######## design 1 ########
**src/rtl/chroma_key_pipe_if.sv**
```systemverilog
// Pixel, config and statistics signals of chroma_key_pipe, grouped for port connection.
// The master modport drives the pixel/config inputs; the slave modport is the keyer.
interface chroma_key_pipe_if #(
    parameter int unsigned CW    = 10,
    parameter int unsigned CNT_W = 20
);
    logic             iCfgWr;
    logic [1:0]       iCfgAddr;
    logic [CW-1:0]    iCfgData;
    logic             iValid;
    logic             iSOF;
    logic [CW-1:0]    iRed;
    logic [CW-1:0]    iGreen;
    logic [CW-1:0]    iBlue;
    logic [CW-1:0]    imVGA_R;
    logic [CW-1:0]    imVGA_G;
    logic [CW-1:0]    imVGA_B;
    logic             oValid;
    logic             oSOF;
    logic [CW-1:0]    gsRed;
    logic [CW-1:0]    gsGreen;
    logic [CW-1:0]    gsBlue;
    logic [CNT_W-1:0] oKeyCount;
    logic             oKeyCountValid;

    modport master (
        output iCfgWr, iCfgAddr, iCfgData, iValid, iSOF, iRed, iGreen, iBlue,
               imVGA_R, imVGA_G, imVGA_B,
        input  oValid, oSOF, gsRed, gsGreen, gsBlue, oKeyCount, oKeyCountValid
    );

    modport slave (
        input  iCfgWr, iCfgAddr, iCfgData, iValid, iSOF, iRed, iGreen, iBlue,
               imVGA_R, imVGA_G, imVGA_B,
        output oValid, oSOF, gsRed, gsGreen, gsBlue, oKeyCount, oKeyCountValid
    );
endinterface

```
**src/rtl/chroma_key_pipe.sv**
```systemverilog
// Two-stage chroma keyer: keyed foreground pixels are replaced by the background pixel,
// keyed pixels are counted per frame. Define CHROMA_SPILL_EN to clamp key-colour spill.
module chroma_key_pipe #(
    parameter int unsigned CW       = 10,
    parameter int unsigned TH_K_DEF = 400,
    parameter int unsigned TH_A_DEF = 100,
    parameter int unsigned TH_B_DEF = 100,
    parameter int unsigned CNT_W    = 20
) (
    input logic               iCLK,
    input logic               iRST,
    chroma_key_pipe_if.slave  bus
);
    localparam logic [CW-1:0]    TH_K_RST = CW'(TH_K_DEF);
    localparam logic [CW-1:0]    TH_A_RST = CW'(TH_A_DEF);
    localparam logic [CW-1:0]    TH_B_RST = CW'(TH_B_DEF);
    localparam logic [CNT_W-1:0] CNT_MAX  = '1;

    // Pending set is written by config; active set is what the key decision uses.
    logic [CW-1:0] r_pend_k, r_pend_a, r_pend_b;
    logic          r_pend_en, r_pend_kb;
    logic [CW-1:0] r_act_k, r_act_a, r_act_b;
    logic          r_act_en, r_act_kb;

    logic w_sof_in;
    assign w_sof_in = bus.iValid & bus.iSOF;

    always_ff @(posedge iCLK or posedge iRST) begin
        if (iRST) begin
            r_pend_k  <= TH_K_RST;
            r_pend_a  <= TH_A_RST;
            r_pend_b  <= TH_B_RST;
            r_pend_en <= 1'b1;
            r_pend_kb <= 1'b0;
            r_act_k   <= TH_K_RST;
            r_act_a   <= TH_A_RST;
            r_act_b   <= TH_B_RST;
            r_act_en  <= 1'b1;
            r_act_kb  <= 1'b0;
        end else begin
            if (w_sof_in) begin
                r_act_k  <= r_pend_k;
                r_act_a  <= r_pend_a;
                r_act_b  <= r_pend_b;
                r_act_en <= r_pend_en;
                r_act_kb <= r_pend_kb;
            end
            if (bus.iCfgWr) begin
                unique case (bus.iCfgAddr)
                    2'd0: r_pend_k <= bus.iCfgData;
                    2'd1: r_pend_a <= bus.iCfgData;
                    2'd2: r_pend_b <= bus.iCfgData;
                    2'd3: begin
                        r_pend_en <= bus.iCfgData[0];
                        r_pend_kb <= bus.iCfgData[1];
                    end
                endcase
            end
        end
    end

    // The SOF pixel already sees the set that the active registers are about to load.
    logic [CW-1:0]        w_th_k, w_th_a, w_th_b;
    logic                 w_en, w_kb;
    logic [CW-1:0]        w_k, w_a, w_b;
    logic signed [CW:0]   w_da, w_db;
    logic                 w_key;

    always_comb begin
        w_th_k = w_sof_in ? r_pend_k  : r_act_k;
        w_th_a = w_sof_in ? r_pend_a  : r_act_a;
        w_th_b = w_sof_in ? r_pend_b  : r_act_b;
        w_en   = w_sof_in ? r_pend_en : r_act_en;
        w_kb   = w_sof_in ? r_pend_kb : r_act_kb;
        w_k    = w_kb ? bus.iBlue  : bus.iGreen;
        w_a    = bus.iRed;
        w_b    = w_kb ? bus.iGreen : bus.iBlue;
        w_da   = $signed({1'b0, w_k}) - $signed({1'b0, w_a});
        w_db   = $signed({1'b0, w_k}) - $signed({1'b0, w_b});
        w_key  = w_en & (w_k > w_th_k)
                      & (w_da > $signed({1'b0, w_th_a}))
                      & (w_db > $signed({1'b0, w_th_b}));
    end

    logic          r_s1_valid, r_s1_sof, r_s1_key;
    logic [CW-1:0] r_s1_fg_r, r_s1_fg_g, r_s1_fg_b;
    logic [CW-1:0] r_s1_bg_r, r_s1_bg_g, r_s1_bg_b;
`ifdef CHROMA_SPILL_EN
    logic [CW-1:0] w_max;
    logic [CW-1:0] r_s1_max;
    logic          r_s1_en, r_s1_kb;
    assign w_max = (w_a > w_b) ? w_a : w_b;
`endif

    always_ff @(posedge iCLK or posedge iRST) begin
        if (iRST) begin
            r_s1_valid <= 1'b0;
            r_s1_sof   <= 1'b0;
            r_s1_key   <= 1'b0;
            r_s1_fg_r  <= '0;
            r_s1_fg_g  <= '0;
            r_s1_fg_b  <= '0;
            r_s1_bg_r  <= '0;
            r_s1_bg_g  <= '0;
            r_s1_bg_b  <= '0;
`ifdef CHROMA_SPILL_EN
            r_s1_max   <= '0;
            r_s1_en    <= 1'b0;
            r_s1_kb    <= 1'b0;
`endif
        end else begin
            r_s1_valid <= bus.iValid;
            r_s1_sof   <= w_sof_in;
            r_s1_key   <= w_key;
            r_s1_fg_r  <= bus.iRed;
            r_s1_fg_g  <= bus.iGreen;
            r_s1_fg_b  <= bus.iBlue;
            r_s1_bg_r  <= bus.imVGA_R;
            r_s1_bg_g  <= bus.imVGA_G;
            r_s1_bg_b  <= bus.imVGA_B;
`ifdef CHROMA_SPILL_EN
            r_s1_max   <= w_max;
            r_s1_en    <= w_en;
            r_s1_kb    <= w_kb;
`endif
        end
    end

    logic [CW-1:0] w_gs_r, w_gs_g, w_gs_b;

    always_comb begin
        w_gs_r = r_s1_key ? r_s1_bg_r : r_s1_fg_r;
        w_gs_g = r_s1_key ? r_s1_bg_g : r_s1_fg_g;
        w_gs_b = r_s1_key ? r_s1_bg_b : r_s1_fg_b;
`ifdef CHROMA_SPILL_EN
        if (r_s1_valid && r_s1_en && !r_s1_key) begin
            if (r_s1_kb && (r_s1_fg_b > r_s1_max)) w_gs_b = r_s1_max;
            if (!r_s1_kb && (r_s1_fg_g > r_s1_max)) w_gs_g = r_s1_max;
        end
`endif
    end

    logic             r_s2_valid, r_s2_sof;
    logic [CW-1:0]    r_gs_r, r_gs_g, r_gs_b;
    logic [CNT_W-1:0] r_cnt, r_key_count;
    logic             r_cnt_valid;

    always_ff @(posedge iCLK or posedge iRST) begin
        if (iRST) begin
            r_s2_valid <= 1'b0;
            r_s2_sof   <= 1'b0;
            r_gs_r     <= '0;
            r_gs_g     <= '0;
            r_gs_b     <= '0;
        end else begin
            r_s2_valid <= r_s1_valid;
            r_s2_sof   <= r_s1_sof;
            r_gs_r     <= w_gs_r;
            r_gs_g     <= w_gs_g;
            r_gs_b     <= w_gs_b;
        end
    end

    // Count report updates on the same edge that presents the SOF pixel on the outputs.
    always_ff @(posedge iCLK or posedge iRST) begin
        if (iRST) begin
            r_cnt       <= '0;
            r_key_count <= '0;
            r_cnt_valid <= 1'b0;
        end else if (r_s1_valid && r_s1_sof) begin
            r_key_count <= r_cnt;
            r_cnt_valid <= 1'b1;
            r_cnt       <= CNT_W'(r_s1_key);
        end else begin
            r_cnt_valid <= 1'b0;
            if (r_s1_valid && r_s1_key && (r_cnt != CNT_MAX)) r_cnt <= r_cnt + CNT_W'(1);
        end
    end

    assign bus.oValid         = r_s2_valid;
    assign bus.oSOF           = r_s2_sof;
    assign bus.gsRed          = r_gs_r;
    assign bus.gsGreen        = r_gs_g;
    assign bus.gsBlue         = r_gs_b;
    assign bus.oKeyCount      = r_key_count;
    assign bus.oKeyCountValid = r_cnt_valid;
endmodule

```
**src/flat_wrapper.sv**
```systemverilog
// flat-port wrapper written by rule: the top's interface ports become plain ports
module chroma_key_pipe_flat 
#(
    parameter int unsigned CW       = 10,
    parameter int unsigned TH_K_DEF = 400,
    parameter int unsigned TH_A_DEF = 100,
    parameter int unsigned TH_B_DEF = 100,
    parameter int unsigned CNT_W    = 20
)
  (iCLK, iRST, bus_iCfgWr, bus_iCfgAddr, bus_iCfgData, bus_iValid, bus_iSOF, bus_iRed, bus_iGreen, bus_iBlue, bus_imVGA_R, bus_imVGA_G, bus_imVGA_B, bus_oValid, bus_oSOF, bus_gsRed, bus_gsGreen, bus_gsBlue, bus_oKeyCount, bus_oKeyCountValid);
  chroma_key_pipe_if #(.CW(CW), .CNT_W(CNT_W)) bus_i ();
  input logic iCLK;
  input logic iRST;
  input wire logic [$bits(bus_i.iCfgWr)-1:0] bus_iCfgWr;
  input wire logic [$bits(bus_i.iCfgAddr)-1:0] bus_iCfgAddr;
  input wire logic [$bits(bus_i.iCfgData)-1:0] bus_iCfgData;
  input wire logic [$bits(bus_i.iValid)-1:0] bus_iValid;
  input wire logic [$bits(bus_i.iSOF)-1:0] bus_iSOF;
  input wire logic [$bits(bus_i.iRed)-1:0] bus_iRed;
  input wire logic [$bits(bus_i.iGreen)-1:0] bus_iGreen;
  input wire logic [$bits(bus_i.iBlue)-1:0] bus_iBlue;
  input wire logic [$bits(bus_i.imVGA_R)-1:0] bus_imVGA_R;
  input wire logic [$bits(bus_i.imVGA_G)-1:0] bus_imVGA_G;
  input wire logic [$bits(bus_i.imVGA_B)-1:0] bus_imVGA_B;
  output wire logic [$bits(bus_i.oValid)-1:0] bus_oValid;
  output wire logic [$bits(bus_i.oSOF)-1:0] bus_oSOF;
  output wire logic [$bits(bus_i.gsRed)-1:0] bus_gsRed;
  output wire logic [$bits(bus_i.gsGreen)-1:0] bus_gsGreen;
  output wire logic [$bits(bus_i.gsBlue)-1:0] bus_gsBlue;
  output wire logic [$bits(bus_i.oKeyCount)-1:0] bus_oKeyCount;
  output wire logic [$bits(bus_i.oKeyCountValid)-1:0] bus_oKeyCountValid;
  assign bus_i.iCfgWr = bus_iCfgWr;
  assign bus_i.iCfgAddr = bus_iCfgAddr;
  assign bus_i.iCfgData = bus_iCfgData;
  assign bus_i.iValid = bus_iValid;
  assign bus_i.iSOF = bus_iSOF;
  assign bus_i.iRed = bus_iRed;
  assign bus_i.iGreen = bus_iGreen;
  assign bus_i.iBlue = bus_iBlue;
  assign bus_i.imVGA_R = bus_imVGA_R;
  assign bus_i.imVGA_G = bus_imVGA_G;
  assign bus_i.imVGA_B = bus_imVGA_B;
  assign bus_oValid = bus_i.oValid;
  assign bus_oSOF = bus_i.oSOF;
  assign bus_gsRed = bus_i.gsRed;
  assign bus_gsGreen = bus_i.gsGreen;
  assign bus_gsBlue = bus_i.gsBlue;
  assign bus_oKeyCount = bus_i.oKeyCount;
  assign bus_oKeyCountValid = bus_i.oKeyCountValid;
  chroma_key_pipe #(.CW(CW), .TH_K_DEF(TH_K_DEF), .TH_A_DEF(TH_A_DEF), .TH_B_DEF(TH_B_DEF), .CNT_W(CNT_W)) u_core (.iCLK(iCLK), .iRST(iRST), .bus(bus_i));
endmodule
```
**config.mk**
```make
export PLATFORM = sky130hd
export DESIGN_NAME = chroma_key_pipe_flat
export DESIGN_NICKNAME = d
export VERILOG_FILES = /design/src/rtl/chroma_key_pipe_if.sv /design/src/rtl/chroma_key_pipe.sv /design/src/flat_wrapper.sv
export SDC_FILE = /design/constraint.sdc
export NUM_CORES = 1
export LEC_CHECK = 0
export CAP_MARGIN = 20
export CORE_MARGIN = 10
export CORE_UTILIZATION = 30
export DETAILED_ROUTE_END_ITERATION = 6
export MAX_ROUTING_LAYER = met4
export SYNTH_ARGS = -nofsm -noshare
export SYNTH_HDL_FRONTEND = slang
export SYNTH_SLANG_ARGS = --single-unit
```
**constraint.sdc**
```tcl
create_clock -name iCLK -period 10.7 [get_ports iCLK]
set_clock_uncertainty 0.1 [all_clocks]
set_input_delay 2.675 -clock iCLK [delete_from_list [all_inputs] [get_ports iCLK]]
set_output_delay 2.675 -clock iCLK [all_outputs]
set_load 0.1 [all_outputs]
```
Design 1, routed metal, one colour a layer:
Bar = 50 microns. Only two layers are drawn.
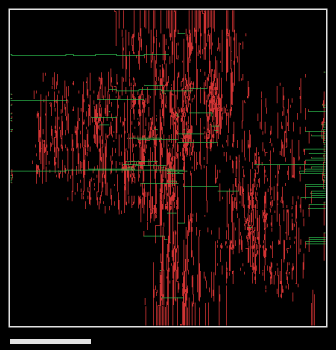
legend:
  met3:
    colour: green
    wire_length: 1030 microns
  met2:
    colour: red
    wire_length: 10800 microns
Routed WL per cell: 17.3 microns
vias: 6337
Global Route Usage Sum: 12.6%

Design 1, cell area per tile:
The die is cut into 20 by 20 equal tiles; black is low, pale yellow is high, 0 to 100% covered.
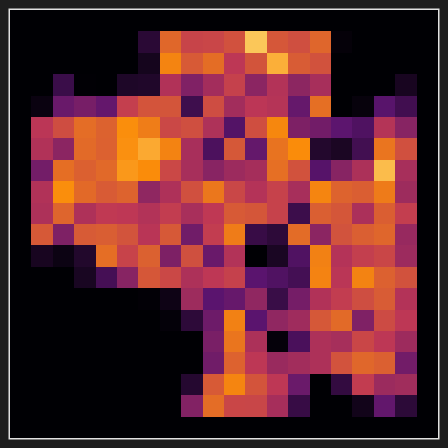
nearly empty tiles: 38%
fullest tile: 88%
mean over tiles: 29%
Core Region: 0.0304 sq mm
fp_density: 30.2%
Core Util, Final: 37.7%

==> results.sh <==
# physical design summary
export IMPL_hp_class="flop to flop"
export IMPL_drt_wl_total_mm=23.3
export IMPL_reg2regPathDepth=18
export IMPL_flop_cell="dfrtp_1"
export IMPL_tns_ns=0
export IMPL_wl_met1_mm=11.0
export IMPL_synth_area_top_cells="dfrtp_1 49%, mux2_2 8.0%, dfstp_2 5.7%, ha_1 5.4%, nand2_1 4.2%"
export IMPL_ys_sh_simple_pct=12.4
export IMPL_ys_cells=808
export IMPL_grt_use_met2_pct=19.4
export IMPL_grt_pass1_vias=6579
export IMPL_log_warning_count=28
export IMPL_start_kind="input pin"
export IMPL_gp_congestion=0.924
export IMPL_ant_nets=0
export IMPL_p_total_w=0.00205
export IMPL_max_freq_ghz=0.150
export IMPL_gr_max_usage_layer="met2"
export IMPL_met3_length_mm=1.03
export IMPL_rows=64
export IMPL_relSlewSlack_pct=32.8
export IMPL_worstPathCellList="clkdlybuf4s50_1, a21boi_2, nor2_8, o21ai_0, ha_1, a21o_1, a21oi_1, o21ai_0, a211oi_1, o311ai_1, ha_1, nand3_1, nor2_1, a41o_1, nor4_1, o211ai_1, nor4_1"
export IMPL_maxUsedRoutingLayer="met4"
export IMPL_drt_pre_antenna_iters=5
export IMPL_drv_cap=0
export IMPL_num_fill_cells=3026
export IMPL_cts_root_buf="clkbuf_16"
export IMPL_seqCellArea_sq_mm=0.00503
export IMPL_ys_sh_xor_pct=3.24
export IMPL_fin_area_sq_mm=0.0115
export IMPL_die_area_sq_mm=0.0381
export IMPL_common_cells="180 x dfrtp_1, 103 x nand2_1, 65 x mux2_2, 62 x inv_1, 40 x ha_1"
export IMPL_drt_initial_drc_count=385
export IMPL_period_used_pct=62.4
export IMPL_irDropWorstVdd_v=0.000115
export IMPL_ctsHoldBuffers=0
export IMPL_place_inst=1312
export IMPL_crit_family="AND-OR/OR-AND gates"
export IMPL_crit_path_end_kind="flop"
export IMPL_critPathKind="input pin to flop"
export IMPL_reg2reg_from="u_core.r_pend_kb"
export IMPL_synth_warning_count=0
export IMPL_cts_tree="built"
export IMPL_p_per_area_mw_per_mm2=179
export IMPL_rsz0062_at_grt="false"
export IMPL_cp_startpoint="bus_iValid"
export IMPL_comb_area_sq_mm=0.00381
export IMPL_synthCells=808
export IMPL_final_hold_viol_count=0
export IMPL_synth_cellmix_adderShare_pct=6.97
export IMPL_critical_path_arrival_ns=6.92
export IMPL_placed_cell_area_sq_mm=0.0109
export IMPL_holdPathEnd="u_core.bus.gsRed[2]"
export IMPL_fin_ws_ns=4.02
export IMPL_worstMarginPinSlew_ns=1.00
export IMPL_cp_depth=17
export IMPL_setup_violations=0
export IMPL_grt_max_degree=124
export IMPL_yosysTopAreaCell="dfrtp_1"
export IMPL_cts_resized=0
export IMPL_cts_sinks=200
export IMPL_status="finished clean"
export IMPL_wl_met2_mm=10.8
export IMPL_die_x_microns=195
export IMPL_antenna_found_initial=1
[report_power, final]
part / internal (W) / total (W) / switching, W
sequential: 0.000846 / 0.000875 / 0.0000293
combinational: 0.000214 / 0.000543 / 0.000330
clock: 0.000320 / 0.000634 / 0.000314
[layout make-up]
type,count,area share [%]
sequential,200,43.8
multi-input combinational,519,33.2
timing repair buffer,133,11.5
tap,396,4.32
clock buffer,20,3.98
inverter,64,2.16
clock inverter,12,0.970
antenna,1,0.0218

######## design 2 ########
Design 2, placed cells, one colour a class:
Bar = 50 microns. Fill, decap, tap and diode cells in grey.
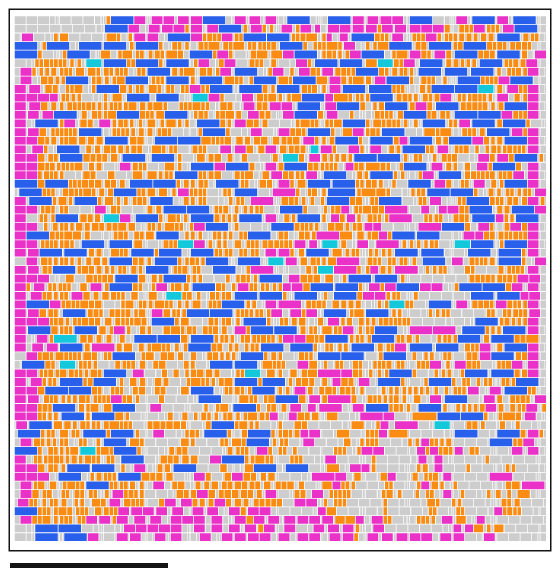
Design 2, routing congestion map:
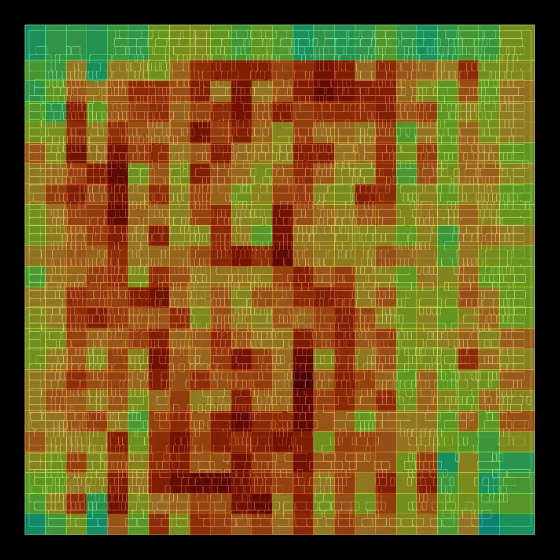
File: src/rtl/id_pkg.sv
// Shared definitions for the ID/EX decode back end.
// Contents:
//   - default field widths and the bubble counter width
//   - id_state_e  : interlock FSM states (RUN / BUBBLE)
//   - fwd_sel_e   : operand source selected by the forwarding mux
//   - fwd_select(): forwarding priority rule (EX > MEM > register file)
package id_pkg;

  localparam int unsigned WORD_W_DEF    = 32;
  localparam int unsigned ADDR_W_DEF    = 30;
  localparam int unsigned REG_W_DEF     = 5;
  localparam int unsigned ALU_OP_W_DEF  = 4;
  localparam int unsigned MEM_OP_W_DEF  = 2;
  localparam int unsigned CTRL_OP_W_DEF = 2;
  localparam int unsigned EXP_W_DEF     = 3;

  // Holds LD_LAT-1 for LD_LAT in 1..7.
  localparam int unsigned BUB_CNT_W = 3;

  typedef enum logic {
    ST_RUN    = 1'b0,
    ST_BUBBLE = 1'b1
  } id_state_e;

  typedef enum logic [1:0] {
    FWD_GPR = 2'd0,
    FWD_EX  = 2'd1,
    FWD_MEM = 2'd2
  } fwd_sel_e;

  // The younger producer (EX) wins when EX and MEM both target the register.
  function automatic fwd_sel_e fwd_select(input logic use_op,
                                          input logic ex_hit,
                                          input logic mem_hit);
    if (use_op && ex_hit)       return FWD_EX;
    else if (use_op && mem_hit) return FWD_MEM;
    else                        return FWD_GPR;
  endfunction

endpackage

File: src/rtl/id_fwd_mux.sv
// Per-operand forwarding mux.
// Ports:
//   use_op          : operand is actually read by the instruction
//   rs, gpr_data    : source register address and register-file read data
//   ex_*            : EX-stage producer (loads are excluded, their data is not ready)
//   mem_*           : MEM-stage producer
//   data            : resolved operand value
module id_fwd_mux
  import id_pkg::*;
#(
  parameter int unsigned WORD_W = WORD_W_DEF,
  parameter int unsigned REG_W  = REG_W_DEF
) (
  input  logic              use_op,
  input  logic [REG_W-1:0]  rs,
  input  logic [WORD_W-1:0] gpr_data,
  input  logic              ex_en,
  input  logic [REG_W-1:0]  ex_dst_addr,
  input  logic              ex_gpr_we_,
  input  logic              ex_is_load,
  input  logic [WORD_W-1:0] ex_fwd_data,
  input  logic              mem_en,
  input  logic [REG_W-1:0]  mem_dst_addr,
  input  logic              mem_gpr_we_,
  input  logic [WORD_W-1:0] mem_fwd_data,
  output logic [WORD_W-1:0] data
);

  logic     ex_hit;
  logic     mem_hit;
  fwd_sel_e sel;

  assign ex_hit  = ex_en & ~ex_gpr_we_ & ~ex_is_load & (ex_dst_addr == rs);
  assign mem_hit = mem_en & ~mem_gpr_we_ & (mem_dst_addr == rs);

  // NOTE: every output of a combinational block gets a value on every path
  // (here via the default arm) so no latch is inferred.
  always_comb begin
    sel = fwd_select(use_op, ex_hit, mem_hit);
    unique case (sel)
      FWD_EX:  data = ex_fwd_data;
      FWD_MEM: data = mem_fwd_data;
      default: data = gpr_data;
    endcase
  end

endmodule

File: src/rtl/id_stage_pipe.sv
// Decode-stage back end: resolves operands by forwarding, holds the decoder
// off during load-use interlock bubbles, and registers the bundle into the
// ID/EX boundary behind a valid/ready handshake with a 1-entry skid buffer.
// Ports:
//   clk, reset (sync, active-high), flush (sync kill), stall (freeze all state)
//   dec_*       : decoder bundle input with dec_valid/dec_ready handshake
//   gpr_rd_data_0/1 : register-file read data for dec_rs0/dec_rs1
//   ex_*, mem_* : forwarding sources from EX and MEM
//   ld_hazard   : combinational load-use hazard on the current decoder bundle
//   id_ready    : EX accepts id_* this cycle
//   id_en, id_* : registered ID/EX bundle
// Interlock timing: the cycle that detects ld_hazard holds the instruction,
// then LD_LAT BUBBLE cycles follow before the decoder is accepted again.
module id_stage_pipe
  import id_pkg::*;
#(
  parameter int unsigned WORD_W    = WORD_W_DEF,
  parameter int unsigned ADDR_W    = ADDR_W_DEF,
  parameter int unsigned REG_W     = REG_W_DEF,
  parameter int unsigned ALU_OP_W  = ALU_OP_W_DEF,
  parameter int unsigned MEM_OP_W  = MEM_OP_W_DEF,
  parameter int unsigned CTRL_OP_W = CTRL_OP_W_DEF,
  parameter int unsigned EXP_W     = EXP_W_DEF,
  parameter int unsigned LD_LAT    = 1
) (
  input  logic                 clk,
  input  logic                 reset,
  input  logic                 flush,
  input  logic                 stall,
  input  logic                 dec_valid,
  output logic                 dec_ready,
  input  logic [ADDR_W-1:0]    dec_pc,
  input  logic [REG_W-1:0]     dec_rs0,
  input  logic [REG_W-1:0]     dec_rs1,
  input  logic                 dec_use0,
  input  logic                 dec_use1,
  input  logic [WORD_W-1:0]    gpr_rd_data_0,
  input  logic [WORD_W-1:0]    gpr_rd_data_1,
  input  logic                 dec_imm_sel,
  input  logic [WORD_W-1:0]    dec_imm,
  input  logic [ALU_OP_W-1:0]  dec_alu_op,
  input  logic [MEM_OP_W-1:0]  dec_mem_op,
  input  logic [CTRL_OP_W-1:0] dec_ctrl_op,
  input  logic [EXP_W-1:0]     dec_exp_code,
  input  logic                 dec_br_flag,
  input  logic [REG_W-1:0]     dec_dst_addr,
  input  logic                 dec_gpr_we_,
  input  logic                 ex_en,
  input  logic [REG_W-1:0]     ex_dst_addr,
  input  logic                 ex_gpr_we_,
  input  logic                 ex_is_load,
  input  logic [WORD_W-1:0]    ex_fwd_data,
  input  logic                 mem_en,
  input  logic [REG_W-1:0]     mem_dst_addr,
  input  logic                 mem_gpr_we_,
  input  logic [WORD_W-1:0]    mem_fwd_data,
  output logic                 ld_hazard,
  input  logic                 id_ready,
  output logic                 id_en,
  output logic [ADDR_W-1:0]    id_pc,
  output logic [ALU_OP_W-1:0]  id_alu_op,
  output logic [WORD_W-1:0]    id_alu_in_0,
  output logic [WORD_W-1:0]    id_alu_in_1,
  output logic                 id_br_flag,
  output logic [MEM_OP_W-1:0]  id_mem_op,
  output logic [WORD_W-1:0]    id_mem_wr_data,
  output logic [CTRL_OP_W-1:0] id_ctrl_op,
  output logic [REG_W-1:0]     id_dst_addr,
  output logic                 id_gpr_we_,
  output logic [EXP_W-1:0]     id_exp_code
);

  typedef struct packed {
    logic [ADDR_W-1:0]    pc;
    logic [ALU_OP_W-1:0]  alu_op;
    logic [WORD_W-1:0]    alu_in_0;
    logic [WORD_W-1:0]    alu_in_1;
    logic                 br_flag;
    logic [MEM_OP_W-1:0]  mem_op;
    logic [WORD_W-1:0]    mem_wr_data;
    logic [CTRL_OP_W-1:0] ctrl_op;
    logic [REG_W-1:0]     dst_addr;
    logic                 gpr_we_;
    logic [EXP_W-1:0]     exp_code;
  } bundle_t;

  localparam bundle_t BUNDLE_RST = '{gpr_we_: 1'b1, default: '0};
  localparam logic [BUB_CNT_W-1:0] BUB_INIT = BUB_CNT_W'(LD_LAT - 1);
  localparam logic [BUB_CNT_W-1:0] BUB_ONE  = BUB_CNT_W'(1);

  id_state_e            state;
  logic [BUB_CNT_W-1:0] bub_cnt;
  logic                 skid_full;
  bundle_t              skid;
  bundle_t              out_q;

  logic [WORD_W-1:0]    op0;
  logic [WORD_W-1:0]    op1;
  bundle_t              in_bundle;
  logic                 accept;
  logic                 out_load;

  id_fwd_mux #(.WORD_W(WORD_W), .REG_W(REG_W)) u_fwd0 (
    .use_op       (dec_use0),
    .rs           (dec_rs0),
    .gpr_data     (gpr_rd_data_0),
    .ex_en        (ex_en),
    .ex_dst_addr  (ex_dst_addr),
    .ex_gpr_we_   (ex_gpr_we_),
    .ex_is_load   (ex_is_load),
    .ex_fwd_data  (ex_fwd_data),
    .mem_en       (mem_en),
    .mem_dst_addr (mem_dst_addr),
    .mem_gpr_we_  (mem_gpr_we_),
    .mem_fwd_data (mem_fwd_data),
    .data         (op0)
  );

  id_fwd_mux #(.WORD_W(WORD_W), .REG_W(REG_W)) u_fwd1 (
    .use_op       (dec_use1),
    .rs           (dec_rs1),
    .gpr_data     (gpr_rd_data_1),
    .ex_en        (ex_en),
    .ex_dst_addr  (ex_dst_addr),
    .ex_gpr_we_   (ex_gpr_we_),
    .ex_is_load   (ex_is_load),
    .ex_fwd_data  (ex_fwd_data),
    .mem_en       (mem_en),
    .mem_dst_addr (mem_dst_addr),
    .mem_gpr_we_  (mem_gpr_we_),
    .mem_fwd_data (mem_fwd_data),
    .data         (op1)
  );

  // The store data is always the forwarded operand 1, even when the ALU
  // takes the immediate on its second input.
  always_comb begin
    in_bundle             = BUNDLE_RST;
    in_bundle.pc          = dec_pc;
    in_bundle.alu_op      = dec_alu_op;
    in_bundle.alu_in_0    = op0;
    in_bundle.alu_in_1    = dec_imm_sel ? dec_imm : op1;
    in_bundle.br_flag     = dec_br_flag;
    in_bundle.mem_op      = dec_mem_op;
    in_bundle.mem_wr_data = op1;
    in_bundle.ctrl_op     = dec_ctrl_op;
    in_bundle.dst_addr    = dec_dst_addr;
    in_bundle.gpr_we_     = dec_gpr_we_;
    in_bundle.exp_code    = dec_exp_code;
  end

  assign ld_hazard = dec_valid & ex_en & ex_is_load & ~ex_gpr_we_ &
                     ((dec_use0 & (dec_rs0 == ex_dst_addr)) |
                      (dec_use1 & (dec_rs1 == ex_dst_addr)));

  assign dec_ready = ~stall & ~skid_full & (state == ST_RUN) & ~ld_hazard;
  assign accept    = dec_valid & dec_ready;
  assign out_load  = ~id_en | id_ready;

  // NOTE: sequential state uses non-blocking assignments so every register
  // samples pre-edge values regardless of statement order.
  // The skid payload is cleared with the control state so a flushed entry
  // can never reappear on id_* later.
  always_ff @(posedge clk) begin
    if (reset || flush) begin
      state     <= ST_RUN;
      bub_cnt   <= '0;
      skid_full <= 1'b0;
      skid      <= BUNDLE_RST;
      out_q     <= BUNDLE_RST;
      id_en     <= 1'b0;
    end else if (!stall) begin
      unique case (state)
        ST_RUN: begin
          if (ld_hazard) begin
            state   <= ST_BUBBLE;
            bub_cnt <= BUB_INIT;
          end
        end
        ST_BUBBLE: begin
          if (bub_cnt == '0) state <= ST_RUN;
          else               bub_cnt <= bub_cnt - BUB_ONE;
        end
        default: state <= ST_RUN;
      endcase

      // accept implies the skid is empty, so a held output parks the new
      // bundle in the skid and a free output always drains the skid first.
      if (out_load) begin
        if (skid_full) begin
          out_q     <= skid;
          id_en     <= 1'b1;
          skid_full <= 1'b0;
        end else if (accept) begin
          out_q <= in_bundle;
          id_en <= 1'b1;
        end else begin
          id_en <= 1'b0;
        end
      end else if (accept) begin
        skid      <= in_bundle;
        skid_full <= 1'b1;
      end
    end
  end

  assign id_pc          = out_q.pc;
  assign id_alu_op      = out_q.alu_op;
  assign id_alu_in_0    = out_q.alu_in_0;
  assign id_alu_in_1    = out_q.alu_in_1;
  assign id_br_flag     = out_q.br_flag;
  assign id_mem_op      = out_q.mem_op;
  assign id_mem_wr_data = out_q.mem_wr_data;
  assign id_ctrl_op     = out_q.ctrl_op;
  assign id_dst_addr    = out_q.dst_addr;
  assign id_gpr_we_     = out_q.gpr_we_;
  assign id_exp_code    = out_q.exp_code;

endmodule

File: config.mk
export PLATFORM = sky130hd
export DESIGN_NAME = id_stage_pipe
export DESIGN_NICKNAME = d
export VERILOG_FILES = /design/src/rtl/id_pkg.sv /design/src/rtl/id_fwd_mux.sv /design/src/rtl/id_stage_pipe.sv
export SDC_FILE = /design/constraint.sdc
export NUM_CORES = 1
export LEC_CHECK = 0
export ABC_AREA = 1
export CAP_MARGIN = 20
export CORE_UTILIZATION = 55
export CTS_BUF_LIST = sky130_fd_sc_hd__clkbuf_2 sky130_fd_sc_hd__clkbuf_4 sky130_fd_sc_hd__clkbuf_8
export CTS_CLUSTER_DIAMETER = 200
export CTS_CLUSTER_SIZE = 24
export DETAILED_ROUTE_END_ITERATION = 7
export HOLD_SLACK_MARGIN = 0.1
export PLACE_DENSITY = 0.88
export SETUP_SLACK_MARGIN = 0.05
export SLEW_MARGIN = 15
export SYNTH_ARGS = -nofsm -noshare
export SYNTH_HDL_FRONTEND = slang
export SYNTH_SLANG_ARGS = --single-unit
File: constraint.sdc
create_clock -name clk -period 2.95 [get_ports clk]
set_input_delay 0.59 -clock clk [delete_from_list [all_inputs] [get_ports clk]]
set_output_delay 0.59 -clock clk [all_outputs]
set_load 0.02 [all_outputs]
==> results.sh <==
# physical design summary
export IMPL_cts_tree="built"
export IMPL_grt_pass1_vias=16100
export IMPL_clock_area_share_pct=1.29
export IMPL_antenna_found_initial=12
export IMPL_placed_cell_area_sq_mm=0.0200
export IMPL_mux_share_pct=0.962
export IMPL_crit_path_end_kind="output port"
export IMPL_fin_area_sq_mm=0.0203
export IMPL_synth_avg_cell_area_sq_um=6.45
export IMPL_drt_initial_drc_count=1865
export IMPL_synth_top_area_share_pct=37.7
export IMPL_num_vias=17200
export IMPL_pwr_share_clk_pct=25.1
export IMPL_hp_class="flop to flop"
export IMPL_die_h_microns=170
export IMPL_hold_ws_ns=0.463
export IMPL_detail_route_wl_per_cell_microns=17.8
export IMPL_portBuffers=388
export IMPL_critPathKind="input pin to output port"
export IMPL_synthCells=2418
export IMPL_synth_cellmix_adderShare_pct=0.160
export IMPL_ys_sh_simple_pct=35.2
export IMPL_synth_area_sq_mm=0.0156
export IMPL_aoi_share_pct=13.6
export IMPL_status="finished clean"
export IMPL_insertion_delay_ns=0.57
export IMPL_num_fill_cells=2231
export IMPL_maxUsedRoutingLayer="met5"
export IMPL_period_used_pct=94.5
export IMPL_nets=2963
export IMPL_tns_ns=0
export IMPL_clockBufferDepth=3
export IMPL_well_tap_count=378
export IMPL_area_growth_pct=30.0
## Picture notes: 'placed cells, one colour a class' of design 2
legend:
  flip-flops:
    colour: blue
    cells: 294
  all other logic:
    colour: orange
    cells: 1951
  other buffers and delay cells:
    colour: magenta
    cells: 456
  clock drivers and dummy loads:
    colour: cyan
    cells: 19
# rows: 61
Core Region: 0.0279 sq mm
Core Util, Final: 72.8%

## Picture notes: 'routing congestion map' of design 2
met1 Track Usage GR: 46.2%
Global Route Usage Sum: 37.4%
grt met2 use: 60.0%
GR Layer Usage met3: 9.33%
GR peak layer: met2

## final timing paths
kind,startpoint,endpoint,slack [ns]
max,ex_dst_addr[0],dec_ready,0.16
min,skid[134],skid[134],0.46
max reg2reg,skid_full,id_alu_in_1[12],1.04
min reg2reg,skid[134],skid[134],0.46
## critical path, stage by stage
cell             delay (ns)
clkdlybuf4s50_1        0.51
inv_1                  0.08
nor2_1                 0.11
nor2_1                 0.08
nand3_1                0.08
nand2_1                0.07
nand2_2                0.14
inv_1                  0.10
nor4_2                 0.21
buf_2                  0.22

######## design 3 ########
===== src/rtl/two_phase_clkgen.sv =====
// ---------------------------------------------------------------------------
// two_phase_clkgen
//   Non-overlapping two-phase clock generator for latch-based datapaths.
//   One period is P1 -> GAP1 -> P2 -> GAP2. Each phase is high for
//   HIGH_CYCLES master clocks, followed by GAP_CYCLES master clocks of dead
//   time. Periods are started by RUN (free run) or, when CLKGEN_STEP_EN is
//   defined, by a single-period STEP_REQ/STEP_ACK four-phase handshake.
//
// Configuration macro:
//   CLKGEN_STEP_EN  - defined: single-step handshake present.
//                     undefined: STEP_REQ ignored, STEP_ACK tied low.
//
// Parameters:
//   HIGH_CYCLES - CLK cycles each phase is high (values < 1 act as 1)
//   GAP_CYCLES  - CLK cycles of dead time after each phase (values < 1 act as 1)
//
// Ports:
//   CLK        in   master clock, rising edge
//   nRST       in   asynchronous active-low reset
//   RUN        in   free-run enable, sampled at period boundaries
//   STEP_REQ   in   single-period request
//   STEP_ACK   out  single-period acknowledge
//   PHI1/nPHI1 out  phase 1 and its registered complement
//   PHI2/nPHI2 out  phase 2 and its registered complement
//   BUSY       out  high whenever the FSM is not IDLE
//   CYCLE_CNT  out  completed periods, wraps at 16 bits
// ---------------------------------------------------------------------------
module two_phase_clkgen #(
  parameter int HIGH_CYCLES = 4,
  parameter int GAP_CYCLES  = 1
) (
  input  logic        CLK,
  input  logic        nRST,
  input  logic        RUN,
  input  logic        STEP_REQ,
  output logic        STEP_ACK,
  output logic        PHI1,
  output logic        nPHI1,
  output logic        PHI2,
  output logic        nPHI2,
  output logic        BUSY,
  output logic [15:0] CYCLE_CNT
);

  localparam int HC   = (HIGH_CYCLES < 1) ? 1 : HIGH_CYCLES;
  localparam int GC   = (GAP_CYCLES < 1) ? 1 : GAP_CYCLES;
  localparam int TMAX = (HC > GC) ? HC : GC;
  localparam int TW   = (TMAX > 1) ? $clog2(TMAX) : 1;

  // The timer counts down to zero, so a state lasting N cycles loads N-1.
  localparam logic [TW-1:0] HIGH_LOAD = TW'(HC - 1);
  localparam logic [TW-1:0] GAP_LOAD  = TW'(GC - 1);
  localparam logic [TW-1:0] TIMER_ONE = TW'(1);

  typedef enum logic [2:0] {
    IDLE = 3'd0,
    P1   = 3'd1,
    GAP1 = 3'd2,
    P2   = 3'd3,
    GAP2 = 3'd4
  } state_e;

  state_e        state_q, state_d;
  logic [TW-1:0] timer_q, timer_d;
  logic [15:0]   cycle_cnt_q, cycle_cnt_d;
  logic          phi1_q, phi1_d, nphi1_q;
  logic          phi2_q, phi2_d, nphi2_q;
  logic          busy_q, busy_d;
  logic          ack_q, ack_d;
  logic          stepped_q, stepped_d;
  logic          step_go_s;
  logic          timer_done_s;

`ifdef CLKGEN_STEP_EN
  // RUN has priority; a step is only taken once the previous ack is cleared.
  assign step_go_s = ~RUN & STEP_REQ & ~ack_q;
`else
  logic unused_step_req_s;
  assign unused_step_req_s = STEP_REQ;
  assign step_go_s         = 1'b0;
`endif

  assign timer_done_s = (timer_q == {TW{1'b0}});

  // Next-state, timer, counter and handshake logic.
  always_comb begin
    state_d     = state_q;
    timer_d     = timer_q;
    cycle_cnt_d = cycle_cnt_q;
    stepped_d   = stepped_q;
`ifdef CLKGEN_STEP_EN
    // Ack holds until STEP_REQ is sampled low, then drops on that edge.
    if (ack_q && !STEP_REQ) begin
      ack_d = 1'b0;
    end else begin
      ack_d = ack_q;
    end
`else
    ack_d = 1'b0;
`endif

    case (state_q)
      IDLE: begin
        if (RUN) begin
          state_d   = P1;
          timer_d   = HIGH_LOAD;
          stepped_d = 1'b0;
        end else if (step_go_s) begin
          state_d   = P1;
          timer_d   = HIGH_LOAD;
          stepped_d = 1'b1;
        end else begin
          state_d = IDLE;
          timer_d = {TW{1'b0}};
        end
      end
      P1: begin
        if (timer_done_s) begin
          state_d = GAP1;
          timer_d = GAP_LOAD;
        end else begin
          timer_d = timer_q - TIMER_ONE;
        end
      end
      GAP1: begin
        if (timer_done_s) begin
          state_d = P2;
          timer_d = HIGH_LOAD;
        end else begin
          timer_d = timer_q - TIMER_ONE;
        end
      end
      P2: begin
        if (timer_done_s) begin
          state_d = GAP2;
          timer_d = GAP_LOAD;
        end else begin
          timer_d = timer_q - TIMER_ONE;
        end
      end
      GAP2: begin
        if (timer_done_s) begin
          cycle_cnt_d = cycle_cnt_q + 16'd1;
`ifdef CLKGEN_STEP_EN
          if (stepped_q) begin
            ack_d = 1'b1;
          end else begin
            ack_d = ack_d;
          end
`endif
          stepped_d = 1'b0;
          // RUN only matters here, so a mid-period drop never truncates.
          if (RUN) begin
            state_d = P1;
            timer_d = HIGH_LOAD;
          end else begin
            state_d = IDLE;
            timer_d = {TW{1'b0}};
          end
        end else begin
          timer_d = timer_q - TIMER_ONE;
        end
      end
      default: begin
        state_d   = IDLE;
        timer_d   = {TW{1'b0}};
        stepped_d = 1'b0;
      end
    endcase

    // Outputs are decoded from the next state so the registers line up
    // with the state register and never see an input combinationally.
    phi1_d = (state_d == P1);
    phi2_d = (state_d == P2);
    busy_d = (state_d != IDLE);
  end

  // FSM state and registered outputs.
  always_ff @(posedge CLK or negedge nRST) begin
    if (!nRST) begin
      state_q     <= IDLE;
      timer_q     <= {TW{1'b0}};
      cycle_cnt_q <= 16'h0000;
      phi1_q      <= 1'b0;
      nphi1_q     <= 1'b1;
      phi2_q      <= 1'b0;
      nphi2_q     <= 1'b1;
      busy_q      <= 1'b0;
      ack_q       <= 1'b0;
      stepped_q   <= 1'b0;
    end else begin
      state_q     <= state_d;
      timer_q     <= timer_d;
      cycle_cnt_q <= cycle_cnt_d;
      phi1_q      <= phi1_d;
      nphi1_q     <= ~phi1_d;
      phi2_q      <= phi2_d;
      nphi2_q     <= ~phi2_d;
      busy_q      <= busy_d;
      ack_q       <= ack_d;
      stepped_q   <= stepped_d;
    end
  end

  assign PHI1      = phi1_q;
  assign nPHI1     = nphi1_q;
  assign PHI2      = phi2_q;
  assign nPHI2     = nphi2_q;
  assign BUSY      = busy_q;
  assign STEP_ACK  = ack_q;
  assign CYCLE_CNT = cycle_cnt_q;

endmodule


===== config.mk =====
export PLATFORM = sky130hd
export DESIGN_NAME = two_phase_clkgen
export DESIGN_NICKNAME = d
export VERILOG_FILES = /design/src/rtl/two_phase_clkgen.sv
export SDC_FILE = /design/constraint.sdc
export NUM_CORES = 1
export LEC_CHECK = 0
export CAP_MARGIN = 20
export CORE_MARGIN = 2
export CORE_UTILIZATION = 24
export CTS_BUF_LIST = sky130_fd_sc_hd__clkbuf_2 sky130_fd_sc_hd__clkbuf_4 sky130_fd_sc_hd__clkbuf_8
export CTS_CLUSTER_SIZE = 14
export DETAILED_ROUTE_END_ITERATION = 7
export PLACE_DENSITY_LB_ADDON = 0.12
export SYNTH_ARGS = -nofsm -noshare
export SYNTH_HDL_FRONTEND = slang
export SYNTH_SLANG_ARGS = --single-unit

===== constraint.sdc =====
create_clock -name CLK -period 2.2 [get_ports CLK]
set_input_delay 0.44 -clock CLK [delete_from_list [all_inputs] [get_ports CLK]]
set_output_delay 0.44 -clock CLK [all_outputs]
set_load 0.05 [all_outputs]

Design 3, sequential cells coloured by netlist name:
Bar = 20 microns.
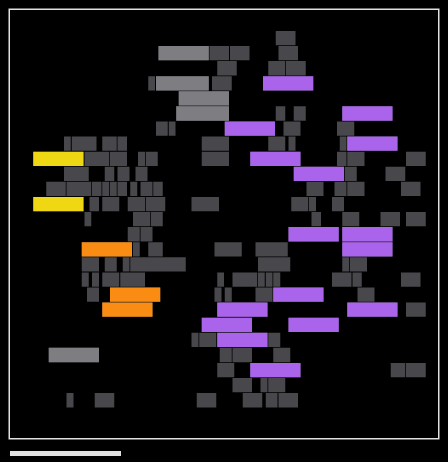
legend:
  `CYCLE_CNT`:
    colour: purple
    sequential_cells: 16
  `state_q`:
    colour: orange
    sequential_cells: 3
  `timer_q`:
    colour: yellow
    sequential_cells: 2
not coloured: 5

Design 3, placed cells, one colour a class:
Bar = 20 microns. Fill, decap, tap and diode cells in grey.
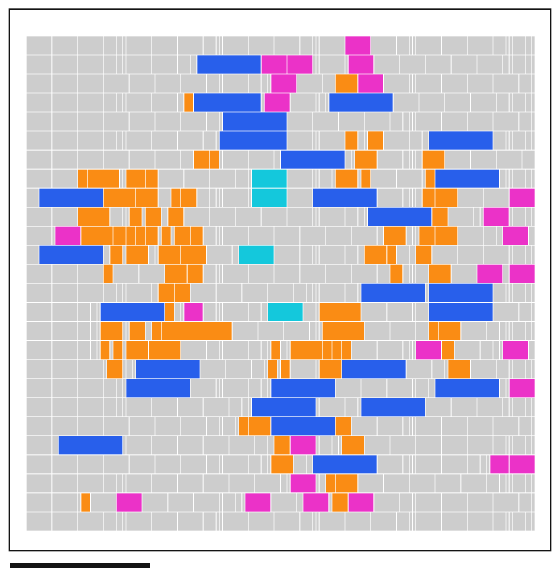
legend:
  clock drivers and dummy loads:
    colour: cyan
    cells: 4
  other buffers and delay cells:
    colour: magenta
    cells: 25
  all other logic:
    colour: orange
    cells: 85
  flip-flops:
    colour: blue
    cells: 26
# rows: 26
Final Cell Area: 0.00164 sq mm
Core Util, Final: 31.8%
flop share of the area: 39.9%
Core Region: 0.00514 sq mm

## worst reg2reg max path: stages, from the launching register on
cell       delay (ns)
dfrtp_1          0.42
inv_1            0.11
ha_1             0.38
nand4bb_4        0.23
nor3_4           0.32
nand4_1          0.15
xnor2_1          0.14
## routing by layer
| metal | global-route usage [%] | up-vias | wire, microns |
|---|---|---|---|
| li1 | - | 441 | - |
| met1 | 10.6 | 444 | 1030 |
| met2 | 13.6 | 11 | 1200 |
| met3 | 1.41 | 2 | 64 |
| met4 | 2.68 | 0 | 12 |
| met5 | 0 | - | 0 |
==> results.sh <==
# physical design summary
export IMPL_status="finished clean"
export IMPL_drv_cap=0
export IMPL_flop_cell="dfrtp_1"
export IMPL_cp_startpoint="nPHI1"
export IMPL_critPathCapture="nPHI1"
export IMPL_layout_min_cycle_time_ns=2.02
export IMPL_yosys_area_sq_mm=0.00128
export IMPL_clkTransAtPathRegs_ns=0.09
export IMPL_reg2reg_from="timer_q[0]"
export IMPL_htreeDepth=1
export IMPL_synth_cellmix_adderShare_pct=4.87
export IMPL_die_area_sq_mm=0.00595
export IMPL_tns_ns=0
export IMPL_r2r_slack_ns=0.36
export IMPL_synth_warning_count=0
export IMPL_gp_congestion=0.863
export IMPL_ys_seq_share_pct=50.9
export IMPL_globalRouteOverflowTotal=0
export IMPL_cp_max_fo=1
export IMPL_cpPeakStageDelay_ns=0.79
export IMPL_most_common_layout_cells="24 x dfrtp_1, 23 x clkdlybuf4s50_1, 14 x xnor2_1, 12 x nand2_1, 7 x inv_1"
export IMPL_setup_violations=0
export IMPL_insertion_delay_ns=0.26
export IMPL_synth_top_area_share_pct=46.8
export IMPL_holdPathEnd="CYCLE_CNT[15]"
export IMPL_area_growth_pct=27.5
export IMPL_clkbuf_count=4
export IMPL_ctsHoldBuffers=0
export IMPL_ys_sh_simple_pct=20.1
export IMPL_start_kind="flop"
export IMPL_synthCells=117
export IMPL_crit_path_end_kind="output port"
export IMPL_p_int_w=0.00105
export IMPL_drt_wl_total_mm=2.30
export IMPL_synth_area_top_cells="dfrtp_1 47%, xnor2_1 9.6%, ha_1 4.9%, dfstp_2 4.1%, nand2_1 3.5%"
export IMPL_grt_pass1_wl_mm=3.89
export IMPL_hold_depth=1
export IMPL_cp_slowest_cell="clkdlybuf4s50_1"
export IMPL_synth_area_sq_mm=0.00128
export IMPL_clockNetworkPower_w=0.000306
export IMPL_vias_per_cell=4.28
export IMPL_period_used_pct=91.7
export IMPL_relSlewSlack_pct=65.9
export IMPL_netSwitchingFraction_pct=41.4
export IMPL_well_tap_count=70
export IMPL_drt_initial_drc_count=40

######## design 4 ########
Design 4, cell area per tile:
The die is cut into 6 by 6 equal tiles; black is low, pale yellow is high, 0 to 100% covered.
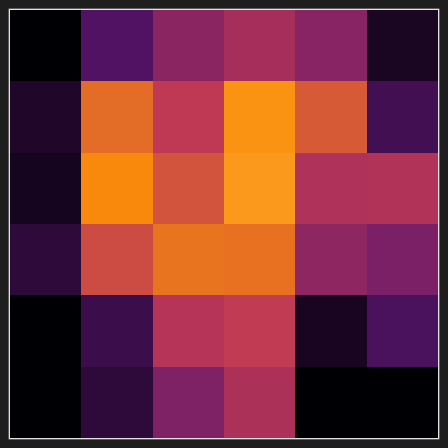
Design 4, routing congestion map:
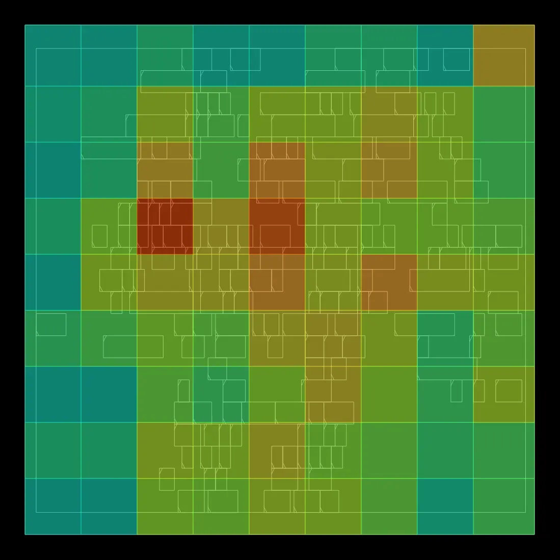
`config.mk`:
```
export PLATFORM = sky130hd
export DESIGN_NAME = main_fsm_flat
export DESIGN_NICKNAME = d
export VERILOG_FILES = /design/src/rtl/main_fsm_if.sv /design/src/rtl/main_fsm.sv /design/src/flat_wrapper.sv
export SDC_FILE = /design/constraint.sdc
export NUM_CORES = 1
export LEC_CHECK = 0
export ABC_AREA = 1
export CORE_UTILIZATION = 25
export DETAILED_ROUTE_END_ITERATION = 8
export PLACE_DENSITY = 0.48
export SLEW_MARGIN = 40
export SYNTH_ARGS = -nofsm -noshare
export SYNTH_HDL_FRONTEND = slang
export SYNTH_SLANG_ARGS = --single-unit
```
`constraint.sdc`:
```
create_clock -name clk -period 1.6 [get_ports clk]
set_clock_uncertainty 0.15 [all_clocks]
set_input_delay 0.4 -clock clk [delete_from_list [all_inputs] [get_ports clk]]
set_output_delay 0.4 -clock clk [all_outputs]
set_load 0.005 [all_outputs]
```
`src/rtl/main_fsm_if.sv`:
```
// Control bundle between the multicycle main FSM and the RV32I datapath.
// master = FSM side (drives controls), slave = datapath side.
interface main_fsm_if #(
    parameter int STATE_W = 4
);
    logic [6:0]         op;
    logic               zero;
    logic               AdrSrc;
    logic               IRWrite;
    logic [1:0]         ALUSrcA;
    logic [1:0]         ALUSrcB;
    logic [1:0]         ALUOP;
    logic [1:0]         ResultSrc;
    logic               RegWrite;
    logic               MemWrite;
    logic               PCWrite;
    logic [STATE_W-1:0] state_o;

    modport master (
        input  op, zero,
        output AdrSrc, IRWrite, ALUSrcA, ALUSrcB, ALUOP,
        output ResultSrc, RegWrite, MemWrite, PCWrite, state_o
    );

    modport slave (
        output op, zero,
        input  AdrSrc, IRWrite, ALUSrcA, ALUSrcB, ALUOP,
        input  ResultSrc, RegWrite, MemWrite, PCWrite, state_o
    );
endinterface

```
`src/rtl/main_fsm.sv`:
```
// Multicycle RV32I main control FSM (fetch/decode/execute/mem/writeback).
// Define MAIN_FSM_ILLEGAL_TRAP_EN to trap unknown opcodes in a sticky TRAP state.
module main_fsm #(
    parameter int STATE_W = 4
) (
    input  logic       clk,
    input  logic       reset,
    main_fsm_if.master bus
`ifdef MAIN_FSM_ILLEGAL_TRAP_EN
    ,
    output logic       illegal_instr
`endif
);

    typedef enum logic [STATE_W-1:0] {
        S_FETCH    = 0,
        S_DECODE   = 1,
        S_MEMADR   = 2,
        S_MEMREAD  = 3,
        S_MEMWB    = 4,
        S_MEMWRITE = 5,
        S_EXECR    = 6,
        S_ALUWB    = 7,
        S_EXECI    = 8,
        S_JAL      = 9,
        S_BEQ      = 10,
        S_TRAP     = 11
    } state_e;

    localparam logic [6:0] OP_LW  = 7'b0000011;
    localparam logic [6:0] OP_SW  = 7'b0100011;
    localparam logic [6:0] OP_R   = 7'b0110011;
    localparam logic [6:0] OP_I   = 7'b0010011;
    localparam logic [6:0] OP_JAL = 7'b1101111;
    localparam logic [6:0] OP_BEQ = 7'b1100011;

    typedef struct packed {
        logic       adr_src;
        logic       ir_write;
        logic [1:0] src_a;
        logic [1:0] src_b;
        logic [1:0] alu_op;
        logic [1:0] res_src;
        logic       reg_write;
        logic       mem_write;
        logic       pc_update;
        logic       branch;
    } ctrl_t;

    state_e state_q, state_d;
    ctrl_t  ctrl_q, ctrl_d;

    function automatic ctrl_t ctrl_of(state_e s);
        ctrl_t c;
        c = '0;
        case (s)
            S_FETCH: begin
                c.ir_write  = 1'b1;
                c.src_b     = 2'b10;
                c.res_src   = 2'b10;
                c.pc_update = 1'b1;
            end
            S_DECODE: begin
                c.src_a = 2'b01;
                c.src_b = 2'b01;
            end
            S_MEMADR: begin
                c.src_a = 2'b10;
                c.src_b = 2'b01;
            end
            S_MEMREAD: c.adr_src = 1'b1;
            S_MEMWB: begin
                c.res_src   = 2'b01;
                c.reg_write = 1'b1;
            end
            S_MEMWRITE: begin
                c.adr_src   = 1'b1;
                c.mem_write = 1'b1;
            end
            S_EXECR: begin
                c.src_a  = 2'b10;
                c.alu_op = 2'b10;
            end
            S_EXECI: begin
                c.src_a  = 2'b10;
                c.src_b  = 2'b01;
                c.alu_op = 2'b10;
            end
            S_ALUWB: c.reg_write = 1'b1;
            S_JAL: begin
                c.src_a     = 2'b01;
                c.src_b     = 2'b10;
                c.pc_update = 1'b1;
            end
            S_BEQ: begin
                c.src_a  = 2'b10;
                c.alu_op = 2'b01;
                c.branch = 1'b1;
            end
            default: c = '0;
        endcase
        return c;
    endfunction

    always_comb begin
        state_d = S_FETCH;
        unique case (state_q)
            S_FETCH:  state_d = S_DECODE;
            S_DECODE: begin
                unique case (1'b1)
                    (bus.op == OP_LW),
                    (bus.op == OP_SW):  state_d = S_MEMADR;
                    (bus.op == OP_R):   state_d = S_EXECR;
                    (bus.op == OP_I):   state_d = S_EXECI;
                    (bus.op == OP_JAL): state_d = S_JAL;
                    (bus.op == OP_BEQ): state_d = S_BEQ;
`ifdef MAIN_FSM_ILLEGAL_TRAP_EN
                    default:            state_d = S_TRAP;
`else
                    default:            state_d = S_FETCH;
`endif
                endcase
            end
            S_MEMADR:
                state_d = (bus.op == OP_LW) ? S_MEMREAD : S_MEMWRITE;
            S_MEMREAD:  state_d = S_MEMWB;
            S_MEMWB:    state_d = S_FETCH;
            S_MEMWRITE: state_d = S_FETCH;
            S_EXECR:    state_d = S_ALUWB;
            S_EXECI:    state_d = S_ALUWB;
            S_ALUWB:    state_d = S_FETCH;
            S_JAL:      state_d = S_ALUWB;
            S_BEQ:      state_d = S_FETCH;
`ifdef MAIN_FSM_ILLEGAL_TRAP_EN
            S_TRAP:     state_d = S_TRAP;
`else
            S_TRAP:     state_d = S_FETCH;
`endif
            default:    state_d = S_FETCH;
        endcase
        // Controls are registered from the state being entered
        ctrl_d = ctrl_of(state_d);
    end

    always_ff @(posedge clk) begin
        if (reset) begin
            state_q <= S_FETCH;
            ctrl_q  <= ctrl_of(S_FETCH);
        end else begin
            state_q <= state_d;
            ctrl_q  <= ctrl_d;
        end
    end

    // Reset gates every output immediately, even mid-instruction
    assign bus.AdrSrc    = ~reset & ctrl_q.adr_src;
    assign bus.IRWrite   = ~reset & ctrl_q.ir_write;
    assign bus.ALUSrcA   = reset ? 2'b00 : ctrl_q.src_a;
    assign bus.ALUSrcB   = reset ? 2'b00 : ctrl_q.src_b;
    assign bus.ALUOP     = reset ? 2'b00 : ctrl_q.alu_op;
    assign bus.ResultSrc = reset ? 2'b00 : ctrl_q.res_src;
    assign bus.RegWrite  = ~reset & ctrl_q.reg_write;
    assign bus.MemWrite  = ~reset & ctrl_q.mem_write;
    assign bus.PCWrite   = ~reset &
                           (ctrl_q.pc_update | (ctrl_q.branch & bus.zero));
    assign bus.state_o   = reset ? '0 : state_q;

`ifdef MAIN_FSM_ILLEGAL_TRAP_EN
    assign illegal_instr = ~reset & (state_q == S_TRAP);
`endif

endmodule

```
`src/flat_wrapper.sv`:
```
// flat-port wrapper written by rule: the top's interface ports become plain ports
module main_fsm_flat 
#(
    parameter int STATE_W = 4
)
  (clk, reset, bus_op, bus_zero, bus_AdrSrc, bus_IRWrite, bus_ALUSrcA, bus_ALUSrcB, bus_ALUOP, bus_ResultSrc, bus_RegWrite, bus_MemWrite, bus_PCWrite, bus_state_o);
  main_fsm_if #(.STATE_W(STATE_W)) bus_i ();
  input  logic clk;
  input  logic reset;
  input wire logic [$bits(bus_i.op)-1:0] bus_op;
  input wire logic [$bits(bus_i.zero)-1:0] bus_zero;
  output wire logic [$bits(bus_i.AdrSrc)-1:0] bus_AdrSrc;
  output wire logic [$bits(bus_i.IRWrite)-1:0] bus_IRWrite;
  output wire logic [$bits(bus_i.ALUSrcA)-1:0] bus_ALUSrcA;
  output wire logic [$bits(bus_i.ALUSrcB)-1:0] bus_ALUSrcB;
  output wire logic [$bits(bus_i.ALUOP)-1:0] bus_ALUOP;
  output wire logic [$bits(bus_i.ResultSrc)-1:0] bus_ResultSrc;
  output wire logic [$bits(bus_i.RegWrite)-1:0] bus_RegWrite;
  output wire logic [$bits(bus_i.MemWrite)-1:0] bus_MemWrite;
  output wire logic [$bits(bus_i.PCWrite)-1:0] bus_PCWrite;
  output wire logic [$bits(bus_i.state_o)-1:0] bus_state_o;
  assign bus_i.op = bus_op;
  assign bus_i.zero = bus_zero;
  assign bus_AdrSrc = bus_i.AdrSrc;
  assign bus_IRWrite = bus_i.IRWrite;
  assign bus_ALUSrcA = bus_i.ALUSrcA;
  assign bus_ALUSrcB = bus_i.ALUSrcB;
  assign bus_ALUOP = bus_i.ALUOP;
  assign bus_ResultSrc = bus_i.ResultSrc;
  assign bus_RegWrite = bus_i.RegWrite;
  assign bus_MemWrite = bus_i.MemWrite;
  assign bus_PCWrite = bus_i.PCWrite;
  assign bus_state_o = bus_i.state_o;
  main_fsm #(.STATE_W(STATE_W)) u_core (.clk(clk), .reset(reset), .bus(bus_i));
endmodule
```
==> results.sh <==
# physical design summary
export IMPL_status="finished clean"
export IMPL_place_inst=220
export IMPL_clkTransAtPathRegs_ns=0.06
export IMPL_drt_pre_antenna_iters=4
export IMPL_ys_sh_simple_pct=49.3
export IMPL_worstMarginPinSlew_ns=0.257
export IMPL_ys_sh_xor_pct=0
export IMPL_drt_initial_drc_count=37
export IMPL_ys_seq_share_pct=34.7
export IMPL_rsz0062_at_grt="true"
export IMPL_cp_num_buf_inv=3
export IMPL_hold_ws_ns=0.374
export IMPL_p_per_area_mw_per_mm2=716
export IMPL_ys_cells=138
export IMPL_area_growth_pct=54.1
export IMPL_fp_util_pct=26.8
export IMPL_grt_pass1_vias=889
export IMPL_finalCoreUtilization_pct=41.3
export IMPL_synthCells=138
export IMPL_common_cells="29 x nor2_1, 19 x inv_1, 18 x nand2_1, 16 x dfxtp_1, 13 x nand2_2"
export IMPL_irDropWorstVdd_v=0.000339
export IMPL_lay_top_count="nor2_1"
export IMPL_met3_length_microns=83
export IMPL_drt_wl_total_mm=2.19
export IMPL_clockBufferDepth=2
export IMPL_aoi_share_pct=2.99
export IMPL_yosysTopAreaCell="dfxtp_1"
export IMPL_cts_buffers_inserted=3
export IMPL_diodes=0
export IMPL_layout_min_cycle_time_ns=1.54
export IMPL_core_sq_mm=0.00344
export IMPL_critPathKind="input pin to output port"
export IMPL_vias_per_cell=4.11
export IMPL_wl_met2_mm=1.06
export IMPL_globalRouteOverflowTotal=0
export IMPL_crit_path_end_kind="output port"
export IMPL_synth_warning_count=0
export IMPL_comb_area_sq_um=509
export IMPL_synth_area_top_cells="dfxtp_1 35%, nor2_1 12%, nand2_2 8.8%, inv_1 7.7%, nand2_1 7.3%"
export IMPL_max_freq_ghz=0.647
export IMPL_drive_gt1_share_pct=39.0
export IMPL_synth_cellmix_adderShare_pct=0
export IMPL_cpPeakStageDelay_ns=0.23
export IMPL_mux_share_pct=0
export IMPL_cts_tree="built"
export IMPL_die_x_microns=62.7
export IMPL_wl_met1_mm=1.04
export IMPL_largest_reg_flops=12
export IMPL_critical_path_arrival_ns=0.99
export IMPL_portBuffers=26
export IMPL_numSynthFlops=16
export IMPL_nets=193
export IMPL_insertion_delay_ns=0.24
About 'cell area per tile' of design 4:
tiles over 75% full: 5.6%
densest ninth of the die: centre
nearly empty tiles: 14%

About 'routing congestion map' of design 4:
GR Layer Usage met3: 3.65%
Routed WL per cell: 9.61 microns
GR peak layer: met2

-- power breakdown --
group	total [W]	internal, W	switching [W]
logic	0.000237	0.000107	0.000129
clock network	0.000350	0.000218	0.000132
registers	0.000432	0.000424	0.00000793
-- final cells by class --
class	count	share of cell area (%)
clock buffers	4	3.87
inverters	27	7.13
multi-input cells	91	35.8
flip-flops and latches	16	22.8
well taps	46	4.05
repair buffers	44	26.3
-- routing by layer --
| layer | up-vias | track usage (%) |
|---|---|---|
| met5 | - | 0 |
| met4 | 0 | 2.62 |
| met3 | 2 | 3.65 |
| met2 | 17 | 20.7 |
| met1 | 422 | 15.2 |
| li1 | 497 | - |

######## design 5 ########
Design 5, routed metal, one colour a layer:
Bar = 20 microns. Only two layers are drawn.
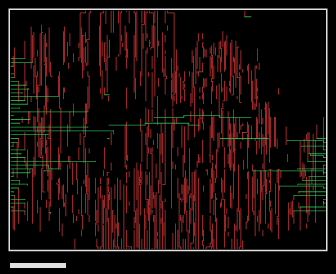
===== src/rtl/cordic_sqrt_arb.sv =====
// Round-robin arbiter that shares one sqrt unit between four requesters.
// It issues one operand at a time and returns a tagged result, or an error if the unit times out.
module cordic_sqrt_arb #(
  parameter int unsigned TMO = 63
) (
  input  logic        clk,
  input  logic        rstx,
  input  logic [3:0]  req,
  input  logic [63:0] req_din,
  output logic [3:0]  req_ack,
  output logic        rsp_valid,
  output logic [1:0]  rsp_id,
  output logic [15:0] rsp_data,
  output logic        rsp_err,
  output logic        sq_start,
  output logic [15:0] sq_din,
  input  logic        sq_busy,
  input  logic [15:0] sq_dout
);

  localparam logic [7:0] TMO_C = 8'(TMO);

  typedef enum logic [1:0] {IDLE, ISSUE, WAIT, DONE} state_t;

  state_t      r_state;
  logic [1:0]  r_ptr;
  logic [1:0]  r_gnt;
  logic [7:0]  r_cnt;
  logic        r_busy;
  logic [3:0]  r_reqAck;
  logic        r_rspValid;
  logic [1:0]  r_rspId;
  logic [15:0] r_rspData;
  logic        r_rspErr;
  logic        r_sqStart;
  logic [15:0] r_sqDin;

  logic [1:0]  w_grantIdx;
  logic [15:0] w_dinSlice;

  // The downward search lets the nearest requester at or after r_ptr win.
  always_comb begin
    w_grantIdx = r_ptr;
    for (int k = 3; k >= 0; k--) begin
      if (req[r_ptr + 2'(k)]) begin
        w_grantIdx = r_ptr + 2'(k);
      end
    end
  end

  assign w_dinSlice = req_din[{w_grantIdx, 4'b0000} +: 16];

  // sq_busy is registered, so r_busy trails the unit by one cycle.
  // r_cnt != 0 skips the first WAIT cycle, before busy can be seen.
  always_ff @(posedge clk or negedge rstx) begin
    if (!rstx) begin
      r_state    <= IDLE;
      r_ptr      <= 2'd0;
      r_gnt      <= 2'd0;
      r_cnt      <= 8'd0;
      r_busy     <= 1'b0;
      r_reqAck   <= 4'd0;
      r_rspValid <= 1'b0;
      r_rspId    <= 2'd0;
      r_rspData  <= 16'd0;
      r_rspErr   <= 1'b0;
      r_sqStart  <= 1'b0;
      r_sqDin    <= 16'd0;
    end else begin
      r_busy     <= sq_busy;
      r_reqAck   <= 4'd0;
      r_sqStart  <= 1'b0;
      r_rspValid <= 1'b0;
      case (r_state)
        IDLE: begin
          if (|req) begin
            r_gnt     <= w_grantIdx;
            r_ptr     <= w_grantIdx + 2'd1;
            r_reqAck  <= 4'd1 << w_grantIdx;
            r_sqStart <= 1'b1;
            r_sqDin   <= w_dinSlice;
            r_state   <= ISSUE;
          end
        end
        ISSUE: begin
          r_cnt   <= 8'd0;
          r_state <= WAIT;
        end
        WAIT: begin
          if (r_cnt != 8'd0 && !r_busy) begin
            r_rspValid <= 1'b1;
            r_rspId    <= r_gnt;
            r_rspData  <= sq_dout;
            r_rspErr   <= 1'b0;
            r_state    <= DONE;
          end else if (r_cnt == TMO_C) begin
            r_rspValid <= 1'b1;
            r_rspId    <= r_gnt;
            r_rspData  <= 16'd0;
            r_rspErr   <= 1'b1;
            r_state    <= DONE;
          end else begin
            r_cnt <= r_cnt + 8'd1;
          end
        end
        DONE: begin
          r_state <= IDLE;
        end
        default: begin
          r_state <= IDLE;
        end
      endcase
    end
  end

  assign req_ack   = r_reqAck;
  assign rsp_valid = r_rspValid;
  assign rsp_id    = r_rspId;
  assign rsp_data  = r_rspData;
  assign rsp_err   = r_rspErr;
  assign sq_start  = r_sqStart;
  assign sq_din    = r_sqDin;

endmodule


===== config.mk =====
export PLATFORM = sky130hd
export DESIGN_NAME = cordic_sqrt_arb
export DESIGN_NICKNAME = d
export VERILOG_FILES = /design/src/rtl/cordic_sqrt_arb.sv
export SDC_FILE = /design/constraint.sdc
export NUM_CORES = 1
export LEC_CHECK = 0
export CELL_PAD_IN_SITES_DETAIL_PLACEMENT = 1
export CELL_PAD_IN_SITES_GLOBAL_PLACEMENT = 1
export CORE_ASPECT_RATIO = 0.75
export CORE_MARGIN = 2
export CORE_UTILIZATION = 32
export CTS_CLUSTER_SIZE = 28
export DETAILED_ROUTE_END_ITERATION = 7
export GPL_ROUTABILITY_DRIVEN = 0
export PLACE_DENSITY = 0.88
export SLEW_MARGIN = 20
export SYNTH_ARGS = -nofsm -noshare
export SYNTH_HDL_FRONTEND = slang
export SYNTH_SLANG_ARGS = --single-unit

===== constraint.sdc =====
create_clock -name clk -period 2 [get_ports clk]
set_input_delay 0.5 -clock clk [delete_from_list [all_inputs] [get_ports clk]]
set_output_delay 0.5 -clock clk [all_outputs]
set_load 0.02 [all_outputs]

==> results.sh <==
# physical design summary
export IMPL_status="complete, but fails checks"
export IMPL_violations="DRC"
export IMPL_dominant_cells="buffers"
export IMPL_ys_types=48
export IMPL_flop_cell="dfrtp_1"
export IMPL_most_common_layout_cells="122 x clkdlybuf4s50_1, 56 x dfrtp_1, 32 x mux2i_1, 24 x nor2_1"
export IMPL_diodes=0
export IMPL_io_pins=128
export IMPL_hpwl_mm=6.55
export IMPL_synth_avg_cell_area_sq_um=12.0
export IMPL_final_setup_skew_ns=0.0133
export IMPL_ctsHoldBuffers=0
export IMPL_crit_family="AND-OR/OR-AND gates"
export IMPL_worstMarginPinSlew_ns=0.328
export IMPL_cts_tree="built"
export IMPL_aoi_share_pct=19.5
export IMPL_final_hold_viol_count=0
export IMPL_ys_cells=237
export IMPL_placed_cell_area_sq_mm=0.00437
export IMPL_num_fill_cells=908
export IMPL_cts_root_buf="clkbuf_16"
export IMPL_grt_pass1_wl_mm=14.6
export IMPL_drt_initial_drc_count=72
export IMPL_p_comb_w=0.00366
export IMPL_well_tap_count=108
export IMPL_cts_sinks=56
export IMPL_hp_class="input pin to async pin"
export IMPL_fp_nets=329
export IMPL_cp_startpoint="r_cnt[0]"
export IMPL_synth_cellmix_adderShare_pct=2.20
export IMPL_globalRouteOverflowTotal=0
export IMPL_r2r_end="r_state[1]"
export IMPL_yosys_area_sq_mm=0.00285
export IMPL_cp_depth=6
export IMPL_comb_area_sq_mm=0.00136
export IMPL_reg2regPathDepth=6
export IMPL_p_int_w=0.00392
export IMPL_log_warning_count=29
export IMPL_common_cells="56 x dfrtp_1, 35 x mux2i_1, 25 x nor2_1, 16 x a22o_1, 15 x a221oi_2"
export IMPL_place_inst=481
export IMPL_synth_area_sq_mm=0.00285
export IMPL_comb_area_share_pct=29.4
export IMPL_ys_sh_xor_pct=0
export IMPL_buf_share_pct=33.3
export IMPL_clockNetworkPower_w=0.000897
export IMPL_die_h_microns=85.7
export IMPL_drc_errors=5
export IMPL_synth_area_top_cells="dfrtp_1 49%, mux2i_1 12%, a221oi_2 7.9%, a22o_1 4.9%, nor2_1 3.3%"
export IMPL_vias_per_cell=5.14
export IMPL_insertion_delay_ns=0.30
## Picture notes: 'routed metal, one colour a layer' of design 5
legend:
  met2:
    colour: red
    wire_length: 4440 microns
  met3:
    colour: green
    wire_length: 548 microns

-- state kept, by name, indices dropped and copies added, names as in the netlist --
name       cells
req_ack        4
r_cnt          8
sq_start       1
r_busy         1
rsp_id         2
r_ptr          2
rsp_valid      1
r_state        2
sq_din        16
rsp_data      16
rsp_err        1
r_gnt          2
-- metal layers --
layer / part of all wire [%] / track usage, %
met2: 51 / 34.1
met1: 42 / 23.6
met3: 6.2 / 4.52
met5: 0 / 0
met4: 0.97 / 3.99

######## design 6 ########
Design 6, cell area per tile:
The die is cut into 10 by 10 equal tiles; black is low, pale yellow is high, 0 to 100% covered.
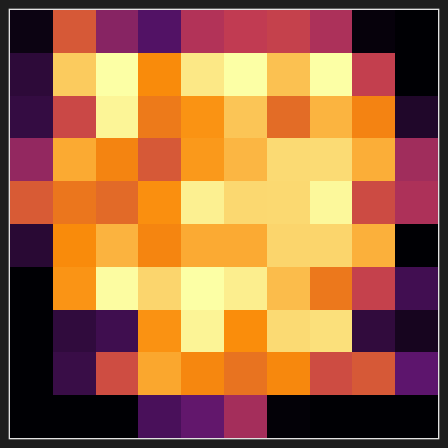
Design 6, routing congestion map:
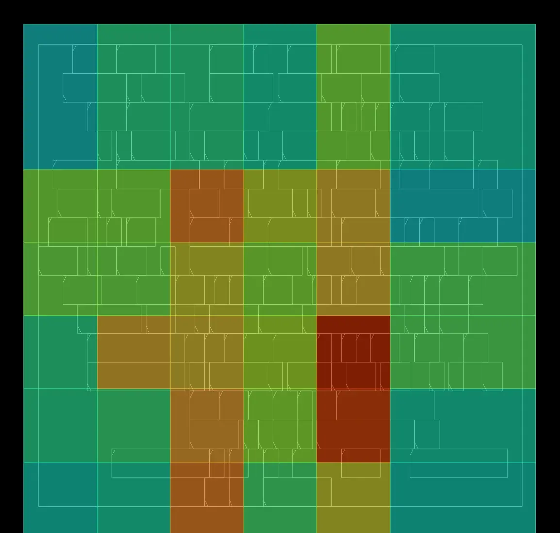
`src/rtl/fifo_write_arbiter_if.sv`:
```
// Handshake bundle between the two sample producers, the arbiter and the FIFO write port.
// The arbiter uses the master modport; the producer/FIFO side uses slave.
interface fifo_write_arbiter_if #(
    parameter int WIDTH = 8
);
    logic             req0_valid;
    logic [WIDTH-1:0] req0_data;
    logic             req0_ready;
    logic             req1_valid;
    logic [WIDTH-1:0] req1_data;
    logic             req1_ready;
    logic [WIDTH-1:0] fifo_wdata;
    logic             fifo_winc;
    logic             fifo_wfull;
    logic [1:0]       grant;

    modport master (
        input  req0_valid, req0_data,
        input  req1_valid, req1_data,
        input  fifo_wfull,
        output req0_ready, req1_ready,
        output fifo_wdata, fifo_winc,
        output grant
    );

    modport slave (
        output req0_valid, req0_data,
        output req1_valid, req1_data,
        output fifo_wfull,
        input  req0_ready, req1_ready,
        input  fifo_wdata, fifo_winc,
        input  grant
    );
endinterface

```
`src/rtl/fifo_write_arbiter.sv`:
```
// Round-robin burst arbiter sharing the block_fifo write port between two producers.
// Define FIFO_ARB_TAG_EN to prefix every burst with a tag byte (8'hA0 | requester).
module fifo_write_arbiter #(
    parameter int WIDTH     = 8,
    parameter int MAX_BURST = 4
) (
    input  logic clk,
    input  logic rst,
    fifo_write_arbiter_if.master arb_if
);

    typedef enum logic [1:0] {
        IDLE = 2'd0,
`ifdef FIFO_ARB_TAG_EN
        TAG  = 2'd1,
`endif
        DATA = 2'd2
    } state_t;

    localparam logic [3:0] MAXB = 4'(MAX_BURST);

`ifdef FIFO_ARB_TAG_EN
    localparam state_t FIRST = TAG;
`else
    localparam state_t FIRST = DATA;
`endif

    state_t     state_q, state_d;
    logic [1:0] grant_q, grant_d;
    logic [3:0] cnt_q, cnt_d;
    logic       last_q, last_d;

    logic             sel;
    logic             sel_valid;
    logic [WIDTH-1:0] sel_data;
    logic [3:0]       cnt_inc;
    logic             winc;
    logic [WIDTH-1:0] wdata;
    logic             ready0;
    logic             ready1;

    assign sel       = grant_q[1];
    assign sel_valid = sel ? arb_if.req1_valid : arb_if.req0_valid;
    assign sel_data  = sel ? arb_if.req1_data : arb_if.req0_data;
    assign cnt_inc   = cnt_q + 4'd1;

    always_comb begin
        state_d = state_q;
        grant_d = grant_q;
        cnt_d   = cnt_q;
        last_d  = last_q;
        winc    = 1'b0;
        wdata   = '0;
        ready0  = 1'b0;
        ready1  = 1'b0;
        unique case (state_q)
            IDLE: begin
                cnt_d = 4'd0;
                // last_q == 1 means requester 0 wins a tie
                if (arb_if.req0_valid && (!arb_if.req1_valid || last_q)) begin
                    grant_d = 2'b01;
                    state_d = FIRST;
                end else if (arb_if.req1_valid) begin
                    grant_d = 2'b10;
                    state_d = FIRST;
                end
            end
`ifdef FIFO_ARB_TAG_EN
            TAG: begin
                winc = ~arb_if.fifo_wfull;
                if (!arb_if.fifo_wfull) begin
                    wdata   = WIDTH'(8'hA0 | {7'd0, sel});
                    state_d = DATA;
                end
            end
`endif
            DATA: begin
                ready0 = ~sel & ~arb_if.fifo_wfull;
                ready1 = sel & ~arb_if.fifo_wfull;
                if (sel_valid && !arb_if.fifo_wfull) begin
                    winc  = 1'b1;
                    wdata = sel_data;
                    cnt_d = cnt_inc;
                    if (cnt_inc == MAXB) begin
                        state_d = IDLE;
                        grant_d = 2'b00;
                        last_d  = sel;
                    end
                end else if (!sel_valid) begin
                    state_d = IDLE;
                    grant_d = 2'b00;
                    last_d  = sel;
                end
            end
            default: begin
                state_d = IDLE;
                grant_d = 2'b00;
            end
        endcase
    end

    always_ff @(posedge clk or posedge rst) begin
        if (rst) begin
            state_q <= IDLE;
            grant_q <= 2'b00;
            cnt_q   <= 4'd0;
            last_q  <= 1'b1;
        end else begin
            state_q <= state_d;
            grant_q <= grant_d;
            cnt_q   <= cnt_d;
            last_q  <= last_d;
        end
    end

    // Reset forces the outputs low at once, not only after the next edge
    assign arb_if.fifo_winc  = winc & ~rst;
    assign arb_if.fifo_wdata = rst ? '0 : wdata;
    assign arb_if.req0_ready = ready0 & ~rst;
    assign arb_if.req1_ready = ready1 & ~rst;
    assign arb_if.grant      = grant_q;

endmodule

```
`src/flat_wrapper.sv`:
```
// flat-port wrapper written by rule: the top's interface ports become plain ports
module fifo_write_arbiter_flat 
#(
    parameter int WIDTH     = 8,
    parameter int MAX_BURST = 4
)
  (clk, rst, arb_if_req0_valid, arb_if_req0_data, arb_if_req1_valid, arb_if_req1_data, arb_if_fifo_wfull, arb_if_req0_ready, arb_if_req1_ready, arb_if_fifo_wdata, arb_if_fifo_winc, arb_if_grant);
  fifo_write_arbiter_if #(.WIDTH(WIDTH)) arb_if_i ();
  input  logic clk;
  input  logic rst;
  input wire logic [$bits(arb_if_i.req0_valid)-1:0] arb_if_req0_valid;
  input wire logic [$bits(arb_if_i.req0_data)-1:0] arb_if_req0_data;
  input wire logic [$bits(arb_if_i.req1_valid)-1:0] arb_if_req1_valid;
  input wire logic [$bits(arb_if_i.req1_data)-1:0] arb_if_req1_data;
  input wire logic [$bits(arb_if_i.fifo_wfull)-1:0] arb_if_fifo_wfull;
  output wire logic [$bits(arb_if_i.req0_ready)-1:0] arb_if_req0_ready;
  output wire logic [$bits(arb_if_i.req1_ready)-1:0] arb_if_req1_ready;
  output wire logic [$bits(arb_if_i.fifo_wdata)-1:0] arb_if_fifo_wdata;
  output wire logic [$bits(arb_if_i.fifo_winc)-1:0] arb_if_fifo_winc;
  output wire logic [$bits(arb_if_i.grant)-1:0] arb_if_grant;
  assign arb_if_i.req0_valid = arb_if_req0_valid;
  assign arb_if_i.req0_data = arb_if_req0_data;
  assign arb_if_i.req1_valid = arb_if_req1_valid;
  assign arb_if_i.req1_data = arb_if_req1_data;
  assign arb_if_i.fifo_wfull = arb_if_fifo_wfull;
  assign arb_if_req0_ready = arb_if_i.req0_ready;
  assign arb_if_req1_ready = arb_if_i.req1_ready;
  assign arb_if_fifo_wdata = arb_if_i.fifo_wdata;
  assign arb_if_fifo_winc = arb_if_i.fifo_winc;
  assign arb_if_grant = arb_if_i.grant;
  fifo_write_arbiter #(.WIDTH(WIDTH), .MAX_BURST(MAX_BURST)) u_core (.clk(clk), .rst(rst), .arb_if(arb_if_i));
endmodule
```
`config.mk`:
```
export PLATFORM = sky130hd
export DESIGN_NAME = fifo_write_arbiter_flat
export DESIGN_NICKNAME = d
export VERILOG_FILES = /design/src/rtl/fifo_write_arbiter_if.sv /design/src/rtl/fifo_write_arbiter.sv /design/src/flat_wrapper.sv
export SDC_FILE = /design/constraint.sdc
export NUM_CORES = 1
export LEC_CHECK = 0
export ABC_AREA = 1
export CAP_MARGIN = 40
export CORE_MARGIN = 1
export CORE_UTILIZATION = 29
export CTS_CLUSTER_SIZE = 12
export DETAILED_ROUTE_END_ITERATION = 8
export HOLD_SLACK_MARGIN = 0.06
export PLACE_DENSITY = 0.65
export SLEW_MARGIN = 10
export SYNTH_ARGS = -nofsm -noshare
export SYNTH_HDL_FRONTEND = slang
export SYNTH_SLANG_ARGS = --single-unit
```
`constraint.sdc`:
```
create_clock -name clk -period 1.1 [get_ports clk]
set_input_delay 0.22 -clock clk [delete_from_list [all_inputs] [get_ports clk]]
set_output_delay 0.22 -clock clk [all_outputs]
set_load 0.02 [all_outputs]
```
==> results.sh <==
# physical design summary
export IMPL_antenna_found_initial=0
export IMPL_cts_tree="built"
export IMPL_maxPowerGroup="combinational cells"
export IMPL_drt_wl_total_mm=2.02
export IMPL_vias_per_cell=4.58
export IMPL_flop_cell="dfrtp_1"
export IMPL_postCtsSetupBuffers=1
export IMPL_seqPwrFrac_pct=21.4
export IMPL_cts_resized=81
export IMPL_status="complete, but fails checks"
export IMPL_setup_violations=20
export IMPL_crit_path_end_kind="output port"
export IMPL_met3_length_microns=89
export IMPL_p_total_w=0.00230
export IMPL_violations="setup timing"
export IMPL_grt_pass1_vias=612
export IMPL_htreeDepth=1
export IMPL_nets=168
export IMPL_drt_pre_antenna_iters=4
export IMPL_clkTransAtPathRegs_ns=0.06
export IMPL_die_x_microns=48.2
export IMPL_top_register="u_core.cnt_q"
export IMPL_fin_ws_ns=-0.598
export IMPL_yosysTopAreaCell="dfrtp_1"
export IMPL_switchingPower_w=0.00104
export IMPL_synth_warning_count=0
Notes on 'cell area per tile' of design 6 above:
nearly empty tiles: 14%
emptiest ninth of the die: lower left
fullest tile: 100%
densest ninth of the die: centre
tiles over 75% full: 39%
Core Region: 0.00198 sq mm
fp_density: 31.2%
Core Util, Final: 67.0%

Notes on 'routing congestion map' of design 6 above:
GR peak layer: met2
grt met2 use: 28.0%
Routed WL per cell: 11.8 microns
Global Route Usage Sum: 16.8%

-- layout make-up --
| cell class | instances | area [sq um] | share of cell area [%] |
|---|---|---|---|
| Inverter | 11 | 48.8 | 3.67 |
| Sequential cell | 8 | 203 | 15.3 |
| Clock buffer | 4 | 26.3 | 1.98 |
| Timing Repair Buffer | 53 | 498 | 37.5 |
| Multi-Input combinational cell | 68 | 519 | 39.1 |
| Tap cell | 27 | 33.8 | 2.54 |
-- cells by family after synthesis --
family,Yosys count,share of synthesized area (%)
buffers and inverters,14,8.70
AOI/OAI and AO/OA,15,19.6
adders and majority gates,2,4.05
DFF,8,32.6
and+or+nand+nor,50,35.0

######## design 7 ########
[src/rtl/imem_loader.sv]
// Streams bytes into 32-bit big-endian words and writes them to instruction memory.
// One write per word, issued the cycle after its 4th byte is accepted; busy holds the CPU in reset.
module imem_loader #(
  parameter int DEPTH  = 1024,
  parameter int ADDR_W = 10
) (
  input  logic        clk,
  input  logic        rst_n,
  input  logic        start,
  input  logic [10:0] num_words,
  input  logic        byte_valid,
  input  logic [7:0]  byte_data,
  output logic        byte_ready,
  output logic        mem_we,
  output logic [31:0] mem_addr,
  output logic [31:0] mem_wdata,
  output logic        busy,
  output logic        done,
  output logic        error
);

  typedef enum logic [1:0] {IDLE, RECV, WRITE, FIN} state_t;

  localparam logic [10:0] DEPTH_NW = 11'(DEPTH);

  state_t            state_q, state_d;
  logic [10:0]       num_words_q, num_words_d;
  logic [ADDR_W-1:0] word_idx_q, word_idx_d;
  logic [1:0]        byte_cnt_q, byte_cnt_d;
  logic [31:0]       asm_q, asm_d;
  logic [31:0]       mem_addr_q, mem_addr_d;
  logic [31:0]       mem_wdata_q, mem_wdata_d;
  logic              error_q, error_d;
  logic              start_legal;
  logic              last_word;

  assign start_legal = (num_words != 11'd0) && (num_words <= DEPTH_NW);
  assign last_word   = (11'(word_idx_q) == (num_words_q - 11'd1));

  always_ff @(posedge clk or negedge rst_n) begin
    if (!rst_n) begin
      state_q     <= IDLE;
      num_words_q <= '0;
      word_idx_q  <= '0;
      byte_cnt_q  <= '0;
      asm_q       <= '0;
      mem_addr_q  <= '0;
      mem_wdata_q <= '0;
      error_q     <= 1'b0;
    end else begin
      state_q     <= state_d;
      num_words_q <= num_words_d;
      word_idx_q  <= word_idx_d;
      byte_cnt_q  <= byte_cnt_d;
      asm_q       <= asm_d;
      mem_addr_q  <= mem_addr_d;
      mem_wdata_q <= mem_wdata_d;
      error_q     <= error_d;
    end
  end

  always_comb begin
    state_d     = state_q;
    num_words_d = num_words_q;
    word_idx_d  = word_idx_q;
    byte_cnt_d  = byte_cnt_q;
    asm_d       = asm_q;
    mem_addr_d  = mem_addr_q;
    mem_wdata_d = mem_wdata_q;
    error_d     = error_q;
    case (state_q)
      IDLE: begin
        if (start) begin
          if (start_legal) begin
            num_words_d = num_words;
            word_idx_d  = '0;
            byte_cnt_d  = '0;
            error_d     = 1'b0;
            state_d     = RECV;
          end else begin
            error_d = 1'b1;
          end
        end
      end
      RECV: begin
        if (byte_valid) begin
          asm_d      = {asm_q[23:0], byte_data};
          byte_cnt_d = byte_cnt_q + 2'd1;
          // Address and data are registered here so they hold after word_idx advances.
          if (byte_cnt_q == 2'd3) begin
            mem_addr_d  = {{(30-ADDR_W){1'b0}}, word_idx_q, 2'b00};
            mem_wdata_d = {asm_q[23:0], byte_data};
            state_d     = WRITE;
          end
        end
      end
      WRITE: begin
        if (last_word) begin
          state_d = FIN;
        end else begin
          word_idx_d = word_idx_q + ADDR_W'(1);
          byte_cnt_d = '0;
          state_d    = RECV;
        end
      end
      FIN: begin
        state_d = IDLE;
      end
      default: begin
        state_d = IDLE;
      end
    endcase
  end

  assign byte_ready = (state_q == RECV);
  assign mem_we     = (state_q == WRITE);
  assign busy       = (state_q != IDLE);
  assign done       = (state_q == FIN);
  assign error      = error_q;
  assign mem_addr   = mem_addr_q;
  assign mem_wdata  = mem_wdata_q;

endmodule

[config.mk]
export PLATFORM = sky130hd
export DESIGN_NAME = imem_loader
export DESIGN_NICKNAME = d
export VERILOG_FILES = /design/src/rtl/imem_loader.sv
export SDC_FILE = /design/constraint.sdc
export NUM_CORES = 1
export LEC_CHECK = 0
export CAP_MARGIN = 10
export CORE_MARGIN = 5
export CORE_UTILIZATION = 35
export DETAILED_ROUTE_END_ITERATION = 16
export PLACE_DENSITY = 0.71
export RECOVER_POWER = 50
export SETUP_SLACK_MARGIN = 0.05
export SYNTH_ARGS = -nofsm -noshare
export SYNTH_HDL_FRONTEND = slang
export SYNTH_SLANG_ARGS = --single-unit
export TNS_END_PERCENT = 10
[constraint.sdc]
create_clock -name clk -period 4.22 [get_ports clk]
set_clock_uncertainty 0.05 [all_clocks]
set_input_delay 0.844 -clock clk [delete_from_list [all_inputs] [get_ports clk]]
set_output_delay 0.844 -clock clk [all_outputs]
set_load 0.01 [all_outputs]
Design 7, sequential cells coloured by netlist name:
Bar = 20 microns.
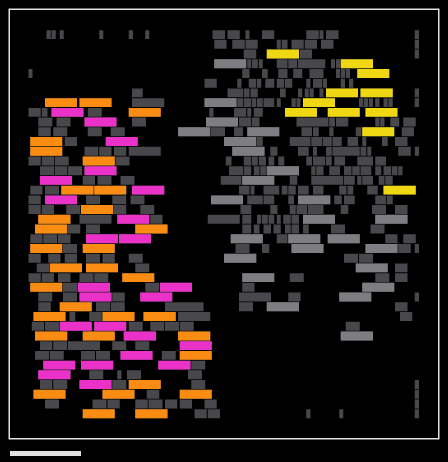
legend:
  `num_words_q`:
    colour: yellow
    sequential_cells: 11
    where: upper right
  `mem_wdata`:
    colour: orange
    sequential_cells: 32
  `asm_q`:
    colour: magenta
    sequential_cells: 24
not coloured: 25
flop share of the area: 43.5%
FF+latch area: 0.00230 sq mm

Design 7, placed cells, one colour a class:
Bar = 20 microns. Fill, decap, tap and diode cells in grey.
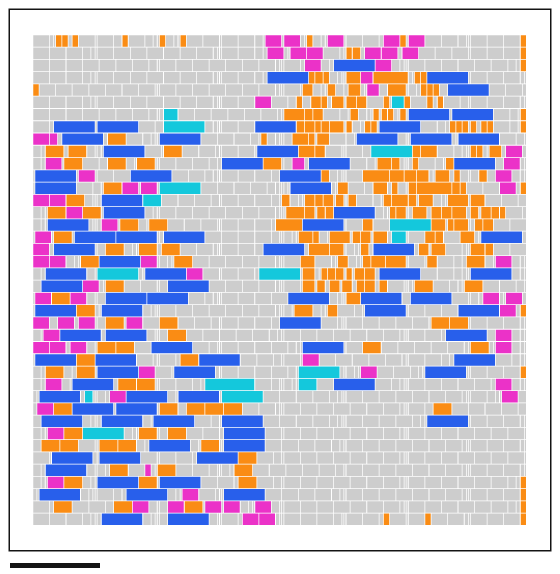
legend:
  other buffers and delay cells:
    colour: magenta
    cells: 73
  flip-flops:
    colour: blue
    cells: 92
  all other logic:
    colour: orange
    cells: 238
  clock drivers and dummy loads:
    colour: cyan
    cells: 16
Final Cell Area: 0.00529 sq mm
# rows: 40
Core Region: 0.0119 sq mm
Core Util, Final: 44.4%

Design 7, cell area per tile:
The die is cut into 12 by 12 equal tiles; black is low, pale yellow is high, 0 to 100% covered.
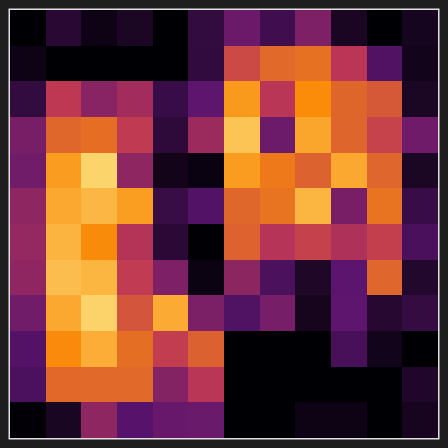
tiles over 75% full: 13%
fullest tile: 91%
densest ninth of the die: middle left
emptiest ninth of the die: lower right
nearly empty tiles: 15%
fp_density: 35.4%

## worst min path at each step
stage,startpoint,end,slack [ns]
2_1_floorplan,asm_q[16],mem_wdata[24],0.42
3_3_place_gp,asm_q[23],mem_wdata[31],0.44
3_5_place_dp,mem_wdata[29],mem_wdata[29],0.44
4_1_cts,mem_wdata[27],mem_wdata[27],0.46
5_1_grt,mem_addr[5],mem_addr[5],0.47
6_report,mem_wdata[29],mem_wdata[29],0.45
==> results.sh <==
# physical design summary
export IMPL_cts_tree="built"
export IMPL_powerSeq_w=0.00148
export IMPL_postCtsSetupBuffers=0
export IMPL_clock_area_share_pct=5.82
export IMPL_critPathCapture="word_idx_q[9]"
export IMPL_wl_met1_mm=3.72
export IMPL_top_logic_kind="multiplexers"
export IMPL_cp_slowest_cell="or4_4"
export IMPL_pre_cts_ws_ns=0.489
export IMPL_grt_pass1_wl_mm=14.8
export IMPL_crit_family="simple AND/OR/NAND/NOR gates"
export IMPL_netSwitchingFraction_pct=32.2
export IMPL_slew_violations=72
export IMPL_die_h_microns=120
export IMPL_cp_startpoint="num_words[5]"
export IMPL_drv_cap=1
export IMPL_htreeDepth=3
export IMPL_cts_buffers_inserted=9
export IMPL_most_common_layout_cells="92 x dfrtp_1, 67 x mux2_2, 45 x clkdlybuf4s50_1, 29 x nand2_1, 23 x dlygate4sd3_1"
export IMPL_cp_num_buf_inv=1
export IMPL_status="complete, but fails checks"
export IMPL_violations="capacitance limit, slew limit"
export IMPL_log_warning_count=26

######## design 8 ########
Design 8, routed metal, one colour a layer:
Bar = 50 microns. Only two layers are drawn.
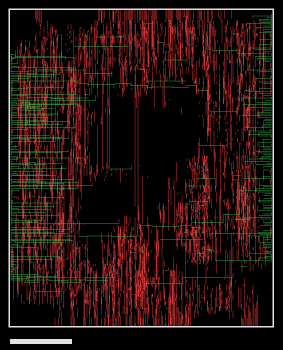
Design 8, sequential cells coloured by netlist name:
Bar = 50 microns.
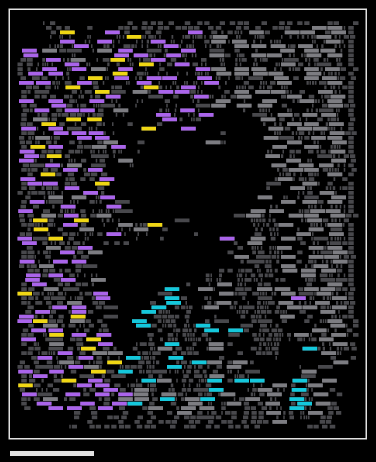
Design 8, routing congestion map:
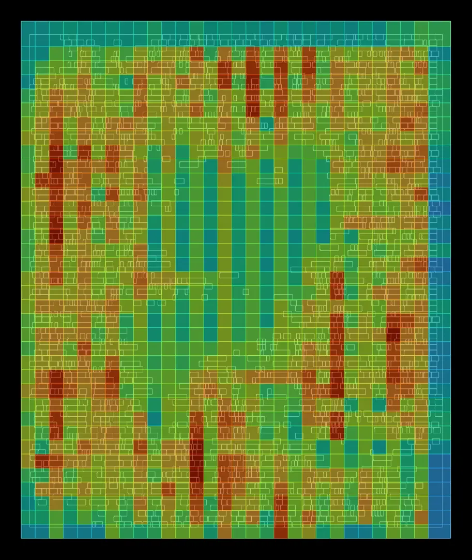
### config.mk
export PLATFORM = sky130hd
export DESIGN_NAME = t05_sram_arbiter
export DESIGN_NICKNAME = d
export VERILOG_FILES = /design/src/rtl/t05_sram_arbiter.sv
export SDC_FILE = /design/constraint.sdc
export NUM_CORES = 1
export LEC_CHECK = 0
export CAP_MARGIN = 20
export CORE_AREA = 4 4 207 250
export DETAILED_ROUTE_END_ITERATION = 10
export DIE_AREA = 0 0 211 254
export MAX_ROUTING_LAYER = met4
export PLACE_DENSITY = 0.6
export SLEW_MARGIN = 10
export SYNTH_ARGS = -nofsm -noshare
export SYNTH_HDL_FRONTEND = slang
export SYNTH_SLANG_ARGS = --single-unit
### constraint.sdc
create_clock -name clk -period 16.13 [get_ports clk]
set_input_delay 2.4195 -clock clk [delete_from_list [all_inputs] [get_ports clk]]
set_output_delay 2.4195 -clock clk [all_outputs]
set_load 0.1 [all_outputs]
### src/rtl/t05_sram_arbiter.sv
// Shares one 32-bit Wishbone-style SRAM port among the header decoder, translation stage and
// output writer: round-robin grant, 128-bit codebook accesses as four beats, per-beat ack timeout.
module t05_sram_arbiter #(
  parameter logic [31:0] CB_BASE  = 32'h3300_0000,
  parameter logic [31:0] OUT_BASE = 32'h3300_1000,
  parameter int unsigned TIMEOUT  = 255
) (
  input  logic         clk,
  input  logic         rst,
  input  logic         hd_req,
  input  logic [7:0]   hd_index,
  input  logic [127:0] hd_path,
  output logic         hd_ack,
  input  logic         tr_req,
  input  logic [7:0]   tr_index,
  output logic [127:0] tr_path,
  output logic         tr_ack,
  input  logic         wr_req,
  input  logic [31:0]  wr_addr,
  input  logic [31:0]  wr_data,
  output logic         wr_ack,
  output logic         bus_cyc,
  output logic         bus_we,
  output logic [31:0]  bus_adr,
  output logic [31:0]  bus_dat_o,
  output logic [3:0]   bus_sel,
  input  logic [31:0]  bus_dat_i,
  input  logic         bus_ack,
  output logic         err,
  output logic [1:0]   grant
);

  typedef enum logic [1:0] {StIdle, StBeat, StDone} state_e;

  localparam logic [1:0] GntNone = 2'd0;
  localparam logic [1:0] GntHd   = 2'd1;
  localparam logic [1:0] GntTr   = 2'd2;
  localparam logic [1:0] GntWr   = 2'd3;
  // Abort on the cycle the counter would reach TIMEOUT.
  localparam logic [7:0] TmoLast = 8'(TIMEOUT - 1);

  state_e       state_q, state_d;
  logic [1:0]   grant_q, grant_d, rr_q, rr_d, k_q, k_d, winner, cand;
  logic [7:0]   tmo_q, tmo_d, idx_q, idx_d;
  logic [127:0] path_q, path_d, tr_path_q, tr_path_d;
  logic [31:0]  wadr_q, wadr_d, wdat_q, wdat_d;
  logic [31:0]  bus_adr_q, bus_adr_d, bus_dat_q, bus_dat_d;
  logic         bus_cyc_q, bus_cyc_d, bus_we_q, bus_we_d;
  logic [3:0]   bus_sel_q, bus_sel_d, req_vec;
  logic         hd_ack_q, hd_ack_d, tr_ack_q, tr_ack_d, wr_ack_q, wr_ack_d, err_q, err_d;

  function automatic logic [1:0] rr_next(input logic [1:0] c);
    case (c)
      GntHd:   return GntTr;
      GntTr:   return GntWr;
      default: return GntHd;
    endcase
  endfunction

  function automatic logic [31:0] word_of(input logic [127:0] p, input logic [1:0] k);
    case (k)
      2'd0:    return p[127:96];
      2'd1:    return p[95:64];
      2'd2:    return p[63:32];
      default: return p[31:0];
    endcase
  endfunction

  // rr_q holds the client checked first, so it starts at wr out of reset.
  assign req_vec = {wr_req, tr_req, hd_req, 1'b0};

  always_comb begin
    winner = GntNone;
    cand   = rr_q;
    for (int i = 0; i < 3; i++) begin
      if (winner == GntNone && req_vec[cand]) winner = cand;
      cand = rr_next(cand);
    end
  end

  always_comb begin
    state_d   = state_q;
    grant_d   = grant_q;
    rr_d      = rr_q;
    k_d       = k_q;
    tmo_d     = tmo_q;
    idx_d     = idx_q;
    path_d    = path_q;
    wadr_d    = wadr_q;
    wdat_d    = wdat_q;
    tr_path_d = tr_path_q;
    hd_ack_d  = 1'b0;
    tr_ack_d  = 1'b0;
    wr_ack_d  = 1'b0;
    err_d     = 1'b0;

    unique case (state_q)
      StIdle: begin
        if (winner != GntNone) begin
          state_d = StBeat;
          grant_d = winner;
          k_d     = 2'd0;
          tmo_d   = 8'd0;
          idx_d   = (winner == GntTr) ? tr_index : hd_index;
          path_d  = hd_path;
          wadr_d  = wr_addr;
          wdat_d  = wr_data;
          // Unreceived words of an aborted read must read back as zero.
          if (winner == GntTr) tr_path_d = '0;
        end
      end
      StBeat: begin
        if (bus_ack) begin
          if (grant_q == GntTr) begin
            for (int j = 0; j < 4; j++) begin
              if (k_q == 2'(j)) tr_path_d[127-32*j -: 32] = bus_dat_i;
            end
          end
          if (grant_q != GntWr && k_q != 2'd3) begin
            k_d   = k_q + 2'd1;
            tmo_d = 8'd0;
          end else begin
            state_d = StDone;
          end
        end else if (tmo_q == TmoLast) begin
          state_d = StDone;
          err_d   = 1'b1;
        end else begin
          tmo_d = tmo_q + 8'd1;
        end
        if (state_d == StDone) begin
          hd_ack_d = (grant_q == GntHd);
          tr_ack_d = (grant_q == GntTr);
          wr_ack_d = (grant_q == GntWr);
        end
      end
      StDone: begin
        state_d = StIdle;
        rr_d    = rr_next(grant_q);
        grant_d = GntNone;
      end
      default: state_d = StIdle;
    endcase

    bus_cyc_d = (state_d == StBeat);
    bus_we_d  = 1'b0;
    bus_sel_d = 4'h0;
    bus_adr_d = 32'h0;
    bus_dat_d = 32'h0;
    if (bus_cyc_d) begin
      bus_sel_d = 4'hF;
      bus_we_d  = (grant_d != GntTr);
      if (grant_d == GntWr) begin
        bus_adr_d = OUT_BASE + {wadr_d[31:2], 2'b00};
        bus_dat_d = wdat_d;
      end else begin
        bus_adr_d = CB_BASE + {20'd0, idx_d, 4'd0} + {28'd0, k_d, 2'b00};
        if (grant_d == GntHd) bus_dat_d = word_of(path_d, k_d);
      end
    end
  end

  always_ff @(posedge clk or posedge rst) begin
    if (rst) begin
      state_q   <= StIdle;
      grant_q   <= GntNone;
      rr_q      <= GntWr;
      k_q       <= 2'd0;
      tmo_q     <= 8'd0;
      idx_q     <= 8'd0;
      path_q    <= '0;
      wadr_q    <= 32'h0;
      wdat_q    <= 32'h0;
      tr_path_q <= '0;
      bus_cyc_q <= 1'b0;
      bus_we_q  <= 1'b0;
      bus_sel_q <= 4'h0;
      bus_adr_q <= 32'h0;
      bus_dat_q <= 32'h0;
      hd_ack_q  <= 1'b0;
      tr_ack_q  <= 1'b0;
      wr_ack_q  <= 1'b0;
      err_q     <= 1'b0;
    end else begin
      state_q   <= state_d;
      grant_q   <= grant_d;
      rr_q      <= rr_d;
      k_q       <= k_d;
      tmo_q     <= tmo_d;
      idx_q     <= idx_d;
      path_q    <= path_d;
      wadr_q    <= wadr_d;
      wdat_q    <= wdat_d;
      tr_path_q <= tr_path_d;
      bus_cyc_q <= bus_cyc_d;
      bus_we_q  <= bus_we_d;
      bus_sel_q <= bus_sel_d;
      bus_adr_q <= bus_adr_d;
      bus_dat_q <= bus_dat_d;
      hd_ack_q  <= hd_ack_d;
      tr_ack_q  <= tr_ack_d;
      wr_ack_q  <= wr_ack_d;
      err_q     <= err_d;
    end
  end

  assign grant     = grant_q;
  assign tr_path   = tr_path_q;
  assign bus_cyc   = bus_cyc_q;
  assign bus_we    = bus_we_q;
  assign bus_sel   = bus_sel_q;
  assign bus_adr   = bus_adr_q;
  assign bus_dat_o = bus_dat_q;
  assign hd_ack    = hd_ack_q;
  assign tr_ack    = tr_ack_q;
  assign wr_ack    = wr_ack_q;
  assign err       = err_q;

endmodule
==> results.sh <==
# physical design summary
export IMPL_status="finished clean"
export IMPL_num_multi_input_gates=1085
export IMPL_cts_resized=0
export IMPL_place_inst=2618
export IMPL_synth_area_sq_mm=0.0171
export IMPL_synth_area_top_cells="dfrtp_1 60%, nand2_1 11%, mux2_2 6.0%, o21ai_0 4.3%, o22ai_1 2.3%"
export IMPL_num_fill_cells=4594
export IMPL_cp_slowest_cell="o31a_2"
export IMPL_clock_area_share_pct=6.38
export IMPL_flop_cell="dfrtp_1"
export IMPL_diodes=11
export IMPL_crit_family="buffers and inverters"
export IMPL_met3_length_mm=5.14
export IMPL_insertion_delay_ns=0.55
export IMPL_cp_num_buf_inv=3
export IMPL_fin_ws_ns=10.21
export IMPL_dominant_cells="flip-flops and latches"
export IMPL_inv_count=26
export IMPL_critical_path_arrival_ns=6.34
export IMPL_cp_depth=9
export IMPL_buffers=465
export IMPL_cts_tree="built"
export IMPL_postCtsSetupBuffers=0
export IMPL_drv_cap=0
export IMPL_synth_top_area_share_pct=59.6
export IMPL_well_tap_count=637
export IMPL_drt_pre_antenna_iters=5
export IMPL_die_area_sq_mm=0.0536
export IMPL_cp_max_fo=68
export IMPL_seq_cell_count=410
export IMPL_core_sq_mm=0.0491
export IMPL_clockBufferDepth=3
export IMPL_layout_min_cycle_time_ns=5.92
export IMPL_hp_class="flop to flop"
export IMPL_stdcell_count=2713
export IMPL_cts_buffers_inserted=43
export IMPL_nets=2289
export IMPL_drt_wl_total_mm=53.2
export IMPL_die_h_microns=254
export IMPL_reg2regPathDepth=10
export IMPL_mux_share_pct=6.98
export IMPL_ys_sh_simple_pct=14.9
export IMPL_synth_most_common_cell="nand2_1"
export IMPL_wl_met2_mm=25.3
export IMPL_synth_avg_cell_area_sq_um=10.5
export IMPL_hpwl_mm=36.4
export IMPL_grt_pass1_wl_mm=81.7
export IMPL_drc_errors=0
export IMPL_drt_initial_drc_count=888
export IMPL_fp_util_pct=34.9
export IMPL_critPathKind="input pin to flop"
export IMPL_ctsHoldBuffers=0
## Picture notes: 'routed metal, one colour a layer' of design 8
legend:
  met2:
    colour: red
    wire_length: 25.3 mm
  met3:
    colour: green
    wire_length: 5140 microns
Routed WL per cell: 19.6 microns
Global Route Usage Sum: 20.0%
vias: 13400

## Picture notes: 'sequential cells coloured by netlist name' of design 8
legend:
  `wadr_q`:
    colour: cyan
    sequential_cells: 30
    where: bottom centre
  `path_q`:
    colour: purple
    sequential_cells: 128
  `bus_dat_o`:
    colour: yellow
    sequential_cells: 32
not coloured: 220
FF+latch area: 0.0103 sq mm
flop share of the area: 43.4%

## Picture notes: 'routing congestion map' of design 8
met1 Track Usage GR: 24.3%
GR Layer Usage met3: 7.68%
grt met2 use: 31.6%
Core Util, Final: 48.1%

[final timing paths]
| kind | start | to | slack, ns |
|---|---|---|---|
| max in group asynchronous | rst | bus_adr[10] | 11.58 |
| max | wr_req | bus_dat_o[19] | 10.21 |
| min | wadr_q[11] | wadr_q[11] | 0.47 |
| max reg2reg | rr_q[0] | bus_dat_o[19] | 11.60 |
| min reg2reg | wadr_q[11] | wadr_q[11] | 0.47 |
| min in group asynchronous | rst | path_q[82] | 2.41 |

######## design 9 ########
File: src/rtl/waveform_player_sdram_if.sv
// Bus bundle for the waveform player: CPU register port, SDRAM master port
// and the two audio sample streams.
// master = the player's view (drives SDRAM requests and audio samples);
// slave  = the environment's view (CPU, SDRAM controller, audio FIFOs).
interface waveform_player_sdram_if;
  // CPU register port
  logic        address;
  logic        write;
  logic [31:0] writedata;
  // Audio streams
  logic        l_audio_ready;
  logic        r_audio_ready;
  logic [15:0] l_audio_data;
  logic [15:0] r_audio_data;
  logic        l_audio_valid;
  logic        r_audio_valid;
  // SDRAM master port
  logic [25:0] sdram_addr;
  logic [1:0]  sdram_byteenable_n;
  logic        sdram_chipselect;
  logic [15:0] sdram_writedata;
  logic        sdram_read_n;
  logic        sdram_write_n;
  logic [15:0] sdram_readdata;
  logic        sdram_readdata_valid;
  logic        sdram_waitrequest;

  modport master (
    input  address, write, writedata,
    input  l_audio_ready, r_audio_ready,
    input  sdram_readdata, sdram_readdata_valid, sdram_waitrequest,
    output l_audio_data, r_audio_data, l_audio_valid, r_audio_valid,
    output sdram_addr, sdram_byteenable_n, sdram_chipselect,
    output sdram_writedata, sdram_read_n, sdram_write_n
  );

  modport slave (
    output address, write, writedata,
    output l_audio_ready, r_audio_ready,
    output sdram_readdata, sdram_readdata_valid, sdram_waitrequest,
    input  l_audio_data, r_audio_data, l_audio_valid, r_audio_valid,
    input  sdram_addr, sdram_byteenable_n, sdram_chipselect,
    input  sdram_writedata, sdram_read_n, sdram_write_n
  );
endinterface

File: src/rtl/waveform_player_sdram.sv
// Purpose: loops over SDRAM words 0..max_audio_index, presenting each 16-bit
//   sample on both left and right valid/ready streams; CPU sets LENGTH/CONTROL.
// Latency: request issued the cycle after enable; sample valid the cycle after
//   readdata_valid. Backpressure: one read outstanding; next read waits until
//   both channels have handshaked the current sample.
// Ports: clock, reset_n (sync, active-low); bus = waveform_player_sdram_if.master.
module waveform_player_sdram (
  input  logic                          clock,
  input  logic                          reset_n,
  waveform_player_sdram_if.master       bus
);

  typedef enum logic [1:0] {
    S_IDLE    = 2'd0,
    S_REQ     = 2'd1,
    S_WAIT    = 2'd2,
    S_PRESENT = 2'd3
  } state_e;

  state_e      state_q, state_d;
  logic [25:0] max_idx_q;
  logic        enable_q;
  logic [25:0] index_q, index_d;
  logic [25:0] addr_q, addr_d;
  logic        cs_q, cs_d;
  logic        rd_n_q, rd_n_d;
  logic [15:0] data_q, data_d;
  logic        l_vld_q, l_vld_d;
  logic        r_vld_q, r_vld_d;

  logic        both_clear;
  logic [25:0] index_next;
  logic        unused_wdata;

  assign both_clear   = ~l_vld_q & ~r_vld_q;
  // >= rather than == so a LENGTH shrunk below the current index still wraps.
  assign index_next   = (index_q >= max_idx_q) ? 26'd0 : index_q + 26'd1;
  assign unused_wdata = ^bus.writedata[31:26];

  // Write-only configuration registers.
  always_ff @(posedge clock) begin
    if (!reset_n) begin
      max_idx_q <= '0;
      enable_q  <= 1'b0;
    end else if (bus.write) begin
      if (bus.address == 1'b0) max_idx_q <= bus.writedata[25:0];
      else                     enable_q  <= bus.writedata[0];
    end
  end

  // State register.
  always_ff @(posedge clock) begin
    if (!reset_n) state_q <= S_IDLE;
    else          state_q <= state_d;
  end

  // Next-state logic. A stop never aborts a read already issued: REQ and WAIT
  // run to completion and WAIT then drops the data.
  always_comb begin
    state_d = state_q;
    case (state_q)
      S_IDLE:    if (enable_q) state_d = S_REQ;
      S_REQ:     if (!bus.sdram_waitrequest) state_d = S_WAIT;
      S_WAIT:    if (bus.sdram_readdata_valid) state_d = enable_q ? S_PRESENT : S_IDLE;
      S_PRESENT: begin
        if (!enable_q)       state_d = S_IDLE;
        else if (both_clear) state_d = S_REQ;
      end
      default:   state_d = S_IDLE;
    endcase
  end

  // Output / datapath next-state logic.
  always_comb begin
    index_d = index_q;
    data_d  = data_q;
    l_vld_d = l_vld_q;
    r_vld_d = r_vld_q;
    case (state_q)
      S_IDLE: index_d = '0;
      S_WAIT: begin
        if (bus.sdram_readdata_valid && enable_q) begin
          data_d  = bus.sdram_readdata;
          l_vld_d = 1'b1;
          r_vld_d = 1'b1;
        end
      end
      S_PRESENT: begin
        if (!enable_q) begin
          l_vld_d = 1'b0;
          r_vld_d = 1'b0;
          index_d = '0;
        end else if (both_clear) begin
          index_d = index_next;
        end else begin
          if (bus.l_audio_ready) l_vld_d = 1'b0;
          if (bus.r_audio_ready) r_vld_d = 1'b0;
        end
      end
      default: ;
    endcase
    // Request lines are registered from the next state so they are clean flops
    // and hold steady for the whole waitrequest stall.
    cs_d   = (state_d == S_REQ);
    rd_n_d = ~cs_d;
    addr_d = ((state_d == S_REQ) && (state_q != S_REQ)) ? index_d : addr_q;
  end

  always_ff @(posedge clock) begin
    if (!reset_n) begin
      index_q <= '0;
      addr_q  <= '0;
      cs_q    <= 1'b0;
      rd_n_q  <= 1'b1;
      data_q  <= '0;
      l_vld_q <= 1'b0;
      r_vld_q <= 1'b0;
    end else begin
      index_q <= index_d;
      addr_q  <= addr_d;
      cs_q    <= cs_d;
      rd_n_q  <= rd_n_d;
      data_q  <= data_d;
      l_vld_q <= l_vld_d;
      r_vld_q <= r_vld_d;
    end
  end

  assign bus.l_audio_data       = data_q;
  assign bus.r_audio_data       = data_q;
  assign bus.l_audio_valid      = l_vld_q;
  assign bus.r_audio_valid      = r_vld_q;
  assign bus.sdram_addr         = addr_q;
  assign bus.sdram_chipselect   = cs_q;
  assign bus.sdram_read_n       = rd_n_q;
  assign bus.sdram_byteenable_n = 2'b00;
  assign bus.sdram_writedata    = 16'h0000;
  assign bus.sdram_write_n      = 1'b1;

endmodule

File: src/flat_wrapper.sv
// flat-port wrapper written by rule: the top's interface ports become plain ports
module waveform_player_sdram_flat 
  (clock, reset_n, bus_address, bus_write, bus_writedata, bus_l_audio_ready, bus_r_audio_ready, bus_sdram_readdata, bus_sdram_readdata_valid, bus_sdram_waitrequest, bus_l_audio_data, bus_r_audio_data, bus_l_audio_valid, bus_r_audio_valid, bus_sdram_addr, bus_sdram_byteenable_n, bus_sdram_chipselect, bus_sdram_writedata, bus_sdram_read_n, bus_sdram_write_n);
  waveform_player_sdram_if bus_i ();
  input  logic clock;
  input  logic reset_n;
  input wire logic [$bits(bus_i.address)-1:0] bus_address;
  input wire logic [$bits(bus_i.write)-1:0] bus_write;
  input wire logic [$bits(bus_i.writedata)-1:0] bus_writedata;
  input wire logic [$bits(bus_i.l_audio_ready)-1:0] bus_l_audio_ready;
  input wire logic [$bits(bus_i.r_audio_ready)-1:0] bus_r_audio_ready;
  input wire logic [$bits(bus_i.sdram_readdata)-1:0] bus_sdram_readdata;
  input wire logic [$bits(bus_i.sdram_readdata_valid)-1:0] bus_sdram_readdata_valid;
  input wire logic [$bits(bus_i.sdram_waitrequest)-1:0] bus_sdram_waitrequest;
  output wire logic [$bits(bus_i.l_audio_data)-1:0] bus_l_audio_data;
  output wire logic [$bits(bus_i.r_audio_data)-1:0] bus_r_audio_data;
  output wire logic [$bits(bus_i.l_audio_valid)-1:0] bus_l_audio_valid;
  output wire logic [$bits(bus_i.r_audio_valid)-1:0] bus_r_audio_valid;
  output wire logic [$bits(bus_i.sdram_addr)-1:0] bus_sdram_addr;
  output wire logic [$bits(bus_i.sdram_byteenable_n)-1:0] bus_sdram_byteenable_n;
  output wire logic [$bits(bus_i.sdram_chipselect)-1:0] bus_sdram_chipselect;
  output wire logic [$bits(bus_i.sdram_writedata)-1:0] bus_sdram_writedata;
  output wire logic [$bits(bus_i.sdram_read_n)-1:0] bus_sdram_read_n;
  output wire logic [$bits(bus_i.sdram_write_n)-1:0] bus_sdram_write_n;
  assign bus_i.address = bus_address;
  assign bus_i.write = bus_write;
  assign bus_i.writedata = bus_writedata;
  assign bus_i.l_audio_ready = bus_l_audio_ready;
  assign bus_i.r_audio_ready = bus_r_audio_ready;
  assign bus_i.sdram_readdata = bus_sdram_readdata;
  assign bus_i.sdram_readdata_valid = bus_sdram_readdata_valid;
  assign bus_i.sdram_waitrequest = bus_sdram_waitrequest;
  assign bus_l_audio_data = bus_i.l_audio_data;
  assign bus_r_audio_data = bus_i.r_audio_data;
  assign bus_l_audio_valid = bus_i.l_audio_valid;
  assign bus_r_audio_valid = bus_i.r_audio_valid;
  assign bus_sdram_addr = bus_i.sdram_addr;
  assign bus_sdram_byteenable_n = bus_i.sdram_byteenable_n;
  assign bus_sdram_chipselect = bus_i.sdram_chipselect;
  assign bus_sdram_writedata = bus_i.sdram_writedata;
  assign bus_sdram_read_n = bus_i.sdram_read_n;
  assign bus_sdram_write_n = bus_i.sdram_write_n;
  waveform_player_sdram u_core (.clock(clock), .reset_n(reset_n), .bus(bus_i));
endmodule
File: config.mk
export PLATFORM = sky130hd
export DESIGN_NAME = waveform_player_sdram_flat
export DESIGN_NICKNAME = d
export VERILOG_FILES = /design/src/rtl/waveform_player_sdram_if.sv /design/src/rtl/waveform_player_sdram.sv /design/src/flat_wrapper.sv
export SDC_FILE = /design/constraint.sdc
export NUM_CORES = 1
export LEC_CHECK = 0
export CORE_UTILIZATION = 39
export DETAILED_ROUTE_END_ITERATION = 12
export PLACE_DENSITY_LB_ADDON = 0.25
export SLEW_MARGIN = 10
export SYNTH_ARGS = -nofsm -noshare
export SYNTH_HDL_FRONTEND = slang
export SYNTH_SLANG_ARGS = --single-unit
File: constraint.sdc
create_clock -name clock -period 3.1 [get_ports clock]
set_input_delay 0.62 -clock clock [delete_from_list [all_inputs] [get_ports clock]]
set_output_delay 0.62 -clock clock [all_outputs]
set_load 0.01 [all_outputs]
Design 9, routing congestion map:
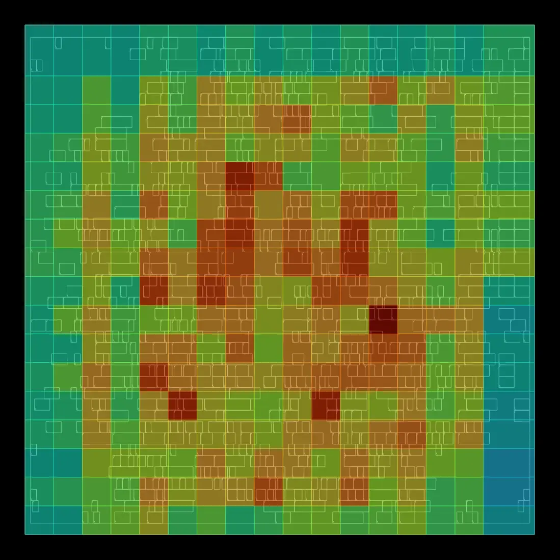
Global Route Usage Sum: 21.1%
grt met2 use: 33.4%

Design 9, placed cells, one colour a class:
Bar = 20 microns. Fill, decap, tap and diode cells in grey.
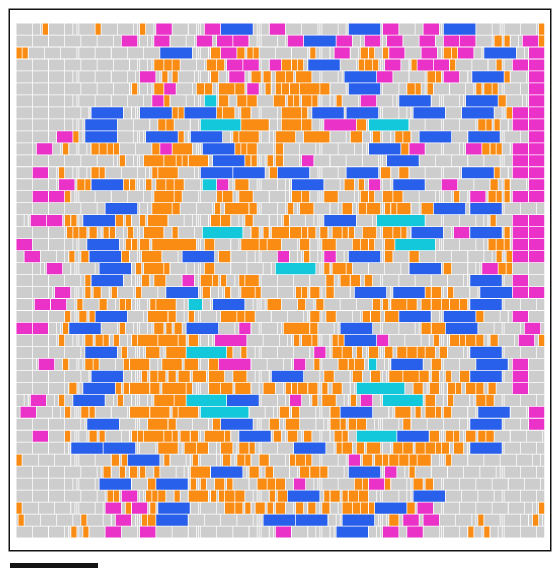
legend:
  all other logic:
    colour: orange
    cells: 578
  other buffers and delay cells:
    colour: magenta
    cells: 134
  clock drivers and dummy loads:
    colour: cyan
    cells: 16
  flip-flops:
    colour: blue
    cells: 101
Core Region: 0.0140 sq mm
flop share of the area: 28.2%
Core Util, Final: 51.1%
# rows: 43
Final Cell Area: 0.00718 sq mm

==> results.sh <==
# physical design summary
export IMPL_status="finished clean"
export IMPL_globalRouteOverflowTotal=0
export IMPL_worstPathCellList="ha_1, a41oi_1, o21ai_0, a22oi_1, o211ai_1, nor2_4, a41oi_1, a2111oi_2"
export IMPL_relSlewSlack_pct=54.0
export IMPL_irDropWorstVdd_v=0.000286
export IMPL_diodes=0
export IMPL_rsz0062_at_grt="false"
export IMPL_cts_resized=0
export IMPL_period_used_pct=90.1
export IMPL_gp_congestion=0.860
export IMPL_synthCells=745
export IMPL_wl_met2_mm=6.85
export IMPL_final_setup_skew_ns=0.00778
export IMPL_tns_ns=0
export IMPL_htreeDepth=3
export IMPL_ys_sh_xor_pct=0
export IMPL_cts_tree="built"
export IMPL_p_total_w=0.00310
export IMPL_common_cells="144 x nand2_1, 101 x dfxtp_1, 68 x a21oi_1, 42 x a31oi_1, 42 x inv_1"
export IMPL_ctsHoldBuffers=0
export IMPL_reg2regPathDepth=8
export IMPL_grt_max_degree=50
export IMPL_drc_errors=0
export IMPL_die_x_microns=123
export IMPL_r2r_slack_ns=0.31
export IMPL_cp_max_fo=7
export IMPL_cts_buffers_inserted=9
export IMPL_fin_ws_ns=0.306
export IMPL_flop_cell="dfxtp_1"
export IMPL_top_logic_kind="simple AND/OR/NAND/NOR gates"
export IMPL_final_hold_viol_count=0
export IMPL_slew_violations=0
export IMPL_met3_length_microns=792
export IMPL_pre_cts_ws_ns=0.286
export IMPL_synth_top_area_share_pct=35.6
export IMPL_synth_avg_cell_area_sq_um=7.62
export IMPL_placed_cell_area_sq_mm=0.00683
export IMPL_max_freq_ghz=0.358
export IMPL_most_common_layout_cells="144 x nand2_1, 111 x clkdlybuf4s50_1, 101 x dfxtp_1, 68 x a21oi_1, 42 x a31oi_1"
export IMPL_log_warning_count=35
export IMPL_stdcell_count=1009
export IMPL_lay_top_count="nand2_1"
export IMPL_gr_max_usage_layer="met2"
export IMPL_synth_area_sq_mm=0.00568
export IMPL_cpPeakStageDelay_ns=0.53
export IMPL_grt_pass1_vias=4898
export IMPL_grt_pass1_wl_mm=24.9
export IMPL_crit_family="AND-OR/OR-AND gates"
export IMPL_ys_types=57
export IMPL_die_area_sq_mm=0.0150
export IMPL_maxUsedRoutingLayer="met4"
export IMPL_ys_sh_simple_pct=25.2
export IMPL_required_ns=3.34
export IMPL_p_per_area_mw_per_mm2=432
export IMPL_cp_num_buf_inv=0
export IMPL_clkTransAtPathRegs_ns=0.07
export IMPL_critical_path_arrival_ns=3.03
export IMPL_cp_depth=8
export IMPL_synth_warning_count=0
export IMPL_ant_nets=0
export IMPL_p_leak_nw=2.61
export IMPL_drv_cap=0
export IMPL_synth_most_common_cell="nand2_1"
export IMPL_ys_seq_share_pct=35.6
export IMPL_worstMarginPinSlew_ns=0.687
export IMPL_setup_violations=0
export IMPL_cp_startpoint="u_core.index_q[17]"
export IMPL_drt_pre_antenna_iters=5
Design 9, cell area per tile:
The die is cut into 12 by 12 equal tiles; black is low, pale yellow is high, 0 to 100% covered.
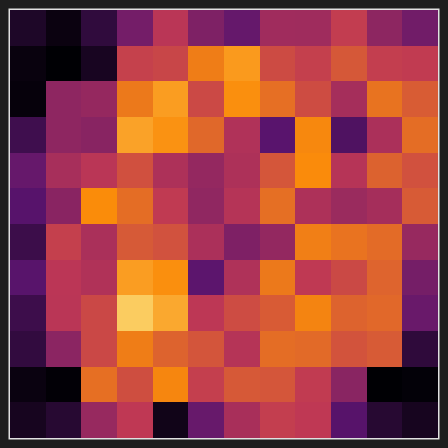
mean over tiles: 46%
fullest tile: 89%
nearly empty tiles: 3.5%
emptiest ninth of the die: upper left

[where the power goes]
group / leakage, nW / internal, W / switching [W] / total [W]
registers: 0.820 / 0.00134 / 0.0000268 / 0.00137
clock network: 0.166 / 0.000794 / 0.000514 / 0.00131
logic: 1.63 / 0.000198 / 0.000228 / 0.000426
total: 2.61 / 0.00234 / 0.000768 / 0.00310
[final cells by class]
cell class                      instances  area, sq um  area share, %
Tap cell                              180          225           3.14
Timing Repair Buffer                  134         1320           18.4
Clock inverter                          7          120           1.67
Clock buffer                            9          225           3.14
Sequential cell                       101         2020           28.2
Inverter                               42          158           2.20
Multi-Input combinational cell        536         3110           43.3


==> notes/layouts.md <==
Pictures saved along the way, in no particular order.

Routed metal, one colour a layer.
Plate I
Bar = 20 microns. Only two layers are drawn.
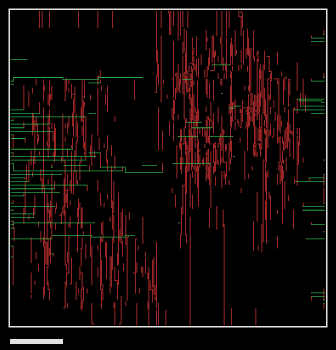
Plate II
Bar = 20 microns. Only two layers are drawn.
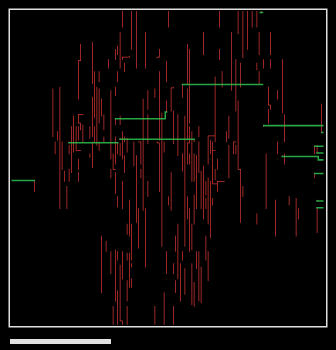
Plate III
Bar = 20 microns. Only two layers are drawn.
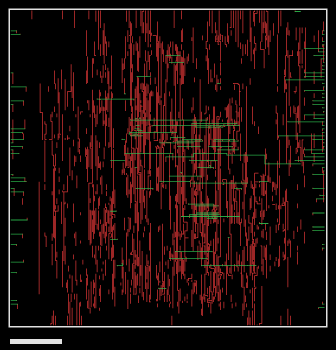
Plate IV
Bar = 10 microns. Only two layers are drawn.
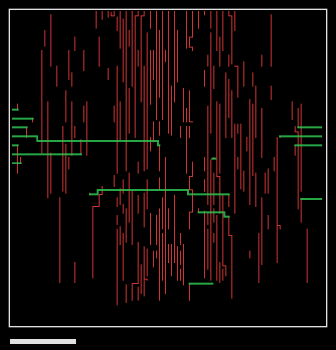
Plate V
Bar = 50 microns. Only two layers are drawn.
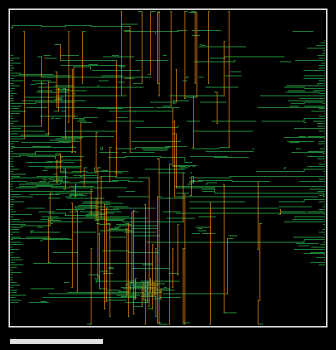
Plate VI
Bar = 20 microns. Only two layers are drawn.
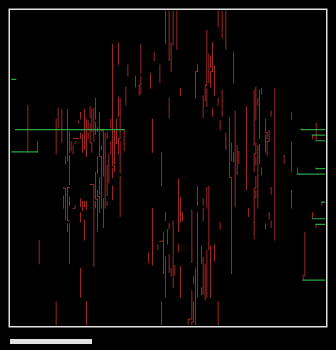
Plate VI is design 3.
Plate II is design 4.
Plate V is design 2.
Plate I is design 7.
Plate III is design 9.
Plate IV is design 6.

Key to Plate IV:
legend:
  met3:
    colour: green
    wire_length: 89.7 microns
  met2:
    colour: red
    wire_length: 1090 microns


## Gallery

Sequential cells coloured by netlist name.
picture 1
Bar = 20 microns.
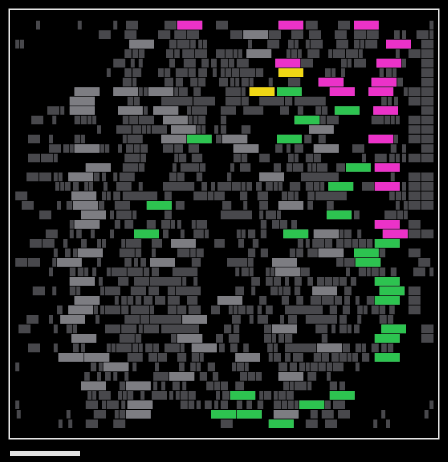
picture 2
Bar = 10 microns.
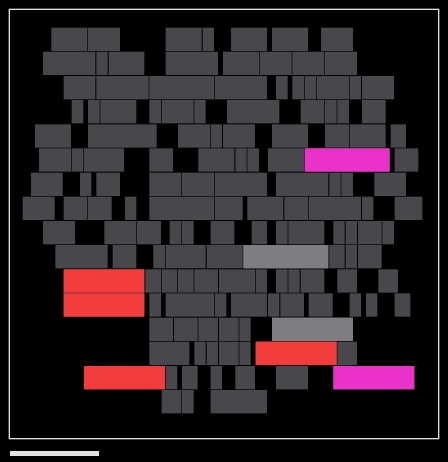
picture 3
Bar = 20 microns.
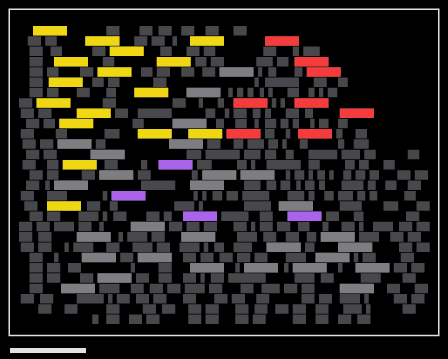
picture 4
Bar = 20 microns.
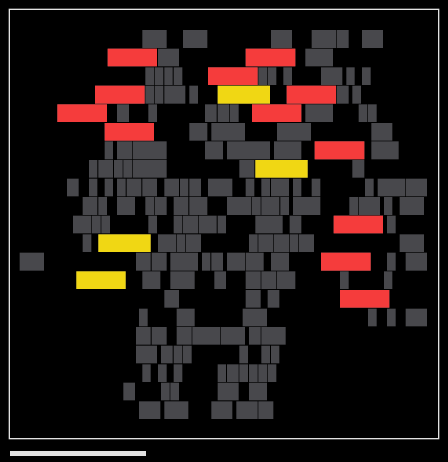
picture 5
Bar = 50 microns.
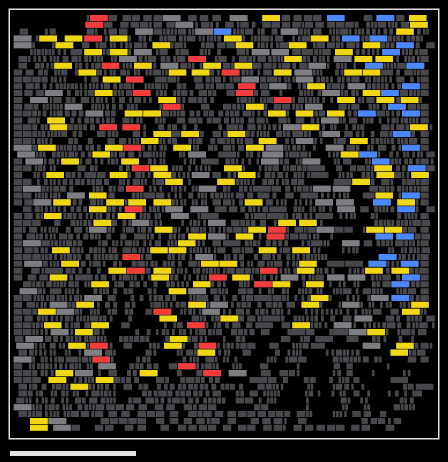
picture 3: design 5
picture 5: design 2
picture 4: design 4
picture 2: design 6
picture 1: design 9
- most sequential cells: picture 5
- fewest sequential cells: picture 2

Power figures rest on the tool's default switching activity, not on a simulated workload.
